==================== design 1
### Signal metal coverage by tile, design 1

Drawn at 6 px/µm. The die is cut into 14 by 14 equal tiles; black is low, pale yellow is high, scaled to the fullest tile. Values are wire area over tile area, all layers added.
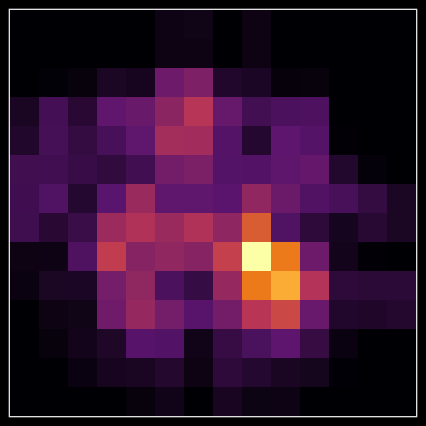

<file path="config.mk">
export PLATFORM = sky130hd
export DESIGN_NAME = climit_cond_flat
export DESIGN_NICKNAME = d
export VERILOG_FILES = /design/src/rtl/climit_cond_if.sv /design/src/rtl/climit_cond.sv /design/src/flat_wrapper.sv
export SDC_FILE = /design/constraint.sdc
export NUM_CORES = 1
export LEC_CHECK = 0
export CORE_MARGIN = 8
export CORE_UTILIZATION = 57
export CTS_CLUSTER_SIZE = 10
export DETAILED_ROUTE_END_ITERATION = 12
export MAX_ROUTING_LAYER = met4
export PLACE_DENSITY_LB_ADDON = 0.2
export SLEW_MARGIN = 20
export SYNTH_ARGS = -nofsm -noshare
export SYNTH_HDL_FRONTEND = slang
export SYNTH_SLANG_ARGS = --single-unit
</file>
<file path="constraint.sdc">
create_clock -name clk -period 5.25 [get_ports clk]
set_clock_uncertainty 0.1 [all_clocks]
set_input_delay 1.05 -clock clk [delete_from_list [all_inputs] [get_ports clk]]
set_output_delay 1.05 -clock clk [all_outputs]
set_load 0.02 [all_outputs]
</file>
<file path="src/rtl/climit_cond_if.sv">
// ============================================================================
// Module   : climit_cond_if
// Brief    : Bundle between the PWM/host side and the current-limit
//            conditioner: PWM timing, raw comparator, fault clear, and the
//            conditioned limit/fault/status outputs.
// Revision : 1.0 - initial release
// ============================================================================
`default_nettype none

interface climit_cond_if;
  logic       pwmcntce;
  logic [7:0] pwmcount;
  logic       climit_raw;
  logic       faultclr;
  logic       currentlimit;
  logic       faultlatch;
  logic       blanking;
  logic [7:0] limitcount;

  // Host / PWM side: drives timing and comparator, observes results
  modport master (
    output pwmcntce, pwmcount, climit_raw, faultclr,
    input  currentlimit, faultlatch, blanking, limitcount
  );

  // Conditioner side
  modport slave (
    input  pwmcntce, pwmcount, climit_raw, faultclr,
    output currentlimit, faultlatch, blanking, limitcount
  );
endinterface

`default_nettype wire

</file>
<file path="src/rtl/climit_cond.sv">
// ============================================================================
// Module   : climit_cond
// Brief    : Over-current conditioner for pwm8. Synchronises the raw
//            comparator, ignores it during a blanking window after each PWM
//            period start, filters it over FILT_LEN clocks, latches a limit
//            for the rest of the period and escalates repeated limited
//            periods to a latched fault.
//            Optional macro CLIMIT_AUTORETRY_EN: fault auto-clears after
//            RETRY_PERIODS period starts.
// Revision : 1.0 - initial release
// ============================================================================
`default_nettype none

module climit_cond #(
  parameter int SYNC_STAGES   = 2,
  parameter int BLANK_TICKS   = 8,
  parameter int FILT_LEN      = 3,
  parameter int FAULT_CYCLES  = 4,
  parameter int RETRY_PERIODS = 64
) (
  input  logic         clk,
  input  logic         reset_n,
  climit_cond_if.slave bus
);

  localparam logic [7:0] C_BLANK_LOAD   = 8'(BLANK_TICKS);
  localparam logic [3:0] C_FILT_LAST    = 4'(FILT_LEN - 1);
  localparam logic [3:0] C_FAULT_CYCLES = 4'(FAULT_CYCLES);

  // Elaboration-time parameter range checks
  if (SYNC_STAGES < 2 || SYNC_STAGES > 4) begin : g_chk_sync
    $error("climit_cond: SYNC_STAGES out of range 2..4");
  end
  if (BLANK_TICKS < 0 || BLANK_TICKS > 255) begin : g_chk_blank
    $error("climit_cond: BLANK_TICKS out of range 0..255");
  end
  if (FILT_LEN < 1 || FILT_LEN > 15) begin : g_chk_filt
    $error("climit_cond: FILT_LEN out of range 1..15");
  end
  if (FAULT_CYCLES < 1 || FAULT_CYCLES > 15) begin : g_chk_fault
    $error("climit_cond: FAULT_CYCLES out of range 1..15");
  end
  if (RETRY_PERIODS < 1 || RETRY_PERIODS > 255) begin : g_chk_retry
    $error("climit_cond: RETRY_PERIODS out of range 1..255");
  end

  typedef enum logic [1:0] {
    S_RUN     = 2'd0,
    S_LIMITED = 2'd1,
    S_FAULT   = 2'd2
  } state_t;

  logic [SYNC_STAGES-1:0] sync_q;
  logic [7:0]             blank_q;
  logic [3:0]             filt_q;
  state_t                 state_q, state_d;
  logic [3:0]             consec_q, consec_d;
  logic [7:0]             limcnt_q, limcnt_d;
`ifdef CLIMIT_AUTORETRY_EN
  localparam logic [7:0] C_RETRY_LAST = 8'(RETRY_PERIODS);
  logic [7:0]             retry_q, retry_d;
`endif

  logic w_ps;
  logic w_blanking;
  logic w_cond;
  logic w_detect;
  logic w_fault_entry;

  // Period start coincides with the edge where pwm8 drives its output high
  assign w_ps       = bus.pwmcntce && (bus.pwmcount == 8'hFF);
  assign w_blanking = (blank_q != 8'd0);
  assign w_cond     = sync_q[SYNC_STAGES-1] && !w_blanking;
  // A detection in the period-start cycle is dropped: the new period wins
  assign w_detect   = w_cond && (filt_q == C_FILT_LAST) && (state_q == S_RUN) && !w_ps;
  assign w_fault_entry = (state_q == S_LIMITED) && w_ps &&
                         ((consec_q + 4'd1) == C_FAULT_CYCLES);

  // Comparator synchroniser chain
  always_ff @(posedge clk) begin
    if (!reset_n) sync_q <= '0;
    else          sync_q <= {sync_q[SYNC_STAGES-2:0], bus.climit_raw};
  end

  // Blanking window: reload on period start, count down on PWM ticks
  always_ff @(posedge clk) begin
    if (!reset_n)                   blank_q <= 8'd0;
    else if (w_ps)                  blank_q <= C_BLANK_LOAD;
    else if (bus.pwmcntce && w_blanking) blank_q <= blank_q - 8'd1;
  end

  // Consecutive-sample filter; saturates so a steady level re-detects at once
  always_ff @(posedge clk) begin
    if (!reset_n)                filt_q <= 4'd0;
    else if (state_q == S_FAULT) filt_q <= 4'd0;
    else if (w_cond) begin
      if (filt_q != C_FILT_LAST) filt_q <= filt_q + 4'd1;
    end
    else                         filt_q <= 4'd0;
  end

  // FSM and period counters state register
  always_ff @(posedge clk) begin
    if (!reset_n) begin
      state_q  <= S_RUN;
      consec_q <= 4'd0;
      limcnt_q <= 8'd0;
`ifdef CLIMIT_AUTORETRY_EN
      retry_q  <= 8'd0;
`endif
    end else begin
      state_q  <= state_d;
      consec_q <= consec_d;
      limcnt_q <= limcnt_d;
`ifdef CLIMIT_AUTORETRY_EN
      retry_q  <= retry_d;
`endif
    end
  end

  // FSM next state: limit latch lives in LIMITED, escalation into FAULT
  always_comb begin
    state_d  = state_q;
    consec_d = consec_q;
    limcnt_d = limcnt_q;
`ifdef CLIMIT_AUTORETRY_EN
    retry_d  = retry_q;
`endif
    case (state_q)
      S_RUN: begin
        if (w_ps)          consec_d = 4'd0;
        else if (w_detect) state_d  = S_LIMITED;
        if (bus.faultclr) begin
          consec_d = 4'd0;
          limcnt_d = 8'd0;
        end
      end
      S_LIMITED: begin
        if (w_ps) begin
          consec_d = consec_q + 4'd1;
          if (limcnt_q != 8'hFF) limcnt_d = limcnt_q + 8'd1;
          state_d = w_fault_entry ? S_FAULT : S_RUN;
        end
        // Fault entry takes precedence over a coincident clear
        if (bus.faultclr && !w_fault_entry) begin
          consec_d = 4'd0;
          limcnt_d = 8'd0;
        end
      end
      S_FAULT: begin
`ifdef CLIMIT_AUTORETRY_EN
        if (w_ps) begin
          if ((retry_q + 8'd1) == C_RETRY_LAST) begin
            state_d  = S_RUN;
            consec_d = 4'd0;
            retry_d  = 8'd0;
          end else begin
            retry_d  = retry_q + 8'd1;
          end
        end
`endif
        if (bus.faultclr) begin
          state_d  = S_RUN;
          consec_d = 4'd0;
          limcnt_d = 8'd0;
`ifdef CLIMIT_AUTORETRY_EN
          retry_d  = 8'd0;
`endif
        end
      end
      default: begin
        state_d  = S_RUN;
        consec_d = 4'd0;
      end
    endcase
  end

  assign bus.currentlimit = (state_q == S_LIMITED) || (state_q == S_FAULT);
  assign bus.faultlatch   = (state_q == S_FAULT);
  assign bus.blanking     = w_blanking;
  assign bus.limitcount   = limcnt_q;

endmodule

`default_nettype wire

</file>
<file path="src/flat_wrapper.sv">
// flat-port wrapper written by rule: the top's interface ports become plain ports
module climit_cond_flat 
#(
  parameter int SYNC_STAGES   = 2,
  parameter int BLANK_TICKS   = 8,
  parameter int FILT_LEN      = 3,
  parameter int FAULT_CYCLES  = 4,
  parameter int RETRY_PERIODS = 64
)
  (clk, reset_n, bus_pwmcntce, bus_pwmcount, bus_climit_raw, bus_faultclr, bus_currentlimit, bus_faultlatch, bus_blanking, bus_limitcount);
  climit_cond_if bus_i ();
  input  logic clk;
  input  logic reset_n;
  input wire logic [$bits(bus_i.pwmcntce)-1:0] bus_pwmcntce;
  input wire logic [$bits(bus_i.pwmcount)-1:0] bus_pwmcount;
  input wire logic [$bits(bus_i.climit_raw)-1:0] bus_climit_raw;
  input wire logic [$bits(bus_i.faultclr)-1:0] bus_faultclr;
  output wire logic [$bits(bus_i.currentlimit)-1:0] bus_currentlimit;
  output wire logic [$bits(bus_i.faultlatch)-1:0] bus_faultlatch;
  output wire logic [$bits(bus_i.blanking)-1:0] bus_blanking;
  output wire logic [$bits(bus_i.limitcount)-1:0] bus_limitcount;
  assign bus_i.pwmcntce = bus_pwmcntce;
  assign bus_i.pwmcount = bus_pwmcount;
  assign bus_i.climit_raw = bus_climit_raw;
  assign bus_i.faultclr = bus_faultclr;
  assign bus_currentlimit = bus_i.currentlimit;
  assign bus_faultlatch = bus_i.faultlatch;
  assign bus_blanking = bus_i.blanking;
  assign bus_limitcount = bus_i.limitcount;
  climit_cond #(.SYNC_STAGES(SYNC_STAGES), .BLANK_TICKS(BLANK_TICKS), .FILT_LEN(FILT_LEN), .FAULT_CYCLES(FAULT_CYCLES), .RETRY_PERIODS(RETRY_PERIODS)) u_core (.clk(clk), .reset_n(reset_n), .bus(bus_i));
endmodule
</file>
==================== design 2
File: src/rtl/writeback_unit.sv
// writeback_unit
//
// Final pipeline stage. Merges single-cycle ALU results with backpressured
// long-latency results (load / mul-div) into at most one register-file write
// per cycle. It also tracks which registers still wait on a long-latency
// result and stalls decode on RAW/WAW hazards against them.
//
// Ports:
//   clk, rst_n                          clock, synchronous active-low reset
//   issue_valid/long/rd/rs1/rs2         instruction presented by decode
//   issue_stall                         decode must hold; instruction not issued
//   alu_valid/rd/data                   ALU result, no backpressure
//   mem_valid/ready/rd/data             long-path result handshake
//   rf_we/rf_waddr/rf_wdata             registered register-file write port
//   pending                             bit i set = reg i awaits a long result
//
// Handshake (long path): a result transfers on a rising edge where
// mem_valid & mem_ready are both high. While mem_ready is low the producer
// holds mem_rd/mem_data stable and the block ignores them. mem_ready depends
// only on rst_n and the FIFO occupancy, never on mem_valid.
module writeback_unit #(
    parameter  int XLEN     = 32,
    parameter  int NREGS    = 32,
    parameter  int LQ_DEPTH = 2,
    localparam int AW       = $clog2(NREGS)
) (
    input  logic            clk,
    input  logic            rst_n,
    input  logic            issue_valid,
    input  logic            issue_long,
    input  logic [AW-1:0]   issue_rd,
    input  logic [AW-1:0]   issue_rs1,
    input  logic [AW-1:0]   issue_rs2,
    output logic            issue_stall,
    input  logic            alu_valid,
    input  logic [AW-1:0]   alu_rd,
    input  logic [XLEN-1:0] alu_data,
    input  logic            mem_valid,
    output logic            mem_ready,
    input  logic [AW-1:0]   mem_rd,
    input  logic [XLEN-1:0] mem_data,
    output logic            rf_we,
    output logic [AW-1:0]   rf_waddr,
    output logic [XLEN-1:0] rf_wdata,
    output logic [NREGS-1:0] pending
);

    localparam int PW = $clog2(LQ_DEPTH);
    localparam int CW = PW + 1;

    // Long-path result FIFO
    logic [AW-1:0]   lq_rd   [LQ_DEPTH];
    logic [XLEN-1:0] lq_data [LQ_DEPTH];
    logic [PW-1:0]   wr_ptr;
    logic [PW-1:0]   rd_ptr;
    logic [CW-1:0]   count;

    logic fifo_full;
    logic fifo_empty;
    logic push;
    logic pop;

    // Set when the write currently on rf_* came from the FIFO; only those
    // writes retire a pending bit.
    logic rf_from_fifo;
    logic sb_set;
    logic [NREGS-1:0] pending_next;

    assign fifo_full  = (count == CW'(LQ_DEPTH));
    assign fifo_empty = (count == '0);
    assign mem_ready  = rst_n & ~fifo_full;
    assign push       = mem_valid & mem_ready;
    // ALU has priority; the FIFO head only drains on ALU-idle cycles.
    assign pop        = ~alu_valid & ~fifo_empty;

    // Stall is forced low during reset so nothing looks blocked while the
    // scoreboard is being cleared.
    assign issue_stall = rst_n & issue_valid &
                         (pending[issue_rs1] | pending[issue_rs2] | pending[issue_rd]);

    assign sb_set = issue_valid & ~issue_stall & issue_long & (issue_rd != '0);

    // Clear first, then set, so a same-edge collision leaves the bit set.
    always_comb begin
        pending_next = pending;
        if (rf_we && rf_from_fifo) begin
            pending_next[rf_waddr] = 1'b0;
        end
        if (sb_set) begin
            pending_next[issue_rd] = 1'b1;
        end
    end

    // FIFO storage carries no reset; occupancy is governed by count.
    always_ff @(posedge clk) begin
        if (push) begin
            lq_rd[wr_ptr]   <= mem_rd;
            lq_data[wr_ptr] <= mem_data;
        end
    end

    always_ff @(posedge clk) begin
        if (!rst_n) begin
            wr_ptr       <= '0;
            rd_ptr       <= '0;
            count        <= '0;
            rf_we        <= 1'b0;
            rf_waddr     <= '0;
            rf_wdata     <= '0;
            rf_from_fifo <= 1'b0;
            pending      <= '0;
        end else begin
            if (push) begin
                wr_ptr <= wr_ptr + PW'(1);
            end
            if (pop) begin
                rd_ptr <= rd_ptr + PW'(1);
            end
            if (push && !pop) begin
                count <= count + CW'(1);
            end else if (pop && !push) begin
                count <= count - CW'(1);
            end

            // Writes to x0 are suppressed but still consume their source.
            if (alu_valid) begin
                rf_we        <= (alu_rd != '0);
                rf_waddr     <= alu_rd;
                rf_wdata     <= alu_data;
                rf_from_fifo <= 1'b0;
            end else if (!fifo_empty) begin
                rf_we        <= (lq_rd[rd_ptr] != '0);
                rf_waddr     <= lq_rd[rd_ptr];
                rf_wdata     <= lq_data[rd_ptr];
                rf_from_fifo <= 1'b1;
            end else begin
                rf_we        <= 1'b0;
                rf_from_fifo <= 1'b0;
            end

            pending <= pending_next;
        end
    end

endmodule

File: config.mk
export PLATFORM = sky130hd
export DESIGN_NAME = writeback_unit
export DESIGN_NICKNAME = d
export VERILOG_FILES = /design/src/rtl/writeback_unit.sv
export SDC_FILE = /design/constraint.sdc
export NUM_CORES = 1
export LEC_CHECK = 0
export CORE_ASPECT_RATIO = 0.5
export CORE_MARGIN = 2
export CORE_UTILIZATION = 25
export DETAILED_ROUTE_END_ITERATION = 12
export HOLD_SLACK_MARGIN = 0.05
export MAX_ROUTING_LAYER = met4
export PLACE_DENSITY = 0.45
export SETUP_SLACK_MARGIN = 0.3
export SKIP_CTS_REPAIR_TIMING = 1
export SYNTH_ARGS = -nofsm -noshare
export SYNTH_HDL_FRONTEND = slang
export SYNTH_SLANG_ARGS = --single-unit
File: constraint.sdc
create_clock -name clk -period 4.6 [get_ports clk]
set_input_delay 0.92 -clock clk [delete_from_list [all_inputs] [get_ports clk]]
set_output_delay 0.92 -clock clk [all_outputs]
set_load 0.01 [all_outputs]
==================== design 3
## config.mk

```make
export PLATFORM = sky130hd
export DESIGN_NAME = prog_clock_div
export DESIGN_NICKNAME = d
export VERILOG_FILES = /design/src/rtl/prog_clock_div.sv
export SDC_FILE = /design/constraint.sdc
export NUM_CORES = 1
export LEC_CHECK = 0
export CAP_MARGIN = 20
export CORE_MARGIN = 2
export CORE_UTILIZATION = 45
export CTS_BUF_LIST = sky130_fd_sc_hd__clkbuf_4 sky130_fd_sc_hd__clkbuf_8
export CTS_CLUSTER_SIZE = 8
export DETAILED_ROUTE_END_ITERATION = 8
export SYNTH_ARGS = -nofsm -noshare
export SYNTH_HDL_FRONTEND = slang
export SYNTH_SLANG_ARGS = --single-unit
export TNS_END_PERCENT = 30
```

## constraint.sdc

```tcl
create_clock -name clk -period 6.85 [get_ports clk]
set_input_delay 1.37 -clock clk [delete_from_list [all_inputs] [get_ports clk]]
set_output_delay 1.37 -clock clk [all_outputs]
set_load 0.005 [all_outputs]
```

## src/rtl/prog_clock_div.sv

```systemverilog
// Multi-channel programmable clock divider with glitch-free divisor updates.
// Define PROG_CLOCK_DIV_SYNC_EN to compile in the sync phase-align feature.
module prog_clock_div #(
    parameter int NUM_CH      = 4,
    parameter int DIV_W       = 8,
    parameter int DEFAULT_DIV = 2
) (
    input  logic                                         clk,
    input  logic                                         rst,
    input  logic                                         cfg_we,
    input  logic [((NUM_CH > 1) ? $clog2(NUM_CH) : 1)-1:0] cfg_ch,
    input  logic [DIV_W-1:0]                             cfg_div,
    input  logic                                         sync,
    output logic [NUM_CH-1:0]                            div_clk,
    output logic [NUM_CH-1:0]                            tick,
    output logic [NUM_CH-1:0]                            pending
);

    localparam int               CH_W  = (NUM_CH > 1) ? $clog2(NUM_CH) : 1;
    localparam logic [DIV_W-1:0] DEF_A = DIV_W'(DEFAULT_DIV);

    logic ch_ok;
    logic sync_hit;

    // Non-power-of-two channel counts leave index codes that must be dropped.
    assign ch_ok = (32'(cfg_ch) < 32'(NUM_CH));

`ifdef PROG_CLOCK_DIV_SYNC_EN
    assign sync_hit = sync;
`else
    logic unused_sync;
    assign sync_hit    = 1'b0;
    assign unused_sync = sync;
`endif

    for (genvar ch = 0; ch < NUM_CH; ch++) begin : g_ch
        logic [DIV_W-1:0] act_q;
        logic [DIV_W-1:0] pnd_q;
        logic [DIV_W-1:0] cnt_q;
        logic [DIV_W-1:0] half;
        logic             pend_q;
        logic             we_hit;
        logic             running;
        logic             wrap;

        assign we_hit  = cfg_we && ch_ok && (cfg_ch == CH_W'(ch));
        assign running = (act_q != '0);
        assign wrap    = running && (cnt_q >= act_q - DIV_W'(1));
        assign half    = act_q >> 1;

        // Outputs decode registered state only.
        assign div_clk[ch] = running && (cnt_q >= half);
        assign tick[ch]    = running && (cnt_q == half);
        assign pending[ch] = pend_q;

        always_ff @(posedge clk) begin
            if (rst) begin
                act_q  <= DEF_A;
                pnd_q  <= '0;
                cnt_q  <= '0;
                pend_q <= 1'b0;
            end else begin
                if (we_hit) pnd_q <= cfg_div;

                if (sync_hit || wrap) begin
                    // Period boundary: a write landing here bypasses the pending slot.
                    cnt_q <= '0;
                    if (we_hit) begin
                        act_q  <= cfg_div;
                        pend_q <= 1'b0;
                    end else if (pend_q) begin
                        act_q  <= pnd_q;
                        pend_q <= 1'b0;
                    end
                end else if (!running) begin
                    // Stopped: a fresh write wins, otherwise load what is pending.
                    cnt_q <= '0;
                    if (we_hit) begin
                        pend_q <= 1'b1;
                    end else if (pend_q) begin
                        act_q  <= pnd_q;
                        pend_q <= 1'b0;
                    end
                end else begin
                    cnt_q <= cnt_q + DIV_W'(1);
                    if (we_hit) pend_q <= 1'b1;
                end
            end
        end
    end

endmodule

```

### Clock routing, design 3

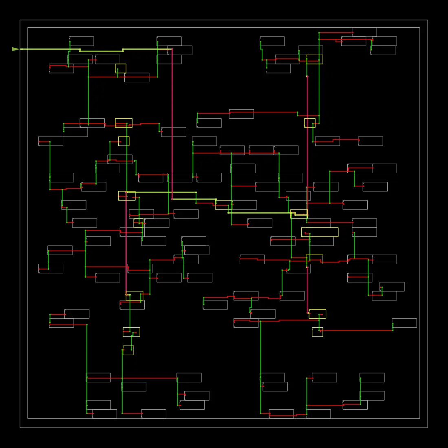
CLK BUF: 9
insertion delay at the late pin of the worst-skew pair: 390 ps
Clk. pwr: 0.409 mW
final clock skew: 13.80 ps

### Met3 routing, design 3

Drawn at 4 px/µm.
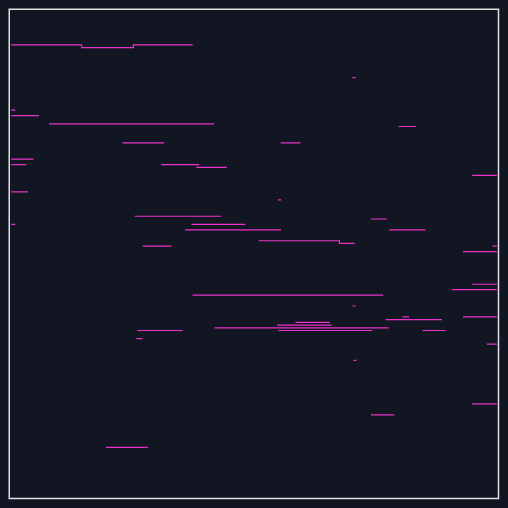
wire length on this layer	477 µm
longest straight run	47.4 µm
share of all routed wire	3.4%
vias: 5234
Total Routed Length: 14080 µm

==> results.cfg, design 3 <==
; flow metrics
[run]
warnings = 27
max_cap_viol_count = 0

[clock_network]
cts_root_buffer = clkbuf_8
cts_setup_buffers = 0

[hold_path]
hold_path_class = register to register
min_to = g_ch[0].pnd_q[2]

[outcome]
status = completed

[final_layout]
final_area_um2 = 6775
clk_share_pct = 3.029
num_antenna_cells = 0

[yosys]
xor_share_pct = 6.716
ys.flop_type = dfxtp_1

[floorplan]
fp_util_pct = 45.63

[pwr]
powerDensity_nw_per_um2 = 437.7

[setup_path]
rr_startpoint = g_ch[2].act_q[0]

[timing]
fmax_mhz = 248.4
design 3: through the flow:
| step | hold slack (ps) | util, % | std cells |
|---|---|---|---|
| floorplan | 425.6 | - | 770 |
| global placement | 441.9 | 47.81 | 939 |
| detailed placement | 445.1 | 47.81 | 939 |
| CTS | 459.6 | 49.30 | 955 |
| global route | 476.9 | 49.38 | 956 |
| finish | 456.1 | 49.38 | 956 |
design 3: where the power goes:
group,internal (mW),leakage (nW),total [mW],switching [mW]
registers,0.679,0.812,0.808,0.130
clock network,0.174,0.101,0.409,0.234
logic,0.758,1.64,1.75,0.991
total,1.61,2.55,2.97,1.35
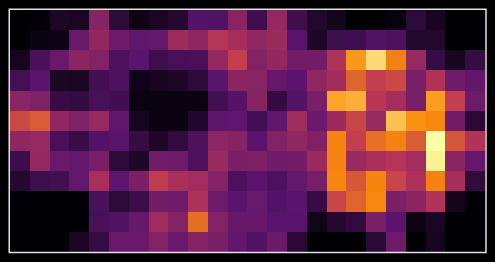
*Signal metal coverage by tile, design 2*
Drawn at 2 px/µm. The die is cut into 24 by 12 equal tiles; black is low, pale yellow is high, scaled to the fullest tile. Values are wire area over tile area, all layers added.
mean over tiles	0.12
fullest tile	0.42
nearly empty tiles	10%
tiles over half the peak	13%
densest ninth of the die	right middle
drt wl/cell: 18.68 µm
Total Routed Length: 21820 µm
GRT Total Usage: 15.63%

==> results.cfg, design 2 <==
; flow metrics
[outcome]
status = completed

[place]
dp_hpwl_um = 15180
gp_congestion = 0.8681

[pwr]
p_int_mw = 2.872
maxPowerGroup = registers
total_leakage_power_nw = 3.401
powerDensity_nw_per_um2 = 417.1

[setup_path]
cp-startpoint = issue_rd[1]
rr_startpoint = pending[23]
cp_top_family = buffers and inverters
critPathBufInv = 3

[yosys]
syn_inst = 636
floorplan.nets = 732

[grt]
grt-busiest-layer = met2

[timing]
fin_ws_ps = 383.1

[clock_network]
cts_tree = built
[design 2: area by class of cell]
class / instances / area [µm²]
flip-flops and latches: 150 / 3745
diodes: 1 / 2.502
clock buffers: 20 / 466.7
multi-input cells: 434 / 2905
fillers: 2630 / 16980
well taps: 352 / 440.4
repair buffers: 194 / 1934
inverters: 5 / 18.77
clock inverters: 12 / 150.1
[design 2: registers in the layout, summed over array words and instances, names as in the netlist, named ones only]
register and cells:
count 2, rf_wdata 32, rd_ptr 1, rf_waddr 5, lq_rd 10, lq_data 64, rf_from_fifo 1, wr_ptr 1
pending 32, rf_we 1
### Sequential cells grouped by signal name, design 1

Drawn at 6 px/µm. Other sequential cells in the stronger gray, the rest of the logic in the fainter gray.
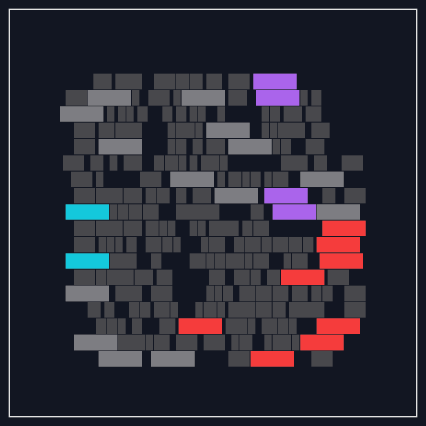
color	signal	placed flops
purple	`u_core.filt_q`	4
red	`u_core.bus.limitcount`	8
cyan	`u_core.state_q`	2
not colored	14
sequential power: 0.269 mW
Seq/total area: 31.13%
fin util: 72.02%

### Clock routing, design 1

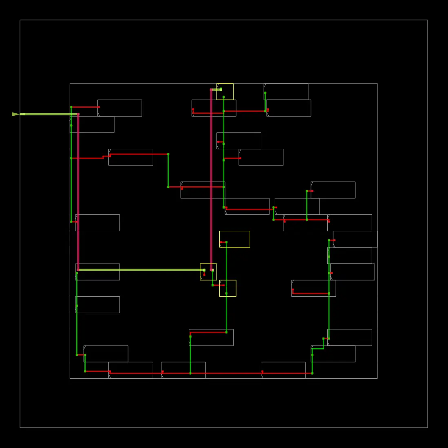
insertion delay at the late pin of the worst-skew pair: 330 ps
CLK BUF: 4
Clk. pwr: 0.105 mW
Flops: 28
total clock sinks: 28

## Picture notes: 'Signal metal coverage by tile' of design 1
fullest tile	0.80
densest ninth of the die	middle
nearly empty tiles	29%
mean over tiles	0.12
emptiest ninth of the die	top right
tiles over half the peak	4.1%
drt wl/cell: 14.72 µm
vias: 1398

==> results.cfg, design 1 <==
; flow metrics
[hold_path]
min_to = u_core.sync_q[1]

[timing]
finalSetupViolations = 0
fin_ws_ps = 1931
final.setup.tns_ps = 0
fin_crit_sh_pct = 63.21
hold_ws_ps = 355.8
fmax_mhz = 301.3
slew_violations = 0
relSlewSlack_pct = 49.82

[setup_path]
required_ps = 5400
path_depth = 6
crit_path_cell_trace = clkdlybuf4s50_1 -> nand4_1 -> or3_1 -> a311o_4 -> or3b_1 -> o41ai_2
cpMaxStageDelayCell = or3b_1
r2r_setup_slack_ps = 2490
start_kind = input pin
arrival_ps = 3470

[grt]
antenna_found_initial = 0
met3_usage_pct = 2.318
grt_first_pass_wirelength_um = 6051
met2_usage_pct = 28.17

[outcome]
status = completed

[drt]
totalWireLength_um = 3459
drt-pass1-iter-count = 4
via_per_inst = 5.949
wl_met1_um = 1533
dr_wl_met2_um = 1628

[floorplan]
fp_util_pct = 60.86
tap_cells = 30
rows = 18

[clock_network]
numCtsBuffers = 3
cts_setup_buffers = 0
path_clk_slew_ps = 150

[yosys]
ys_seq_elements = 28
xor_share_pct = 5.757
edf_count = 0
ys_types = 36
floorplan.nets = 207
synthesis.area_um2 = 1521
ys_sh_aoi_pct = 19.74
syn_inst = 184

[final_layout]
comb_area_share_pct = 49.90
largestClassByArea = combinational gates
buffers = 23
num_antenna_cells = 0
syn2layout_area_growth_pct = 18.34
clk_share_pct = 2.015
mostFrequentLayoutCell = dfxtp_1

[pwr]
power_frac_seq_pct = 46.6
netSwitchingPower_mw = 0.2047

[place]
portBuffers = 23
==> design 1: synth_stat cells (all sizes together) (2+ instances only) <==
cell    count  area [µm²]
o21ai       6       30.03
o31ai       5       37.54
and2        2       12.51
nor3        4       20.02
a31o        2       17.52
nand2      19       71.32
nand3      15       75.07
xnor2       3       26.28
o22ai       2       12.51
nor3b       2       15.01
dfxtp      28       560.5
a21oi       8       40.04
a21boi      2       15.01
ha         10       125.1
buf         2       10.01
nand4       5       31.28
a22oi       5       37.54
o211ai      5       37.54
nor2       20       75.07
inv        10       37.54
xor2        7       61.31
clkbuf      4       15.01
a31oi       2       12.51
or3         4       25.02

==> notes/layouts.md <==
Pictures saved along the way, in no particular order.

Cell sizes after repair.
image #1
Drawn at 2 px/µm.
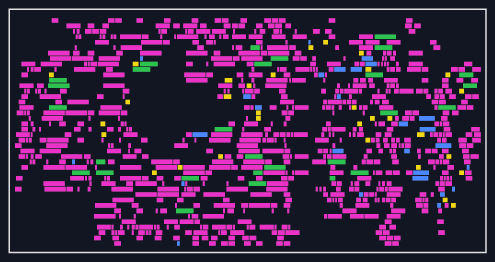
image #2
Drawn at 6 px/µm.
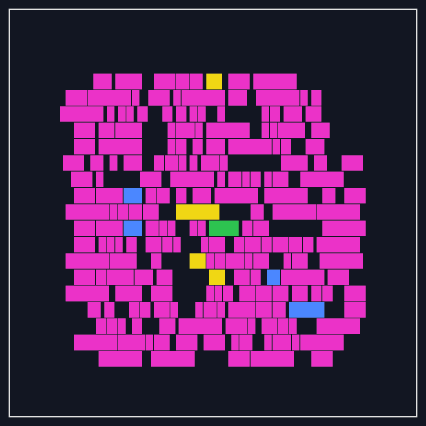
image #3
Drawn at 4 px/µm.
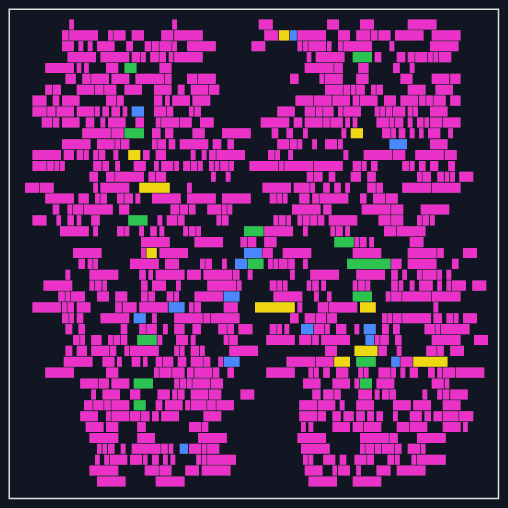
image #2 -> design 1
image #3 -> design 3
image #1 -> design 2


==================== design 4
### Sequential cells grouped by signal name, design 4

Drawn at 4 px/µm. Other sequential cells in the stronger gray, the rest of the logic in the fainter gray.
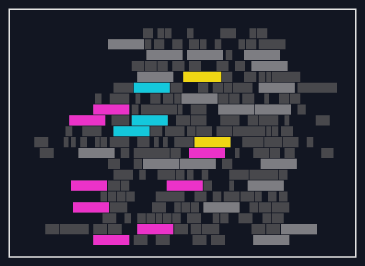

### src/rtl/serial_adder_pkg.sv
// Shared state encodings for the bit-serial adder.
package serial_adder_pkg;

  typedef enum logic [1:0] {
    ST_IDLE  = 2'b00,
    ST_SHIFT = 2'b01,
    ST_DONE  = 2'b10
  } state_e;

endpackage

### src/rtl/serial_adder_fa.sv
// Single-bit full-adder cell used as the bit-slice datapath.
module serial_adder_fa (
  input  logic a,
  input  logic b,
  input  logic ci,
  output logic s,
  output logic co
);

  assign s  = a ^ b ^ ci;
  assign co = (a & b) | (ci & (a ^ b));

endmodule

### src/rtl/serial_adder.sv
// Bit-serial adder: one full-adder cell, LSB-first, carry held in a flop between bits.
module serial_adder
  import serial_adder_pkg::*;
#(
  parameter int WIDTH = 8
) (
  input  logic             clk,
  input  logic             reset_n,
  input  logic             start,
  input  logic [WIDTH-1:0] a,
  input  logic [WIDTH-1:0] b,
  input  logic             c_in,
  output logic             busy,
  output logic             done,
  output logic [WIDTH-1:0] sum,
  output logic             c_out
);

  localparam int CW = (WIDTH > 1) ? $clog2(WIDTH) : 1;
  localparam logic [CW-1:0] LAST = CW'(WIDTH - 1);

  state_e           state_q, state_d;
  logic [WIDTH-1:0] a_q, a_d;
  logic [WIDTH-1:0] b_q, b_d;
  logic [WIDTH-1:0] sum_q, sum_d;
  logic [CW-1:0]    cnt_q, cnt_d;
  logic             carry_q, carry_d;
  logic             cout_q, cout_d;
  logic             fa_s, fa_co;

  serial_adder_fa u_fa (
    .a  (a_q[0]),
    .b  (b_q[0]),
    .ci (carry_q),
    .s  (fa_s),
    .co (fa_co)
  );

  always_comb begin
    state_d = state_q;
    a_d     = a_q;
    b_d     = b_q;
    sum_d   = sum_q;
    cnt_d   = cnt_q;
    carry_d = carry_q;
    cout_d  = cout_q;
    case (state_q)
      ST_IDLE: begin
        if (start) begin
          a_d     = a;
          b_d     = b;
          carry_d = c_in;
          cnt_d   = '0;
          sum_d   = '0;
          cout_d  = 1'b0;
          state_d = ST_SHIFT;
        end
      end
      ST_SHIFT: begin
        a_d     = {1'b0, a_q[WIDTH-1:1]};
        b_d     = {1'b0, b_q[WIDTH-1:1]};
        // Sum enters at the MSB so that after WIDTH shifts bit 0 lands at sum[0].
        sum_d   = {fa_s, sum_q[WIDTH-1:1]};
        carry_d = fa_co;
        cnt_d   = cnt_q + CW'(1);
        if (cnt_q == LAST) begin
          cout_d  = fa_co;
          state_d = ST_DONE;
        end
      end
      ST_DONE: state_d = ST_IDLE;
      default: state_d = ST_IDLE;
    endcase
  end

  always_ff @(posedge clk or negedge reset_n) begin
    if (!reset_n) begin
      state_q <= ST_IDLE;
      a_q     <= '0;
      b_q     <= '0;
      sum_q   <= '0;
      cnt_q   <= '0;
      carry_q <= 1'b0;
      cout_q  <= 1'b0;
    end else begin
      state_q <= state_d;
      a_q     <= a_d;
      b_q     <= b_d;
      sum_q   <= sum_d;
      cnt_q   <= cnt_d;
      carry_q <= carry_d;
      cout_q  <= cout_d;
    end
  end

  assign busy  = (state_q == ST_SHIFT);
  assign done  = (state_q == ST_DONE);
  assign sum   = sum_q;
  assign c_out = cout_q;

endmodule
### config.mk
export PLATFORM = sky130hd
export DESIGN_NAME = serial_adder
export DESIGN_NICKNAME = d
export VERILOG_FILES = /design/src/rtl/serial_adder_pkg.sv /design/src/rtl/serial_adder_fa.sv /design/src/rtl/serial_adder.sv
export SDC_FILE = /design/constraint.sdc
export NUM_CORES = 1
export LEC_CHECK = 0
export ABC_AREA = 0
export CAP_MARGIN = 40
export CORE_ASPECT_RATIO = 0.7
export CORE_MARGIN = 2
export CORE_UTILIZATION = 30
export CTS_BUF_LIST = sky130_fd_sc_hd__clkbuf_8 sky130_fd_sc_hd__clkbuf_16
export CTS_CLUSTER_DIAMETER = 30
export CTS_CLUSTER_SIZE = 28
export DETAILED_ROUTE_END_ITERATION = 10
export PLACE_DENSITY = 0.6
export SETUP_SLACK_MARGIN = 0.5
export SLEW_MARGIN = 40
export SYNTH_ARGS = -nofsm -noshare
export SYNTH_HDL_FRONTEND = slang
export SYNTH_SLANG_ARGS = --single-unit
### constraint.sdc
create_clock -name clk -period 1.2 [get_ports clk]
set_input_delay 0.24 -clock clk [delete_from_list [all_inputs] [get_ports clk]]
set_output_delay 0.24 -clock clk [all_outputs]
set_load 0.01 [all_outputs]
==================== design 5
[src/rtl/hist_serializer_pkg.sv]
// Shared HOG constants: bin count, index width, default bin width.
// Histograms pack bin 0 in the LSBs, bin NBIN-1 in the MSBs.
package hist_serializer_pkg;

  localparam int NBIN      = 9;
  localparam int BIN_IDX_W = 4;
  localparam int BIN_W_DEF = 20;

  localparam logic [BIN_IDX_W-1:0] LAST_IDX =
    BIN_IDX_W'(NBIN - 1);

  typedef enum logic {
    EMPTY,
    SEND
  } state_t;

  function automatic int bin_lsb(input int k, input int w);
    return k * w;
  endfunction

endpackage

[src/rtl/hist_serializer_if.sv]
// Histogram capture strobe plus per-bin output stream.
// slave is the serializer view, master the producer/consumer view.
interface hist_serializer_if
  import hist_serializer_pkg::*;
#(
  parameter int BIN_W = BIN_W_DEF
);

  logic                      i_valid;
  logic [BIN_W*NBIN-1:0]     bin;
  logic                      o_valid;
  logic                      o_ready;
  logic [BIN_W-1:0]          o_data;
  logic [BIN_IDX_W-1:0]      o_idx;
  logic                      o_last;

  modport slave (
    input  i_valid, bin, o_ready,
    output o_valid, o_data, o_idx, o_last
  );

  modport master (
    output i_valid, bin, o_ready,
    input  o_valid, o_data, o_idx, o_last
  );

endinterface

[src/rtl/hist_serializer_fifo.sv]
// Histogram FIFO: DEPTH wide entries, wrapping pointers, occupancy.
// Storage is intentionally not reset; only pointers and count are.
module hist_fifo #(
  parameter int W     = 180,
  parameter int DEPTH = 2
) (
  input  logic         clk,
  input  logic         rst,
  input  logic         push,
  input  logic         pop,
  input  logic [W-1:0] wdata,
  output logic [W-1:0] rdata,
  output logic         full,
  output logic         empty,
  output logic         single
);

  localparam int AW = $clog2(DEPTH);
  localparam int CW = $clog2(DEPTH + 1);

  logic [W-1:0]  mem [DEPTH];
  logic [AW-1:0] wptr;
  logic [AW-1:0] rptr;
  logic [CW-1:0] cnt;

  always_ff @(posedge clk) begin
    if (push) mem[wptr] <= wdata;
  end

  always_ff @(posedge clk or posedge rst) begin
    if (rst) begin
      wptr <= '0;
      rptr <= '0;
      cnt  <= '0;
    end else begin
      if (push) wptr <= wptr + AW'(1);
      if (pop)  rptr <= rptr + AW'(1);
      unique case ({push, pop})
        2'b10:   cnt <= cnt + CW'(1);
        2'b01:   cnt <= cnt - CW'(1);
        default: cnt <= cnt;
      endcase
    end
  end

  assign rdata  = mem[rptr];
  assign full   = (cnt == CW'(DEPTH));
  assign empty  = (cnt == '0);
  assign single = (cnt == CW'(1));

endmodule

[src/rtl/hist_serializer.sv]
// Buffers one-shot histograms and streams them out bin by bin.
// Input loss cannot be backpressured, so drops raise a sticky flag.
module hist_serializer
  import hist_serializer_pkg::*;
#(
  parameter int BIN_W = BIN_W_DEF,
  parameter int DEPTH = 2
) (
  input  logic             clk,
  input  logic             rst,
  hist_serializer_if.slave bus,
  output logic             overflow
);

  localparam int HW = BIN_W * NBIN;

  state_t               state;
  state_t               nxt;
  logic [BIN_IDX_W-1:0] idx;
  logic [HW-1:0]        head;
  logic                 hs;
  logic                 pop;
  logic                 push;
  logic                 full;
  logic                 empty;
  logic                 single;

  assign hs   = bus.o_valid && bus.o_ready;
  assign pop  = hs && (idx == LAST_IDX);
  // A full FIFO still takes a histogram when its head leaves this cycle.
  assign push = bus.i_valid && (!full || pop);

  hist_fifo #(
    .W     (HW),
    .DEPTH (DEPTH)
  ) u_fifo (
    .clk    (clk),
    .rst    (rst),
    .push   (push),
    .pop    (pop),
    .wdata  (bus.bin),
    .rdata  (head),
    .full   (full),
    .empty  (empty),
    .single (single)
  );

  always_ff @(posedge clk or posedge rst) begin
    if (rst) state <= EMPTY;
    else     state <= nxt;
  end

  always_comb begin
    nxt = state;
    unique case (state)
      EMPTY: if (push) nxt = SEND;
      SEND: begin
        if (empty)                        nxt = EMPTY;
        else if (pop && single && !push)  nxt = EMPTY;
      end
      default: nxt = EMPTY;
    endcase
  end

  always_ff @(posedge clk or posedge rst) begin
    if (rst) begin
      idx      <= '0;
      overflow <= 1'b0;
    end else begin
      if (pop)     idx <= '0;
      else if (hs) idx <= idx + BIN_IDX_W'(1);
      if (bus.i_valid && full && !pop) overflow <= 1'b1;
    end
  end

  always_comb begin
    bus.o_valid = (state == SEND);
    bus.o_data  = '0;
    if (bus.o_valid) begin
      for (int k = 0; k < NBIN; k++) begin
        if (idx == BIN_IDX_W'(k))
          bus.o_data = head[bin_lsb(k, BIN_W) +: BIN_W];
      end
    end
    bus.o_idx  = idx;
    bus.o_last = bus.o_valid && (idx == LAST_IDX);
  end

endmodule

[src/flat_wrapper.sv]
// flat-port wrapper written by rule: the top's interface ports become plain ports
module hist_serializer_flat import hist_serializer_pkg::*;
#(
  parameter int BIN_W = BIN_W_DEF,
  parameter int DEPTH = 2
)
  (clk, rst, overflow, bus_i_valid, bus_bin, bus_o_ready, bus_o_valid, bus_o_data, bus_o_idx, bus_o_last);
  hist_serializer_if #(.BIN_W(BIN_W)) bus_i ();
  input  logic clk;
  input  logic rst;
  output logic overflow;
  input wire logic [$bits(bus_i.i_valid)-1:0] bus_i_valid;
  input wire logic [$bits(bus_i.bin)-1:0] bus_bin;
  input wire logic [$bits(bus_i.o_ready)-1:0] bus_o_ready;
  output wire logic [$bits(bus_i.o_valid)-1:0] bus_o_valid;
  output wire logic [$bits(bus_i.o_data)-1:0] bus_o_data;
  output wire logic [$bits(bus_i.o_idx)-1:0] bus_o_idx;
  output wire logic [$bits(bus_i.o_last)-1:0] bus_o_last;
  assign bus_i.i_valid = bus_i_valid;
  assign bus_i.bin = bus_bin;
  assign bus_i.o_ready = bus_o_ready;
  assign bus_o_valid = bus_i.o_valid;
  assign bus_o_data = bus_i.o_data;
  assign bus_o_idx = bus_i.o_idx;
  assign bus_o_last = bus_i.o_last;
  hist_serializer #(.BIN_W(BIN_W), .DEPTH(DEPTH)) u_core (.clk(clk), .rst(rst), .bus(bus_i), .overflow(overflow));
endmodule
[config.mk]
export PLATFORM = sky130hd
export DESIGN_NAME = hist_serializer_flat
export DESIGN_NICKNAME = d
export VERILOG_FILES = /design/src/rtl/hist_serializer_pkg.sv /design/src/rtl/hist_serializer_if.sv /design/src/rtl/hist_serializer_fifo.sv /design/src/rtl/hist_serializer.sv /design/src/flat_wrapper.sv
export SDC_FILE = /design/constraint.sdc
export NUM_CORES = 1
export LEC_CHECK = 0
export ABC_AREA = 0
export CORE_UTILIZATION = 28
export DETAILED_ROUTE_END_ITERATION = 8
export PLACE_DENSITY = 0.54
export SLEW_MARGIN = 40
export SYNTH_ARGS = -nofsm -noshare
export SYNTH_HDL_FRONTEND = slang
export SYNTH_HIERARCHICAL = 1
export SYNTH_SLANG_ARGS = --single-unit
[constraint.sdc]
create_clock -name clk -period 8.7 [get_ports clk]
set_input_delay 1.74 -clock clk [delete_from_list [all_inputs] [get_ports clk]]
set_output_delay 1.74 -clock clk [all_outputs]
set_load 0.02 [all_outputs]
### Signal metal coverage by tile, design 5

Drawn at 1.5 px/µm. The die is cut into 24 by 24 equal tiles; black is low, pale yellow is high, scaled to the fullest tile. Values are wire area over tile area, all layers added.
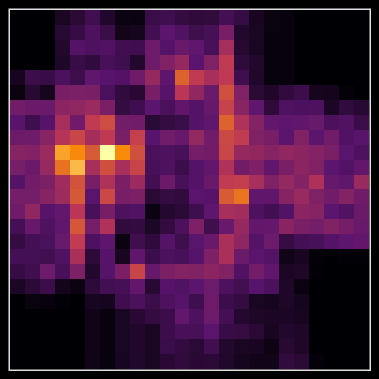
mean over tiles	0.12
emptiest ninth of the die	bottom right
densest ninth of the die	left middle
drt wl/cell: 23.07 µm
GRT Total Usage: 15.38%
Total Routed Length: 44400 µm
vias: 9035

### Cell sizes after repair, design 5

Drawn at 2 px/µm.
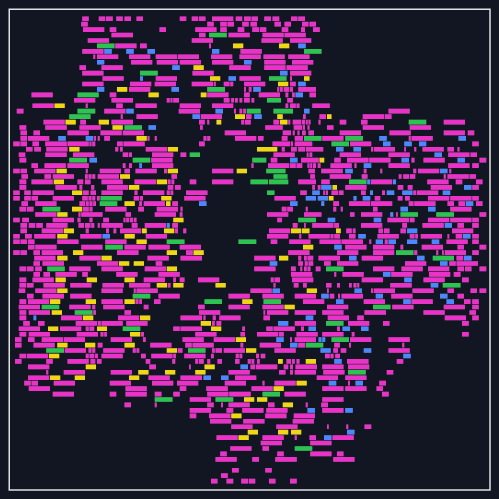
color	size	cells
green	drive 6 and up	58
magenta	drive 1 or less	901
yellow	drive 3 to 4	106
blue	drive 2	112
design area: 20140 µm²
area grow syn2layout: 27.36%
Signal buffers: 236
Worst Slack Setup Final: 2637 ps

==> results.cfg, design 5 <==
; flow metrics
[yosys]
synth.logic.top_family = multiplexers
ys_seq_elements = 370
synth.largest_area_cell = edfxtp_1
synth_chip_area_um2 = 15810
ys_seq_share_pct = 69.95
syn_area_per_cell_um2 = 16.97

[final_layout]
clkbuf_count = 57
comb_area_um2 = 4267
fin_util_pct = 36.34
nFlopsAndLatches = 370
non_clock_buffer_area_share_pct = 11.91
regArea_um2 = 11060
instances_no_fill = 1925
seq_share_pct = 54.95
largestClassByArea = registers
nNetsFinal = 1338

[drt]
routed.top_layer = met5
dr_wl_met2_um = 21660
drc = 0
via_per_inst = 4.694
postRouteAntennaNets = 0

[clock_network]
cts_root_buffer = clkbuf_16
cts_buffer_depth = 3
cts_sinks = 370
numCtsBuffers = 43
cts_setup_buffers = 0

[pwr]
vdd_ir_drop_max_v = 0.0001919
netSwitchingPower_mw = 2.134
maxPowerGroup = registers
comb_power_share_pct = 34.9

[run]
max_cap_viol_count = 0

[timing]
fin_crit_ps = 6063
worst-slew-pin-transition_ps = 939.6
slew_violations = 0
rsz0062_at_grt = false

[floorplan]
tap_cells = 748
ios = 211
fp.dieW_um = 239.6

[grt]
met3_usage_pct = 3.238
grt-busiest-layer = met2
first_global_vias = 9541

[hold_path]
holdPathStages = 1
min_to = u_core/u_fifo/cnt[0]

[outcome]
status = completed

[setup_path]
critPathBufInv = 4
cp-startpoint = u_core/bus.o_idx[0]
rr_startpoint = u_core/bus.o_idx[0]

[place]
dp_slack_ps = 3173
## design 5: registers in the layout, summed over array words and instances, names as in the netlist
signal	flops
u_core/u_fifo/wptr	1
u_core/bus.o_valid	1
u_core/overflow	1
u_core/u_fifo/mem	360
u_core/bus.o_idx	4
u_core/u_fifo/cnt	2
u_core/u_fifo/rptr	1
### Met3 routing, design 4

Drawn at 6 px/µm.
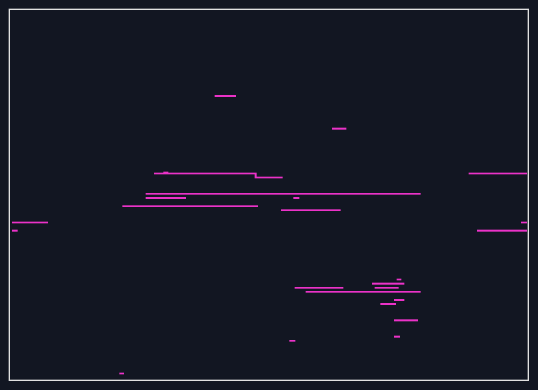
share of all routed wire	4.6%
nets with wire on the layer	19
main direction	horizontal
wire length on this layer	181 µm
longest straight run	45.5 µm
met3 Resource Use GR: 3.217%
Total Routed Length: 3934 µm
vias: 1312

About 'Sequential cells grouped by signal name' of design 4:
color	signal	placed flops
yellow	`state_q`	2
magenta	`a_q`	8
cyan	`cnt_q`	3
not colored	18
sequential power: 1.87 mW
fin util: 49.89%

==> results.cfg, design 4 <==
; flow metrics
[final_layout]
instances_no_fill = 244
non_clock_buffer_area_share_pct = 24.77
syn2layout_area_growth_pct = 56.34
seq_share_pct = 34.97
mostFrequentLayoutCells = dfrtp_1 (30), buf_4 (23), o22ai_1 (21)
largestClassByArea = registers
regArea_um2 = 777.0
logic_gates = 82
comb_area_um2 = 700.7
nFlopsAndLatches = 31
nNetsFinal = 211

[pwr]
power_frac_seq_pct = 34.8
maxPowerGroup = combinational logic
pg_clk_mw = 0.900
total_leakage_power_nw = 0.9771
p_int_mw = 3.423

[grt]
grtUsageMet1_pct = 20.42
first_global_vias = 1293
grt_use_total_pct = 16.14

[place]
dp_hpwl_um = 2340
placed_cell_area_um2 = 1863
dp_cells = 215

[drt]
via_per_inst = 5.377
routed.top_layer = met4
wl_per_cell_um = 16.12
postRouteAntennaNets = 0
wl_met1_um = 1629

[floorplan]
dieArea_um2 = 5313
fp.dieW_um = 86.27
rows = 20

[yosys]
syn_inst = 129
synthSimpleGateAreaFrac_pct = 6.074
synth.logic.top_family = AND-OR/OR-AND gates
mux_area_share_pct = 0.7042
ys_sh_aoi_pct = 28.08
xor_share_pct = 0
synth.largest_area_cell = dfrtp_1
ys_sh_adder_pct = 3.169
floorplan.nets = 152
area_leaders = dfrtp_1 (55%), o22ai_1 (12%), a22o_1 (5.5%), a21oi_1 (5.3%), buf_2 (2.1%)

[timing]
fmax_mhz = 776.1
finalSetupViolations = 28
rsz0062_at_grt = true
hold_ws_ps = 314.3
fin_crit_sh_pct = 107.4
final.setup.tns_ps = -1277
worst-slew-pin-transition_ps = 401.0
fin_ws_ps = -88.54

[clock_network]
cts_tree = built
cts_sinks = 31
numCtsBuffers = 5
path_clk_slew_ps = 70
cts_root_buffer = clkbuf_8
cts_buffer_depth = 2
clock_latency_ps = 280

[setup_path]
cp-startpoint = state_q[1]
arrival_ps = 1450
reg2reg_to = a_q[6]
path_depth = 6
ff2ff_path_depth = 6
crit_path_cell_trace = buf_6 -> buf_6 -> nand2b_4 -> buf_12 -> o22ai_2 -> a21oi_2
crit_type = register to register
path_max_fanout = 7
rr_startpoint = state_q[1]
r2r_setup_slack_ps = -90
cpMaxStageDelayCell = dfrtp_1
crit_path_end_kind = register

[outcome]
violations = negative setup slack
status = complete, but fails checks

[run]
max_cap_viol_count = 0
design 4: cell usage after synthesis (all sizes together):
cell and instances:
a21oi 15, a221oi 1, a22o 9, and3 1, buf 11, dfrtp 31, fa 1, ha 2
inv 6, mux2i 1, nand2 6, nand2b 3, nor2 3, nor2b 1, o21ai 7, o21bai 1
o22ai 28, o32ai 1, or2 1
design 4: what timing repair did:
action	CTS	global route
endpoints found under the setup margin	42	42
gates resized	65	10
pin swaps	14	6
gates cloned	1	0
buffers inserted	14	6

==================== design 6
## src/rtl/run_det_pkg.sv

```systemverilog
// Shared types and widths for the run_detector block: FSM states, counter widths.
package run_det_pkg;

  localparam int CNT_W = 4;

  typedef enum logic [1:0] {
    IDLE = 2'd0,
    RUN0 = 2'd1,
    RUN1 = 2'd2
  } state_t;

  // Width of the tick counter; never below 1 so the counter always exists.
  function automatic int tick_w(input int div);
    return (div <= 2) ? 1 : $clog2(div);
  endfunction

endpackage

```

## src/rtl/run_detector_if.sv

```systemverilog
// Board-facing signal bundle of run_detector. With RUN_DET_STEP_EN defined it also
// carries the single-step button input.
// No handshake: w/step are free-running levels, tick/z/state/run_cnt are plain status outputs.
interface run_detector_if;
  import run_det_pkg::*;

  logic               w;
  logic               tick;
  logic               z;
  state_t             state;
  logic [CNT_W-1:0]   run_cnt;
`ifdef RUN_DET_STEP_EN
  logic               step;
`endif

  modport master (
    output w,
`ifdef RUN_DET_STEP_EN
    output step,
`endif
    input  tick, z, state, run_cnt
  );

  modport slave (
    input  w,
`ifdef RUN_DET_STEP_EN
    input  step,
`endif
    output tick, z, state, run_cnt
  );
endinterface

```

## src/rtl/run_detector_tick_gen.sv

```systemverilog
// Free-running sample-tick generator: counts 0..TICK_DIV-1 and flags the last count.
module tick_gen
  import run_det_pkg::*;
#(
  parameter int TICK_DIV = 25_000_000
) (
  input  logic CLOCK_50,
  input  logic reset,
  output logic tick
);

  localparam int            TW   = tick_w(TICK_DIV);
  localparam logic [TW-1:0] LAST = TW'(TICK_DIV - 1);

  logic [TW-1:0] r_cnt;
  logic          w_last;

  assign w_last = (r_cnt == LAST);
  assign tick   = w_last;

  always_ff @(posedge CLOCK_50) begin
    if (reset)       r_cnt <= '0;
    else if (w_last) r_cnt <= '0;
    else             r_cnt <= r_cnt + 1'b1;
  end

endmodule

```

## src/rtl/run_detector.sv

```systemverilog
// Run-length detector: asserts z once RUN_LEN consecutive tick-sampled values of w match.
// Optional RUN_DET_STEP_EN adds a synchronized step button that advances the FSM once per press.
module run_detector
  import run_det_pkg::*;
#(
  parameter int TICK_DIV = 25_000_000,
  parameter int RUN_LEN  = 4
) (
  input  logic         CLOCK_50,
  input  logic         reset,
  run_detector_if.slave bus
);

  localparam logic [CNT_W-1:0] RL = CNT_W'(RUN_LEN);

  logic             w_tick;
  logic             w_adv;
  logic             r_w_meta;
  logic             r_w_s;
  state_t           r_state;
  logic [CNT_W-1:0] r_run_cnt;
  logic             r_z;
  state_t           w_next_state;
  logic [CNT_W-1:0] w_next_cnt;

  tick_gen #(.TICK_DIV(TICK_DIV)) u_tick_gen (
    .CLOCK_50 (CLOCK_50),
    .reset    (reset),
    .tick     (w_tick)
  );

`ifdef RUN_DET_STEP_EN
  logic r_step_meta;
  logic r_step_s;
  logic r_step_d;
  logic w_step_rise;

  assign w_step_rise = r_step_s & ~r_step_d;
  // A press landing on a tick still yields exactly one advance.
  assign w_adv       = w_tick | w_step_rise;

  always_ff @(posedge CLOCK_50) begin
    if (reset) begin
      r_step_meta <= 1'b0;
      r_step_s    <= 1'b0;
      r_step_d    <= 1'b0;
    end else begin
      r_step_meta <= bus.step;
      r_step_s    <= r_step_meta;
      r_step_d    <= r_step_s;
    end
  end
`else
  assign w_adv = w_tick;
`endif

  always_comb begin
    w_next_state = r_state;
    w_next_cnt   = r_run_cnt;
    unique case (r_state)
      IDLE: begin
        w_next_state = r_w_s ? RUN1 : RUN0;
        w_next_cnt   = CNT_W'(1);
      end
      RUN0, RUN1: begin
        if ((r_state == RUN1) == r_w_s) begin
          w_next_cnt = (r_run_cnt >= RL) ? RL : r_run_cnt + 1'b1;
        end else begin
          w_next_state = r_w_s ? RUN1 : RUN0;
          w_next_cnt   = CNT_W'(1);
        end
      end
      default: begin
        w_next_state = IDLE;
        w_next_cnt   = '0;
      end
    endcase
  end

  always_ff @(posedge CLOCK_50) begin
    if (reset) begin
      r_w_meta  <= 1'b0;
      r_w_s     <= 1'b0;
      r_state   <= IDLE;
      r_run_cnt <= '0;
      r_z       <= 1'b0;
    end else begin
      r_w_meta <= bus.w;
      r_w_s    <= r_w_meta;
      if (w_adv) begin
        r_state   <= w_next_state;
        r_run_cnt <= w_next_cnt;
        r_z       <= (w_next_cnt == RL);
      end
    end
  end

  assign bus.tick    = w_tick;
  assign bus.state   = r_state;
  assign bus.run_cnt = r_run_cnt;
  assign bus.z       = r_z;

endmodule

```

## src/flat_wrapper.sv

```systemverilog
// flat-port wrapper written by rule: the top's interface ports become plain ports
module run_detector_flat import run_det_pkg::*;
#(
  parameter int TICK_DIV = 25_000_000,
  parameter int RUN_LEN  = 4
)
  (CLOCK_50, reset, bus_w, bus_tick, bus_z, bus_state, bus_run_cnt);
  run_detector_if bus_i ();
  input  logic CLOCK_50;
  input  logic reset;
  input wire logic [$bits(bus_i.w)-1:0] bus_w;
  output wire logic [$bits(bus_i.tick)-1:0] bus_tick;
  output wire logic [$bits(bus_i.z)-1:0] bus_z;
  output wire logic [$bits(bus_i.state)-1:0] bus_state;
  output wire logic [$bits(bus_i.run_cnt)-1:0] bus_run_cnt;
  assign bus_i.w = bus_w;
  assign bus_tick = bus_i.tick;
  assign bus_z = bus_i.z;
  assign bus_state = bus_i.state;
  assign bus_run_cnt = bus_i.run_cnt;
  run_detector #(.TICK_DIV(TICK_DIV), .RUN_LEN(RUN_LEN)) u_core (.CLOCK_50(CLOCK_50), .reset(reset), .bus(bus_i));
endmodule
```

## config.mk

```make
export PLATFORM = sky130hd
export DESIGN_NAME = run_detector_flat
export DESIGN_NICKNAME = d
export VERILOG_FILES = /design/src/rtl/run_det_pkg.sv /design/src/rtl/run_detector_if.sv /design/src/rtl/run_detector_tick_gen.sv /design/src/rtl/run_detector.sv /design/src/flat_wrapper.sv
export SDC_FILE = /design/constraint.sdc
export NUM_CORES = 1
export LEC_CHECK = 0
export ABC_AREA = 1
export CAP_MARGIN = 20
export CELL_PAD_IN_SITES_DETAIL_PLACEMENT = 0
export CELL_PAD_IN_SITES_GLOBAL_PLACEMENT = 1
export CORE_MARGIN = 2
export CORE_UTILIZATION = 38
export CTS_CLUSTER_DIAMETER = 40
export CTS_CLUSTER_SIZE = 10
export DETAILED_ROUTE_END_ITERATION = 10
export PLACE_DENSITY = 0.76
export SLEW_MARGIN = 20
export SYNTH_ARGS = -nofsm -noshare
export SYNTH_HDL_FRONTEND = slang
export SYNTH_SLANG_ARGS = --single-unit
export TNS_END_PERCENT = 20
```

## constraint.sdc

```tcl
create_clock -name CLOCK_50 -period 1.5 [get_ports CLOCK_50]
set_clock_uncertainty 0.2 [all_clocks]
set_input_delay 0.225 -clock CLOCK_50 [delete_from_list [all_inputs] [get_ports CLOCK_50]]
set_output_delay 0.225 -clock CLOCK_50 [all_outputs]
set_load 0.02 [all_outputs]
```

==================== design 7
==> src/rtl/tcam_lookup_seq.sv <==
// Command sequencer in front of a TCAM controller: entry writes/invalidates, table flush, packet lookups.
// Latency: write/flush 2 cycles; lookup result valid LOOKUP_LAT+2 cycles after pkt accept.
// Backpressure: single result buffer, held until res_ready; new lookups stall while a result is pending.
// Optional build macro TCAM_SEQ_STATS_EN adds saturating hit_cnt/miss_cnt outputs.
module tcam_lookup_seq #(
    parameter int ID_Width    = 4,
    parameter int AddressSize = 4,
    parameter int LOOKUP_LAT  = 3
) (
    input  logic                     clk,
    input  logic                     rst_n,
    input  logic                     ent_valid,
    output logic                     ent_ready,
    input  logic [AddressSize-1:0]   ent_addr,
    input  logic [ID_Width-1:0]      ent_key,
    input  logic [ID_Width-1:0]      ent_kmask,
    input  logic [ID_Width-1:0]      ent_dst,
    input  logic                     ent_vld,
    input  logic                     flush_req,
    output logic                     flush_done,
    input  logic                     pkt_valid,
    output logic                     pkt_ready,
    input  logic [ID_Width-1:0]      pkt_id,
    output logic                     res_valid,
    input  logic                     res_ready,
    output logic [ID_Width-1:0]      res_dst,
    output logic                     res_miss,
`ifdef TCAM_SEQ_STATS_EN
    output logic [15:0]              hit_cnt,
    output logic [15:0]              miss_cnt,
`endif
    output logic [2:0]               MODE,
    output logic [ID_Width-1:0]      PacketID_Out,
    output logic                     Vbe_Out,
    output logic                     Dcs_Out,
    output logic                     Vbi_Out,
    output logic [2*ID_Width-1:0]    Data_Out,
    output logic [2*ID_Width-1:0]    Mskb_Out,
    output logic [AddressSize-1:0]   A_Out,
    input  logic [ID_Width-1:0]      DstID_In
);

    localparam logic [2:0] MODE_I   = 3'b000;
    localparam logic [2:0] MODE_W   = 3'b001;
    localparam logic [2:0] MODE_F   = 3'b011;
    localparam logic [2:0] MODE_C   = 3'b100;
    localparam logic [2:0] MODE_RST = 3'b101;

    // Wait counter runs 0..LOOKUP_LAT inclusive, so it needs room for LOOKUP_LAT itself.
    localparam int            CW       = (LOOKUP_LAT < 1) ? 1 : $clog2(LOOKUP_LAT + 1);
    localparam logic [CW-1:0] LAT_LAST = CW'(LOOKUP_LAT);

    typedef enum logic [3:0] {
        ST_RST,
        ST_IDLE,
        ST_FL_ISS,
        ST_FL_HOLD,
        ST_WR_ISS,
        ST_WR_HOLD,
        ST_LK_ISS,
        ST_LK_WAIT,
        ST_LK_RESP
    } state_t;

    state_t        state;
    logic [CW-1:0] cnt;

    // Single sequencer: every output is a register updated alongside the state.
    always_ff @(posedge clk) begin
        if (!rst_n) begin
            state        <= ST_RST;
            cnt          <= '0;
            MODE         <= MODE_RST;
            ent_ready    <= 1'b0;
            pkt_ready    <= 1'b0;
            flush_done   <= 1'b0;
            res_valid    <= 1'b0;
            res_dst      <= '0;
            res_miss     <= 1'b0;
            PacketID_Out <= '0;
            Vbe_Out      <= 1'b0;
            Dcs_Out      <= 1'b0;
            Vbi_Out      <= 1'b0;
            Data_Out     <= '0;
            Mskb_Out     <= '0;
            A_Out        <= '0;
`ifdef TCAM_SEQ_STATS_EN
            hit_cnt      <= '0;
            miss_cnt     <= '0;
`endif
        end else begin
            case (state)
                ST_RST: begin
                    MODE  <= MODE_I;
                    state <= ST_IDLE;
                end

                ST_IDLE: begin
                    MODE       <= MODE_I;
                    Vbe_Out    <= 1'b0;
                    Dcs_Out    <= 1'b0;
                    Vbi_Out    <= 1'b0;
                    ent_ready  <= 1'b0;
                    pkt_ready  <= 1'b0;
                    flush_done <= 1'b0;
                    if (flush_req) begin
                        MODE  <= MODE_F;
                        state <= ST_FL_ISS;
                    end else if (ent_valid) begin
                        // Requester holds the entry stable until ent_ready, so load it now.
                        MODE      <= MODE_W;
                        ent_ready <= 1'b1;
                        Vbe_Out   <= 1'b1;
                        Dcs_Out   <= 1'b1;
                        Vbi_Out   <= ent_vld;
                        Data_Out  <= {ent_key, ent_dst};
                        Mskb_Out  <= {ent_kmask, {ID_Width{1'b1}}};
                        A_Out     <= ent_addr;
                        state     <= ST_WR_ISS;
                    end else if (pkt_valid && !res_valid) begin
                        MODE         <= MODE_C;
                        pkt_ready    <= 1'b1;
                        PacketID_Out <= pkt_id;
                        state        <= ST_LK_ISS;
                    end
                end

                ST_FL_ISS: begin
                    MODE       <= MODE_I;
                    flush_done <= 1'b1;
                    state      <= ST_FL_HOLD;
                end

                ST_FL_HOLD: begin
                    flush_done <= 1'b0;
                    state      <= ST_IDLE;
                end

                ST_WR_ISS: begin
                    // Controller consumes Data/Mskb/A/Vbi during the hold cycle; keep them put.
                    MODE      <= MODE_I;
                    ent_ready <= 1'b0;
                    state     <= ST_WR_HOLD;
                end

                ST_WR_HOLD: begin
                    Vbe_Out <= 1'b0;
                    Dcs_Out <= 1'b0;
                    Vbi_Out <= 1'b0;
                    state   <= ST_IDLE;
                end

                ST_LK_ISS: begin
                    MODE      <= MODE_I;
                    pkt_ready <= 1'b0;
                    cnt       <= '0;
                    state     <= ST_LK_WAIT;
                end

                ST_LK_WAIT: begin
                    if (cnt == LAT_LAST) begin
                        res_dst   <= DstID_In;
                        res_miss  <= (DstID_In == '0);
                        res_valid <= 1'b1;
                        state     <= ST_LK_RESP;
`ifdef TCAM_SEQ_STATS_EN
                        if (DstID_In == '0) begin
                            if (miss_cnt != 16'hFFFF) miss_cnt <= miss_cnt + 16'd1;
                        end else begin
                            if (hit_cnt != 16'hFFFF) hit_cnt <= hit_cnt + 16'd1;
                        end
`endif
                    end else begin
                        cnt <= cnt + 1'b1;
                    end
                end

                ST_LK_RESP: begin
                    // Pending flush/entry requests wait here; a lookup is never abandoned.
                    if (res_ready) begin
                        res_valid <= 1'b0;
                        state     <= ST_IDLE;
                    end
                end

                default: begin
                    MODE  <= MODE_I;
                    state <= ST_IDLE;
                end
            endcase
        end
    end

endmodule

==> config.mk <==
export PLATFORM = sky130hd
export DESIGN_NAME = tcam_lookup_seq
export DESIGN_NICKNAME = d
export VERILOG_FILES = /design/src/rtl/tcam_lookup_seq.sv
export SDC_FILE = /design/constraint.sdc
export NUM_CORES = 1
export LEC_CHECK = 0
export ABC_AREA = 1
export ABC_CLOCK_PERIOD_IN_PS = 3650
export CORE_UTILIZATION = 45
export CTS_CLUSTER_DIAMETER = 100
export DETAILED_ROUTE_END_ITERATION = 6
export GPL_TIMING_DRIVEN = 1
export HOLD_SLACK_MARGIN = 0.06
export PLACE_DENSITY = 0.83
export SYNTH_ARGS = -nofsm -noshare
export SYNTH_HDL_FRONTEND = slang
export SYNTH_SLANG_ARGS = --single-unit
==> constraint.sdc <==
create_clock -name clk -period 3.65 [get_ports clk]
set_clock_uncertainty 0.15 [all_clocks]
set_input_delay 1.095 -clock clk [delete_from_list [all_inputs] [get_ports clk]]
set_output_delay 1.095 -clock clk [all_outputs]
set_load 0.02 [all_outputs]
==================== design 8
### src/rtl/watch_set_ctrl.sv
// watch_set_ctrl: button-driven time/date setting controller.
// Four debounced buttons drive a NORMAL/EDIT machine that walks the selected
// field and emits single-cycle inc/dec strobes (with hold-to-repeat) toward the
// datetime counter, plus edit/field/blink for the display driver.

// Per-button conditioner: 2-flop synchronizer followed by a stability counter.
module watch_set_ctrl_btn #(
    parameter int DEBOUNCE = 20,
    parameter int CW       = 5
) (
    input  logic clk,
    input  logic rst,
    input  logic raw,
    output logic level,
    output logic press
);
    localparam int            DB_L    = (DEBOUNCE > 1) ? DEBOUNCE - 1 : 0;
    localparam logic [CW-1:0] DB_LAST = CW'(DB_L);

    logic [1:0]    sync;
    logic [CW-1:0] cnt;

    // synchronize the asynchronous button input
    always_ff @(posedge clk or negedge rst) begin
        if (!rst) sync <= '0;
        else      sync <= {sync[0], raw};
    end

    // accept a new level once the synced input has disagreed for DEBOUNCE cycles
    always_ff @(posedge clk or negedge rst) begin
        if (!rst) begin
            cnt   <= '0;
            level <= 1'b0;
            press <= 1'b0;
        end else begin
            press <= 1'b0;
            if (sync[1] == level) begin
                cnt <= '0;
            end else if (cnt >= DB_LAST) begin
                level <= sync[1];
                press <= sync[1];
                cnt   <= '0;
            end else begin
                cnt <= cnt + 1'b1;
            end
        end
    end
endmodule

module watch_set_ctrl #(
    parameter int DEBOUNCE      = 20,
    parameter int REPEAT_DELAY  = 500,
    parameter int REPEAT_PERIOD = 100,
    parameter int IDLE_TIMEOUT  = 30000,
    parameter int BLINK_HALF    = 250
) (
    input  logic       clk,
    input  logic       rst,
    input  logic       btn_mode,
    input  logic       btn_next,
    input  logic       btn_up,
    input  logic       btn_down,
    output logic       i_y,
    output logic       i_mo,
    output logic       i_d,
    output logic       i_a,
    output logic       i_h,
    output logic       i_m,
    output logic       i_s,
    output logic       d_y,
    output logic       d_mo,
    output logic       d_d,
    output logic       d_h,
    output logic       d_m,
    output logic       d_s,
    output logic       edit,
    output logic [2:0] field,
    output logic       blink
);
    localparam int NUM_BTN = 4;
    localparam int B_MODE  = 0;
    localparam int B_NEXT  = 1;
    localparam int B_UP    = 2;
    localparam int B_DOWN  = 3;

    // repeat period below 2 would violate the one-idle-cycle rule of the counter
    localparam int RPER = (REPEAT_PERIOD < 2) ? 2 : REPEAT_PERIOD;
    localparam int M1   = (DEBOUNCE > REPEAT_DELAY) ? DEBOUNCE : REPEAT_DELAY;
    localparam int M2   = (M1 > RPER) ? M1 : RPER;
    localparam int M3   = (M2 > IDLE_TIMEOUT) ? M2 : IDLE_TIMEOUT;
    localparam int MAXP = (M3 > BLINK_HALF) ? M3 : BLINK_HALF;
    localparam int CW   = $clog2(MAXP + 1);

    localparam int DL_I = (REPEAT_DELAY > 1) ? REPEAT_DELAY - 1 : 0;
    localparam int PL_I = RPER - 1;
    localparam int IL_I = (IDLE_TIMEOUT > 1) ? IDLE_TIMEOUT - 1 : 0;
    localparam int BL_I = (BLINK_HALF > 1) ? BLINK_HALF - 1 : 0;

    localparam logic [CW-1:0] DLY_LAST  = CW'(DL_I);
    localparam logic [CW-1:0] PER_LAST  = CW'(PL_I);
    localparam logic [CW-1:0] IDLE_LAST = CW'(IL_I);
    localparam logic [CW-1:0] BLK_LAST  = CW'(BL_I);
    localparam logic [CW-1:0] SUP_LOAD  = CW'(REPEAT_DELAY);
    localparam logic [2:0]    FLD_AMPM  = 3'd3;
    localparam logic [2:0]    FLD_LAST  = 3'd6;

    typedef enum logic {S_NORMAL = 1'b0, S_EDIT = 1'b1} state_t;

    logic [NUM_BTN-1:0] raw, lvl, prs;

    state_t        state_q, state_n;
    logic [2:0]    field_q, field_n;
    logic [6:0]    inc_q, inc_n;       // y, mo, d, a, h, m, s (bit 0 = year)
    logic [5:0]    dec_q, dec_n;       // y, mo, d, h, m, s
    logic          rep_act_q, rep_act_n;
    logic          rep_dn_q, rep_dn_n;
    logic          rep_first_q, rep_first_n;
    logic [CW-1:0] rep_cnt_q, rep_cnt_n;
    logic [CW-1:0] idle_q, idle_n;
    logic [CW-1:0] bcnt_q, bcnt_n;
    logic          phase_q, phase_n;
    logic [CW-1:0] sup_q, sup_n;
    logic          blink_q, blink_n;

    logic          fire, fire_dn, held, stb_busy, rep_ok;
    logic [2:0]    dec_idx;

    assign raw = {btn_down, btn_up, btn_next, btn_mode};

    genvar g;
    generate
        for (g = 0; g < NUM_BTN; g++) begin : g_btn
            watch_set_ctrl_btn #(.DEBOUNCE(DEBOUNCE), .CW(CW)) u_btn (
                .clk   (clk),
                .rst   (rst),
                .raw   (raw[g]),
                .level (lvl[g]),
                .press (prs[g])
            );
        end
    endgenerate

    function automatic logic [CW-1:0] sat_inc(input logic [CW-1:0] v);
        return (v == {CW{1'b1}}) ? v : v + 1'b1;
    endfunction

    // register all state and outputs
    always_ff @(posedge clk or negedge rst) begin
        if (!rst) begin
            state_q     <= S_NORMAL;
            field_q     <= '0;
            inc_q       <= '0;
            dec_q       <= '0;
            rep_act_q   <= 1'b0;
            rep_dn_q    <= 1'b0;
            rep_first_q <= 1'b0;
            rep_cnt_q   <= '0;
            idle_q      <= '0;
            bcnt_q      <= '0;
            phase_q     <= 1'b0;
            sup_q       <= '0;
            blink_q     <= 1'b0;
        end else begin
            state_q     <= state_n;
            field_q     <= field_n;
            inc_q       <= inc_n;
            dec_q       <= dec_n;
            rep_act_q   <= rep_act_n;
            rep_dn_q    <= rep_dn_n;
            rep_first_q <= rep_first_n;
            rep_cnt_q   <= rep_cnt_n;
            idle_q      <= idle_n;
            bcnt_q      <= bcnt_n;
            phase_q     <= phase_n;
            sup_q       <= sup_n;
            blink_q     <= blink_n;
        end
    end

    // next-state: mode > next > up/down priority, repeat, idle timeout, blink
    always_comb begin
        state_n     = state_q;
        field_n     = field_q;
        inc_n       = '0;
        dec_n       = '0;
        rep_act_n   = rep_act_q;
        rep_dn_n    = rep_dn_q;
        rep_first_n = rep_first_q;
        rep_cnt_n   = sat_inc(rep_cnt_q);
        idle_n      = sat_inc(idle_q);
        bcnt_n      = bcnt_q;
        phase_n     = phase_q;
        sup_n       = (sup_q != '0) ? sup_q - 1'b1 : '0;
        fire        = 1'b0;
        fire_dn     = 1'b0;
        stb_busy    = (|inc_q) | (|dec_q);
        held        = rep_dn_q ? lvl[B_DOWN] : lvl[B_UP];
        // repeat only runs while the repeating key is the sole button held
        rep_ok      = held & ~(lvl[B_UP] & lvl[B_DOWN]) & ~lvl[B_MODE] & ~lvl[B_NEXT];
        dec_idx     = (field_q > FLD_AMPM) ? field_q - 3'd1 : field_q;

        if (rep_act_q && !held) rep_act_n = 1'b0;

        case (state_q)
            S_NORMAL: begin
                rep_act_n = 1'b0;
                idle_n    = '0;
                bcnt_n    = '0;
                phase_n   = 1'b0;
                if (prs[B_MODE]) begin
                    state_n = S_EDIT;
                    field_n = '0;
                end
            end
            S_EDIT: begin
                if (bcnt_q >= BLK_LAST) begin
                    bcnt_n  = '0;
                    phase_n = ~phase_q;
                end else begin
                    bcnt_n = bcnt_q + 1'b1;
                end

                if (prs[B_MODE]) begin
                    state_n   = S_NORMAL;
                    rep_act_n = 1'b0;
                    idle_n    = '0;
                end else if (prs[B_NEXT]) begin
                    field_n   = (field_q >= FLD_LAST) ? 3'd0 : field_q + 3'd1;
                    rep_act_n = 1'b0;
                    idle_n    = '0;
                end else if (prs[B_UP] || prs[B_DOWN]) begin
                    idle_n = '0;
                    if ((prs[B_UP] != prs[B_DOWN]) && !stb_busy) begin
                        fire        = 1'b1;
                        fire_dn     = prs[B_DOWN];
                        rep_act_n   = 1'b1;
                        rep_dn_n    = prs[B_DOWN];
                        rep_first_n = 1'b1;
                        rep_cnt_n   = '0;
                    end else begin
                        rep_act_n = 1'b0;
                    end
                end else if (rep_act_q && rep_ok && !stb_busy &&
                             (rep_cnt_q >= (rep_first_q ? DLY_LAST : PER_LAST))) begin
                    fire        = 1'b1;
                    fire_dn     = rep_dn_q;
                    rep_first_n = 1'b0;
                    rep_cnt_n   = '0;
                    idle_n      = '0;
                end else if (idle_q >= IDLE_LAST) begin
                    state_n   = S_NORMAL;
                    rep_act_n = 1'b0;
                end
            end
            default: begin
                state_n = S_NORMAL;
            end
        endcase

        // AMPM has no decrement input; down toggles it through i_a
        if (fire) begin
            if (!fire_dn || field_q == FLD_AMPM) inc_n[field_q] = 1'b1;
            else                                 dec_n[dec_idx] = 1'b1;
            sup_n = SUP_LOAD;
        end

        blink_n = (state_n == S_EDIT) && phase_n && (sup_n == '0);
    end

    assign {i_s, i_m, i_h, i_a, i_d, i_mo, i_y} = inc_q;
    assign {d_s, d_m, d_h, d_d, d_mo, d_y}      = dec_q;
    assign edit  = (state_q == S_EDIT);
    assign field = field_q;
    assign blink = blink_q;
endmodule
### config.mk
export PLATFORM = sky130hd
export DESIGN_NAME = watch_set_ctrl
export DESIGN_NICKNAME = d
export VERILOG_FILES = /design/src/rtl/watch_set_ctrl.sv
export SDC_FILE = /design/constraint.sdc
export NUM_CORES = 1
export LEC_CHECK = 0
export ABC_AREA = 1
export CORE_ASPECT_RATIO = 1.5
export CORE_MARGIN = 4
export CORE_UTILIZATION = 48
export DETAILED_ROUTE_END_ITERATION = 10
export SYNTH_ARGS = -nofsm -noshare
export SYNTH_HDL_FRONTEND = slang
export SYNTH_SLANG_ARGS = --single-unit
export TNS_END_PERCENT = 50
### constraint.sdc
create_clock -name clk -period 2.55 [get_ports clk]
set_input_delay 0.6375 -clock clk [delete_from_list [all_inputs] [get_ports clk]]
set_output_delay 0.6375 -clock clk [all_outputs]
set_load 0.01 [all_outputs]
==================== design 9
<file path="config.mk">
export PLATFORM = sky130hd
export DESIGN_NAME = dmem_arb
export DESIGN_NICKNAME = d
export VERILOG_FILES = /design/src/rtl/dmem_arb.sv
export SDC_FILE = /design/constraint.sdc
export NUM_CORES = 1
export LEC_CHECK = 0
export ABC_AREA = 0
export CELL_PAD_IN_SITES_DETAIL_PLACEMENT = 0
export CELL_PAD_IN_SITES_GLOBAL_PLACEMENT = 2
export CORE_AREA = 2 2 229 231
export DETAILED_ROUTE_END_ITERATION = 10
export DIE_AREA = 0 0 231 233
export GPL_ROUTABILITY_DRIVEN = 1
export PLACE_DENSITY_LB_ADDON = 0.05
export SYNTH_ARGS = -nofsm -noshare
export SYNTH_HDL_FRONTEND = slang
export SYNTH_SLANG_ARGS = --single-unit
</file>
<file path="constraint.sdc">
create_clock -name CLK -period 1.6 [get_ports CLK]
set_input_delay 0.24 -clock CLK [delete_from_list [all_inputs] [get_ports CLK]]
set_output_delay 0.24 -clock CLK [all_outputs]
set_load 0.03 [all_outputs]
</file>
<file path="src/rtl/dmem_arb.sv">
// dmem_arb: round-robin arbiter letting a CPU port and a debug/loader port
// share one data memory. Writes complete in their grant cycle; reads block
// further grants until the read data returns MEM_LAT cycles later.
module dmem_arb #(
    parameter int DATA_W  = 64,
    parameter int ADDR_W  = 64,
    parameter int MEM_LAT = 1
) (
    input  logic              CLK,
    input  logic              RST_N,
    // CPU port
    input  logic              C_REQ,
    input  logic              C_WE,
    input  logic [ADDR_W-1:0] C_ADDR,
    input  logic [DATA_W-1:0] C_WDATA,
    output logic              C_GNT,
    output logic              C_RVALID,
    output logic [DATA_W-1:0] C_RDATA,
    // debug/loader port
    input  logic              D_REQ,
    input  logic              D_WE,
    input  logic [ADDR_W-1:0] D_ADDR,
    input  logic [DATA_W-1:0] D_WDATA,
    output logic              D_GNT,
    output logic              D_RVALID,
    output logic [DATA_W-1:0] D_RDATA,
    // memory side
    output logic              M_WRITE,
    output logic              M_READ,
    output logic [ADDR_W-1:0] M_ADDR,
    output logic [DATA_W-1:0] M_WDATA,
    input  logic [DATA_W-1:0] M_RDATA,
    output logic              BUSY
);

    typedef enum logic {
        IDLE  = 1'b0,
        RWAIT = 1'b1
    } state_t;

    // Port identifiers used for both the priority pointer and the read owner.
    localparam logic PORT_C = 1'b0;
    localparam logic PORT_D = 1'b1;

    // The counter starts at MEM_LAT-1 so the data cycle lands MEM_LAT cycles after M_READ.
    localparam logic [1:0] CNT_INIT = 2'(MEM_LAT - 1);

    state_t     state_q, state_d;
    logic       pri_q, pri_d;
    logic       owner_q, owner_d;
    logic [1:0] cnt_q, cnt_d;

    logic grant_c;
    logic grant_d;
    logic grant_any;
    logic grant_we;
    logic data_cycle;

    // Grant at most one requester while idle; PRI only breaks ties, and reset blanks all grants.
    always_comb begin
        grant_c = 1'b0;
        grant_d = 1'b0;
        if (RST_N && (state_q == IDLE)) begin
            if (C_REQ && (!D_REQ || (pri_q == PORT_C))) begin
                grant_c = 1'b1;
            end else if (D_REQ) begin
                grant_d = 1'b1;
            end
        end
    end

    assign grant_any  = grant_c | grant_d;
    assign grant_we   = grant_c ? C_WE : D_WE;
    assign data_cycle = RST_N && (state_q == RWAIT) && (cnt_q == 2'd0);

    // Next-state logic: flip priority on every grant, park in RWAIT for reads until the counter drains.
    always_comb begin
        state_d = state_q;
        pri_d   = pri_q;
        owner_d = owner_q;
        cnt_d   = cnt_q;
        if (state_q == IDLE) begin
            if (grant_any) begin
                pri_d = grant_c ? PORT_D : PORT_C;
                if (!grant_we) begin
                    state_d = RWAIT;
                    owner_d = grant_c ? PORT_C : PORT_D;
                    cnt_d   = CNT_INIT;
                end
            end
        end else begin
            if (cnt_q != 2'd0) begin
                cnt_d = cnt_q - 2'd1;
            end else begin
                state_d = IDLE;
            end
        end
    end

    // State registers; an asynchronous reset abandons any outstanding read.
    always_ff @(posedge CLK or negedge RST_N) begin
        if (!RST_N) begin
            state_q <= IDLE;
            pri_q   <= PORT_C;
            owner_q <= PORT_C;
            cnt_q   <= 2'd0;
        end else begin
            state_q <= state_d;
            pri_q   <= pri_d;
            owner_q <= owner_d;
            cnt_q   <= cnt_d;
        end
    end

    // Grant and memory strobes are visible in the same cycle as the request.
    assign C_GNT   = grant_c;
    assign D_GNT   = grant_d;
    assign M_WRITE = grant_any &  grant_we;
    assign M_READ  = grant_any & ~grant_we;
    assign M_ADDR  = grant_c ? C_ADDR  : (grant_d ? D_ADDR  : '0);
    assign M_WDATA = grant_c ? C_WDATA : (grant_d ? D_WDATA : '0);

    // Read data is steered only to the port that issued the read, and is zero otherwise.
    assign C_RVALID = data_cycle && (owner_q == PORT_C);
    assign D_RVALID = data_cycle && (owner_q == PORT_D);
    assign C_RDATA  = C_RVALID ? M_RDATA : '0;
    assign D_RDATA  = D_RVALID ? M_RDATA : '0;
    assign BUSY     = RST_N && (state_q == RWAIT);

endmodule

</file>
### Met3 routing, design 8

Drawn at 3 px/µm.
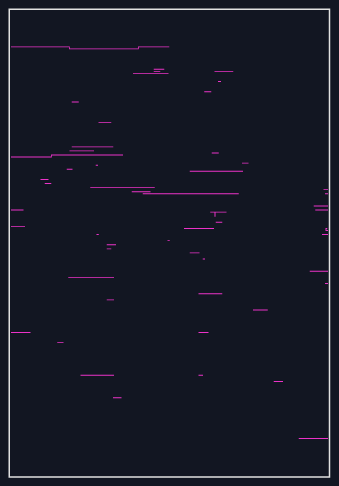
main direction	horizontal
share of all routed wire	2.6%
met3 Resource Use GR: 3.861%
Total Routed Length: 13330 µm

==> results.cfg, design 8 <==
; flow metrics
[outcome]
status = completed

[yosys]
ys_sh_adder_pct = 3.058
mux_area_share_pct = 0
ys.flop_type = dfrtp_1

[final_layout]
nNetsFinal = 865
n_all_inverters = 94
seq_share_pct = 48.19
n_fill_cell = 1255
num_antenna_cells = 0
largest_reg_flops = 60
buffers = 28

[pwr]
power_frac_seq_pct = 45.3
p_clk_share_pct = 38.5
pg_comb_mw = 1.03
comb_power_share_pct = 16.2
p_int_mw = 4.477

[setup_path]
path_depth = 12
crit_path_frequent_cell = nand2_2
cp_top_family = simple AND/OR/NAND/NOR gates

[grt]
overflow = 0
grt_use_total_pct = 17.85
grt_max_degree = 64

[drt]
drt_iter0_markers = 254
drt-pass1-iter-count = 4
wl_met1_um = 5226
met3RoutedLength_um = 351
drc = 0

[clock_network]
htree_levels = 4
clock_latency_ps = 420
cts_root_buffer = clkbuf_16
path_clk_slew_ps = 70

[timing]
finalSetupViolations = 0
fin_crit_ps = 2159
fin_crit_sh_pct = 84.66
rsz0062_at_grt = false

[floorplan]
dieArea_um2 = 16520
rows = 53

[place]
gp_congestion = 0.8683
## design 8: layout by cell type, fill, tap and decap left out, types with 5 or more instances in the layout
cell type / count
a21oi_1: 33
and3_1: 5
clkbuf_16: 17
clkdlybuf4s50_1: 22
conb_1: 47
dfrtp_1: 158
ha_1: 17
inv_1: 83
inv_2: 9
nand2_1: 128
nand2_2: 8
nand3_1: 44
nand4_1: 14
nor2_1: 118
nor2_2: 6
nor3_1: 20
nor4_1: 12
o21ai_0: 30
xnor2_1: 5
xor2_1: 20
## design 8: what timing repair did
action                                  CTS  global route
hold endpoints to repair                  0             0
endpoints found under the setup margin    0             2
resized                                   0             2
### Routed clock nets over the placement, design 9

Drawn at 1.5 px/µm.
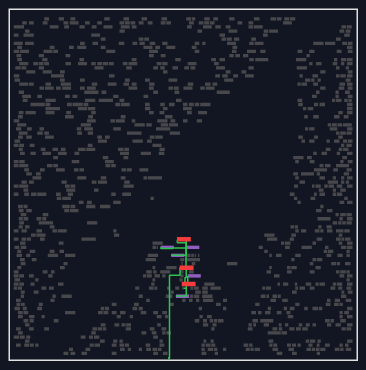
[red] cells driving clock nets | count: 3
[green] clock wires | length: 173 µm
[purple] flip-flops | count: 5
routed clock nets	4
final clock skew: 2.245 ps
Clk. pwr: 0.414 mW
insertion delay at the late pin of the worst-skew pair: 230 ps
clock share of power: 8.7%

==> results.cfg, design 9 <==
; flow metrics
[clock_network]
hold_buffers = 0
cts_setup_buffers = 14
htree_levels = 1

[grt]
overflow = 0
grt_first_pass_wirelength_um = 42790

[setup_path]
rr_startpoint = pri_q
slowest_delay_ps = 390
path_max_fanout = 8
crit_type = register to output port
cpMaxStageDelayCell = dfrtp_1

[yosys]
ys_types = 23

[final_layout]
syn2layout_area_growth_pct = 362.6
final_area_um2 = 11560
seq_share_pct = 1.082
mostFrequentLayoutCells = clkdlybuf4s50_1 (322), buf_6 (208), and2_2 (90)

[pwr]
total_leakage_power_nw = 5.054

[place]
dp_cells = 1594
dp_slack_ps = -558.3

[timing]
fin_ws_ps = -433.4
relSlewSlack_pct = 81.30
fmax_mhz = 491.8
finalSetupViolations = 262

[drt]
drt_iter0_markers = 66

[floorplan]
tap_cells = 680

[outcome]
violations = negative setup slack
status = complete, but fails checks
==> design 9: power by group through the flow <==
stage	Sequential (mW)	Combinational, mW	Clock (mW)
2_1_floorplan	0.155	1.67	0
3_3_place_gp	0.165	3.63	0
3_5_place_dp	0.163	3.58	0
4_1_cts	0.163	4.03	0.420
5_1_grt	0.168	4.40	0.428
6_report	0.165	4.19	0.414
==> design 9: kinds of logic after synthesis <==
logic type,after synthesis
simple gates,145
compound gates,133
buf+inv,47
flops,5
fa+ha+maj,1
==> design 9: registers in the layout (all words and copies together) (netlist names) <==
register,count
owner_q,1
state_q,1
pri_q,1
cnt_q,2
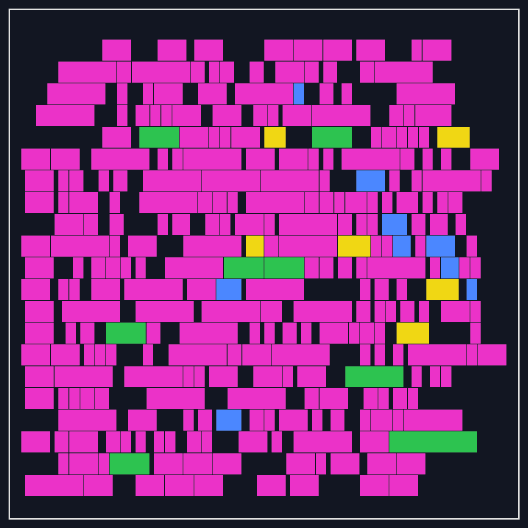
*Cell sizes after repair, design 7*
Drawn at 8 px/µm.
color	size	cells
yellow	drive 3 to 4	6
blue	drive 2	9
green	drive 6 and up	8
magenta	drive 1 or less	268
design area: 2511 µm²
area grow syn2layout: 47.47%
Signal buffers: 70

==> results.cfg, design 7 <==
; flow metrics
[outcome]
status = completed

[yosys]
synth_chip_area_um2 = 1703
xor_share_pct = 0

[pwr]
vdd_ir_drop_max_v = 0.0002865
power_frac_seq_pct = 46.2
p_int_mw = 0.7850
p_clk_share_pct = 35.7

[grt]
first_global_vias = 1624
grt_max_degree = 20
met3_usage_pct = 6.341

[timing]
slew_violations = 0
final.setup.tns_ps = 0
fin_crit_ps = 2574
fin_ws_ps = 1076

[final_layout]
instances_no_fill = 337
fin_util_pct = 72.40
n_fill_cell = 306

[clock_network]
cts_root_buffer = clkbuf_8

[drt]
dr_wl_met2_um = 2134
design 7: final timing paths:
check / start / endpoint / cells after the start
setup / recovery: Mskb_Out[3] / Mskb_Out[2] / 1
hold / removal: PacketID_Out[1] / PacketID_Out[1] / 2
setup reg to reg: state[2] / PacketID_Out[2] / 6
hold reg to reg: PacketID_Out[1] / PacketID_Out[1] / 2
design 7: layout make-up:
cell class                 instances  area [µm²]  area share (%)
tap                               46       57.56           2.292
sequential                        41       820.8           32.69
clock buffer                       7       86.33           3.438
clock inverter                     1       30.03           1.196
inverter                          21       81.33           3.239
multi-input combinational        151       737.0           29.35
timing repair buffer              70       698.2           27.80
### Met3 routing, design 6

Drawn at 6 px/µm.
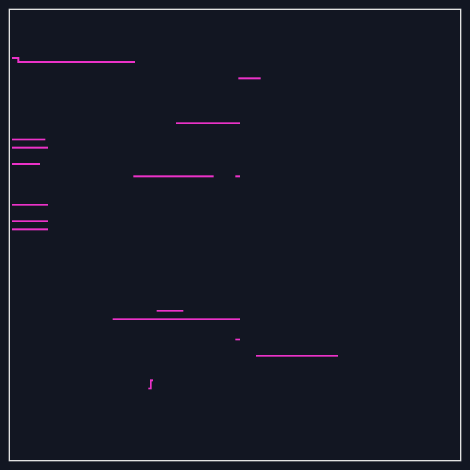
nets with wire on the layer	11
main direction	horizontal
wire length on this layer	121 µm
met3 Resource Use GR: 4.016%
vias: 1873

==> results.cfg, design 6 <==
; flow metrics
[yosys]
syn_inst = 273
ys_cells = 273
area_leaders = dfxtp_1 (36%), nand2_1 (12%), nor2_1 (8.4%), inv_1 (7.3%), nand3_1 (5.0%)
ys_seq_share_pct = 35.56
top_area_share_pct = 35.56
ys_sh_aoi_pct = 4.641

[final_layout]
num_antenna_cells = 0
clkbuf_count = 5
comb_area_um2 = 1171
regArea_um2 = 693.2
largestClassByArea = combinational gates
non_clock_buffer_area_share_pct = 20.99

[clock_network]
path_clk_slew_ps = 80

[setup_path]
path_depth = 5
r2r_setup_slack_ps = -130
slowest_delay_ps = 330
required_ps = 1070
ff2ff_path_depth = 8

[outcome]
violations = negative setup slack
status = complete, but fails checks

[grt]
grt_use_total_pct = 19.72
grt-busiest-layer = met2
grt_first_pass_wirelength_um = 8273

[place]
placed_cell_area_um2 = 2550

[timing]
relSlewSlack_pct = 84.08
fin_ws_ps = -314.8
fmax_mhz = 551.0
finalSetupViolations = 33
rsz0062_at_grt = true
fin_crit_sh_pct = 121.0

[run]
max_cap_viol_count = 0

[hold_path]
min_to = u_core.r_w_s

[floorplan]
fp_util_pct = 40.00

[drt]
wl_per_cell_um = 11.68

[pwr]
vdd_ir_drop_max_v = 0.0007262
power.total_mw = 2.046
==> design 6: flip-flops by register name, summed over array words and instances (netlist names) <==
| register | cells |
|---|---|
| u_core.bus.run_cnt | 4 |
| u_core.bus.state | 2 |
| u_core.bus.z | 1 |
| u_core.r_w_meta | 1 |
| u_core.r_w_s | 1 |
| u_core.u_tick_gen.r_cnt | 25 |
==> design 6: power by group <==
| group | leakage [nW] | switching, mW | internal, mW |
|---|---|---|---|
| sequential | 0.279 | 0.00721 | 0.912 |
| combinational | 0.842 | 0.0407 | 0.0468 |
| clock | 0.0683 | 0.373 | 0.666 |
| total | 1.19 | 0.421 | 1.62 |


==> notes/layouts.md <==
Pictures saved along the way, in no particular order.

Sequential cells grouped by signal name.
picture 1
Drawn at 3 px/µm. Other sequential cells in the stronger gray, the rest of the logic in the fainter gray.
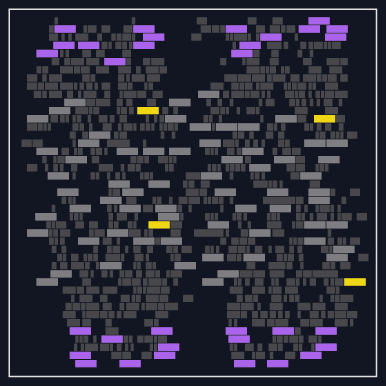
picture 2
Drawn at 2 px/µm. Other sequential cells in the stronger gray, the rest of the logic in the fainter gray.
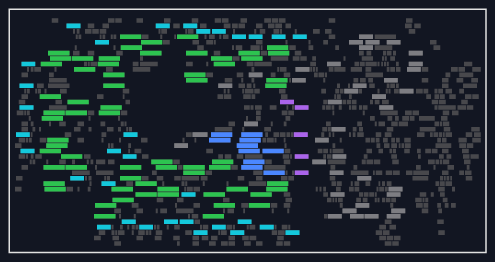
picture 3
Drawn at 2 px/µm. Other sequential cells in the stronger gray, the rest of the logic in the fainter gray.
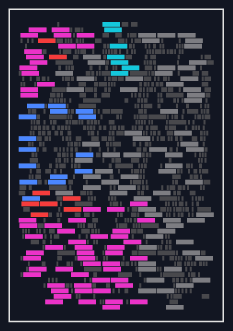
picture 4
Drawn at 6 px/µm. Other sequential cells in the stronger gray, the rest of the logic in the fainter gray.
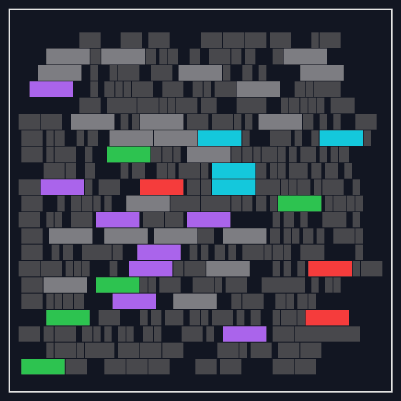
picture 5
Drawn at 1.5 px/µm. Other sequential cells in the stronger gray, the rest of the logic in the fainter gray.
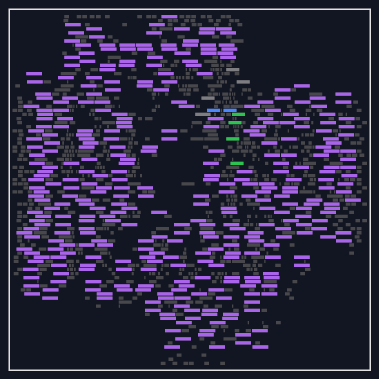
picture 6
Drawn at 4 px/µm. Other sequential cells in the stronger gray, the rest of the logic in the fainter gray.
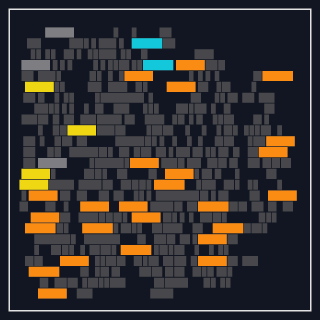
Picture 2 comes from design 2.
Picture 3 comes from design 8.
Picture 6 comes from design 6.
Picture 4 comes from design 7.
Picture 5 comes from design 5.
Picture 1 comes from design 3.


==> notes/layouts.md <==
Pictures saved along the way, in no particular order.

Met3 routing.
Plate I
Drawn at 2 px/µm.
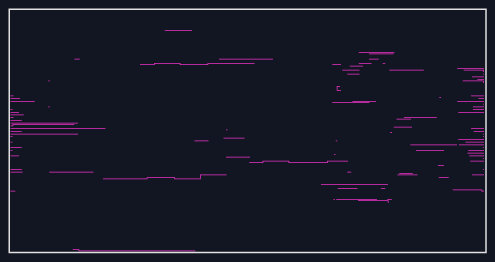
Plate II
Drawn at 2 px/µm.
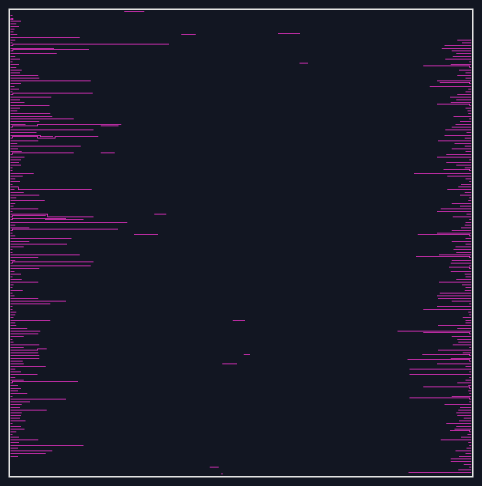
Plate III
Drawn at 8 px/µm.
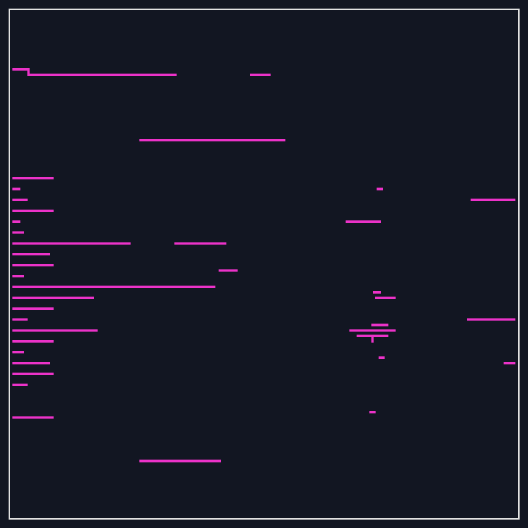
Plate IV
Drawn at 2 px/µm.
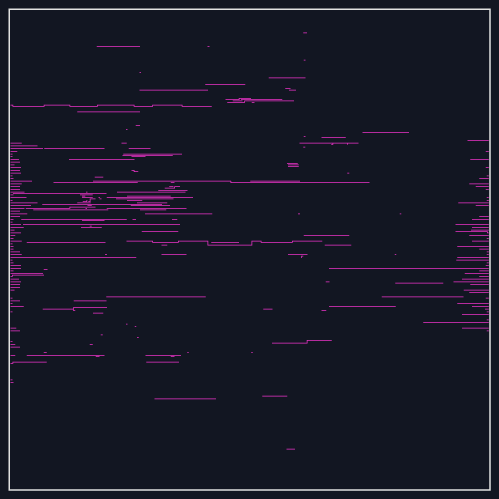
Plate V
Drawn at 6 px/µm.
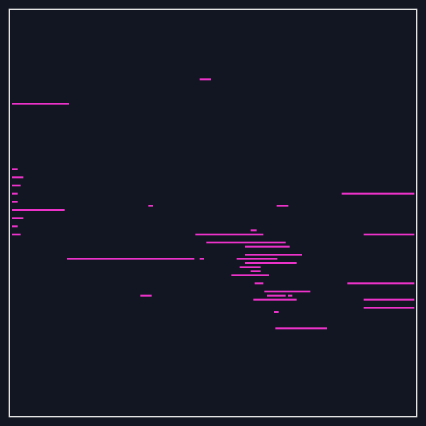
design 7: Plate III
design 1: Plate V
design 9: Plate II
design 5: Plate IV
design 2: Plate I

Power is estimated from default activity; no workload was simulated.
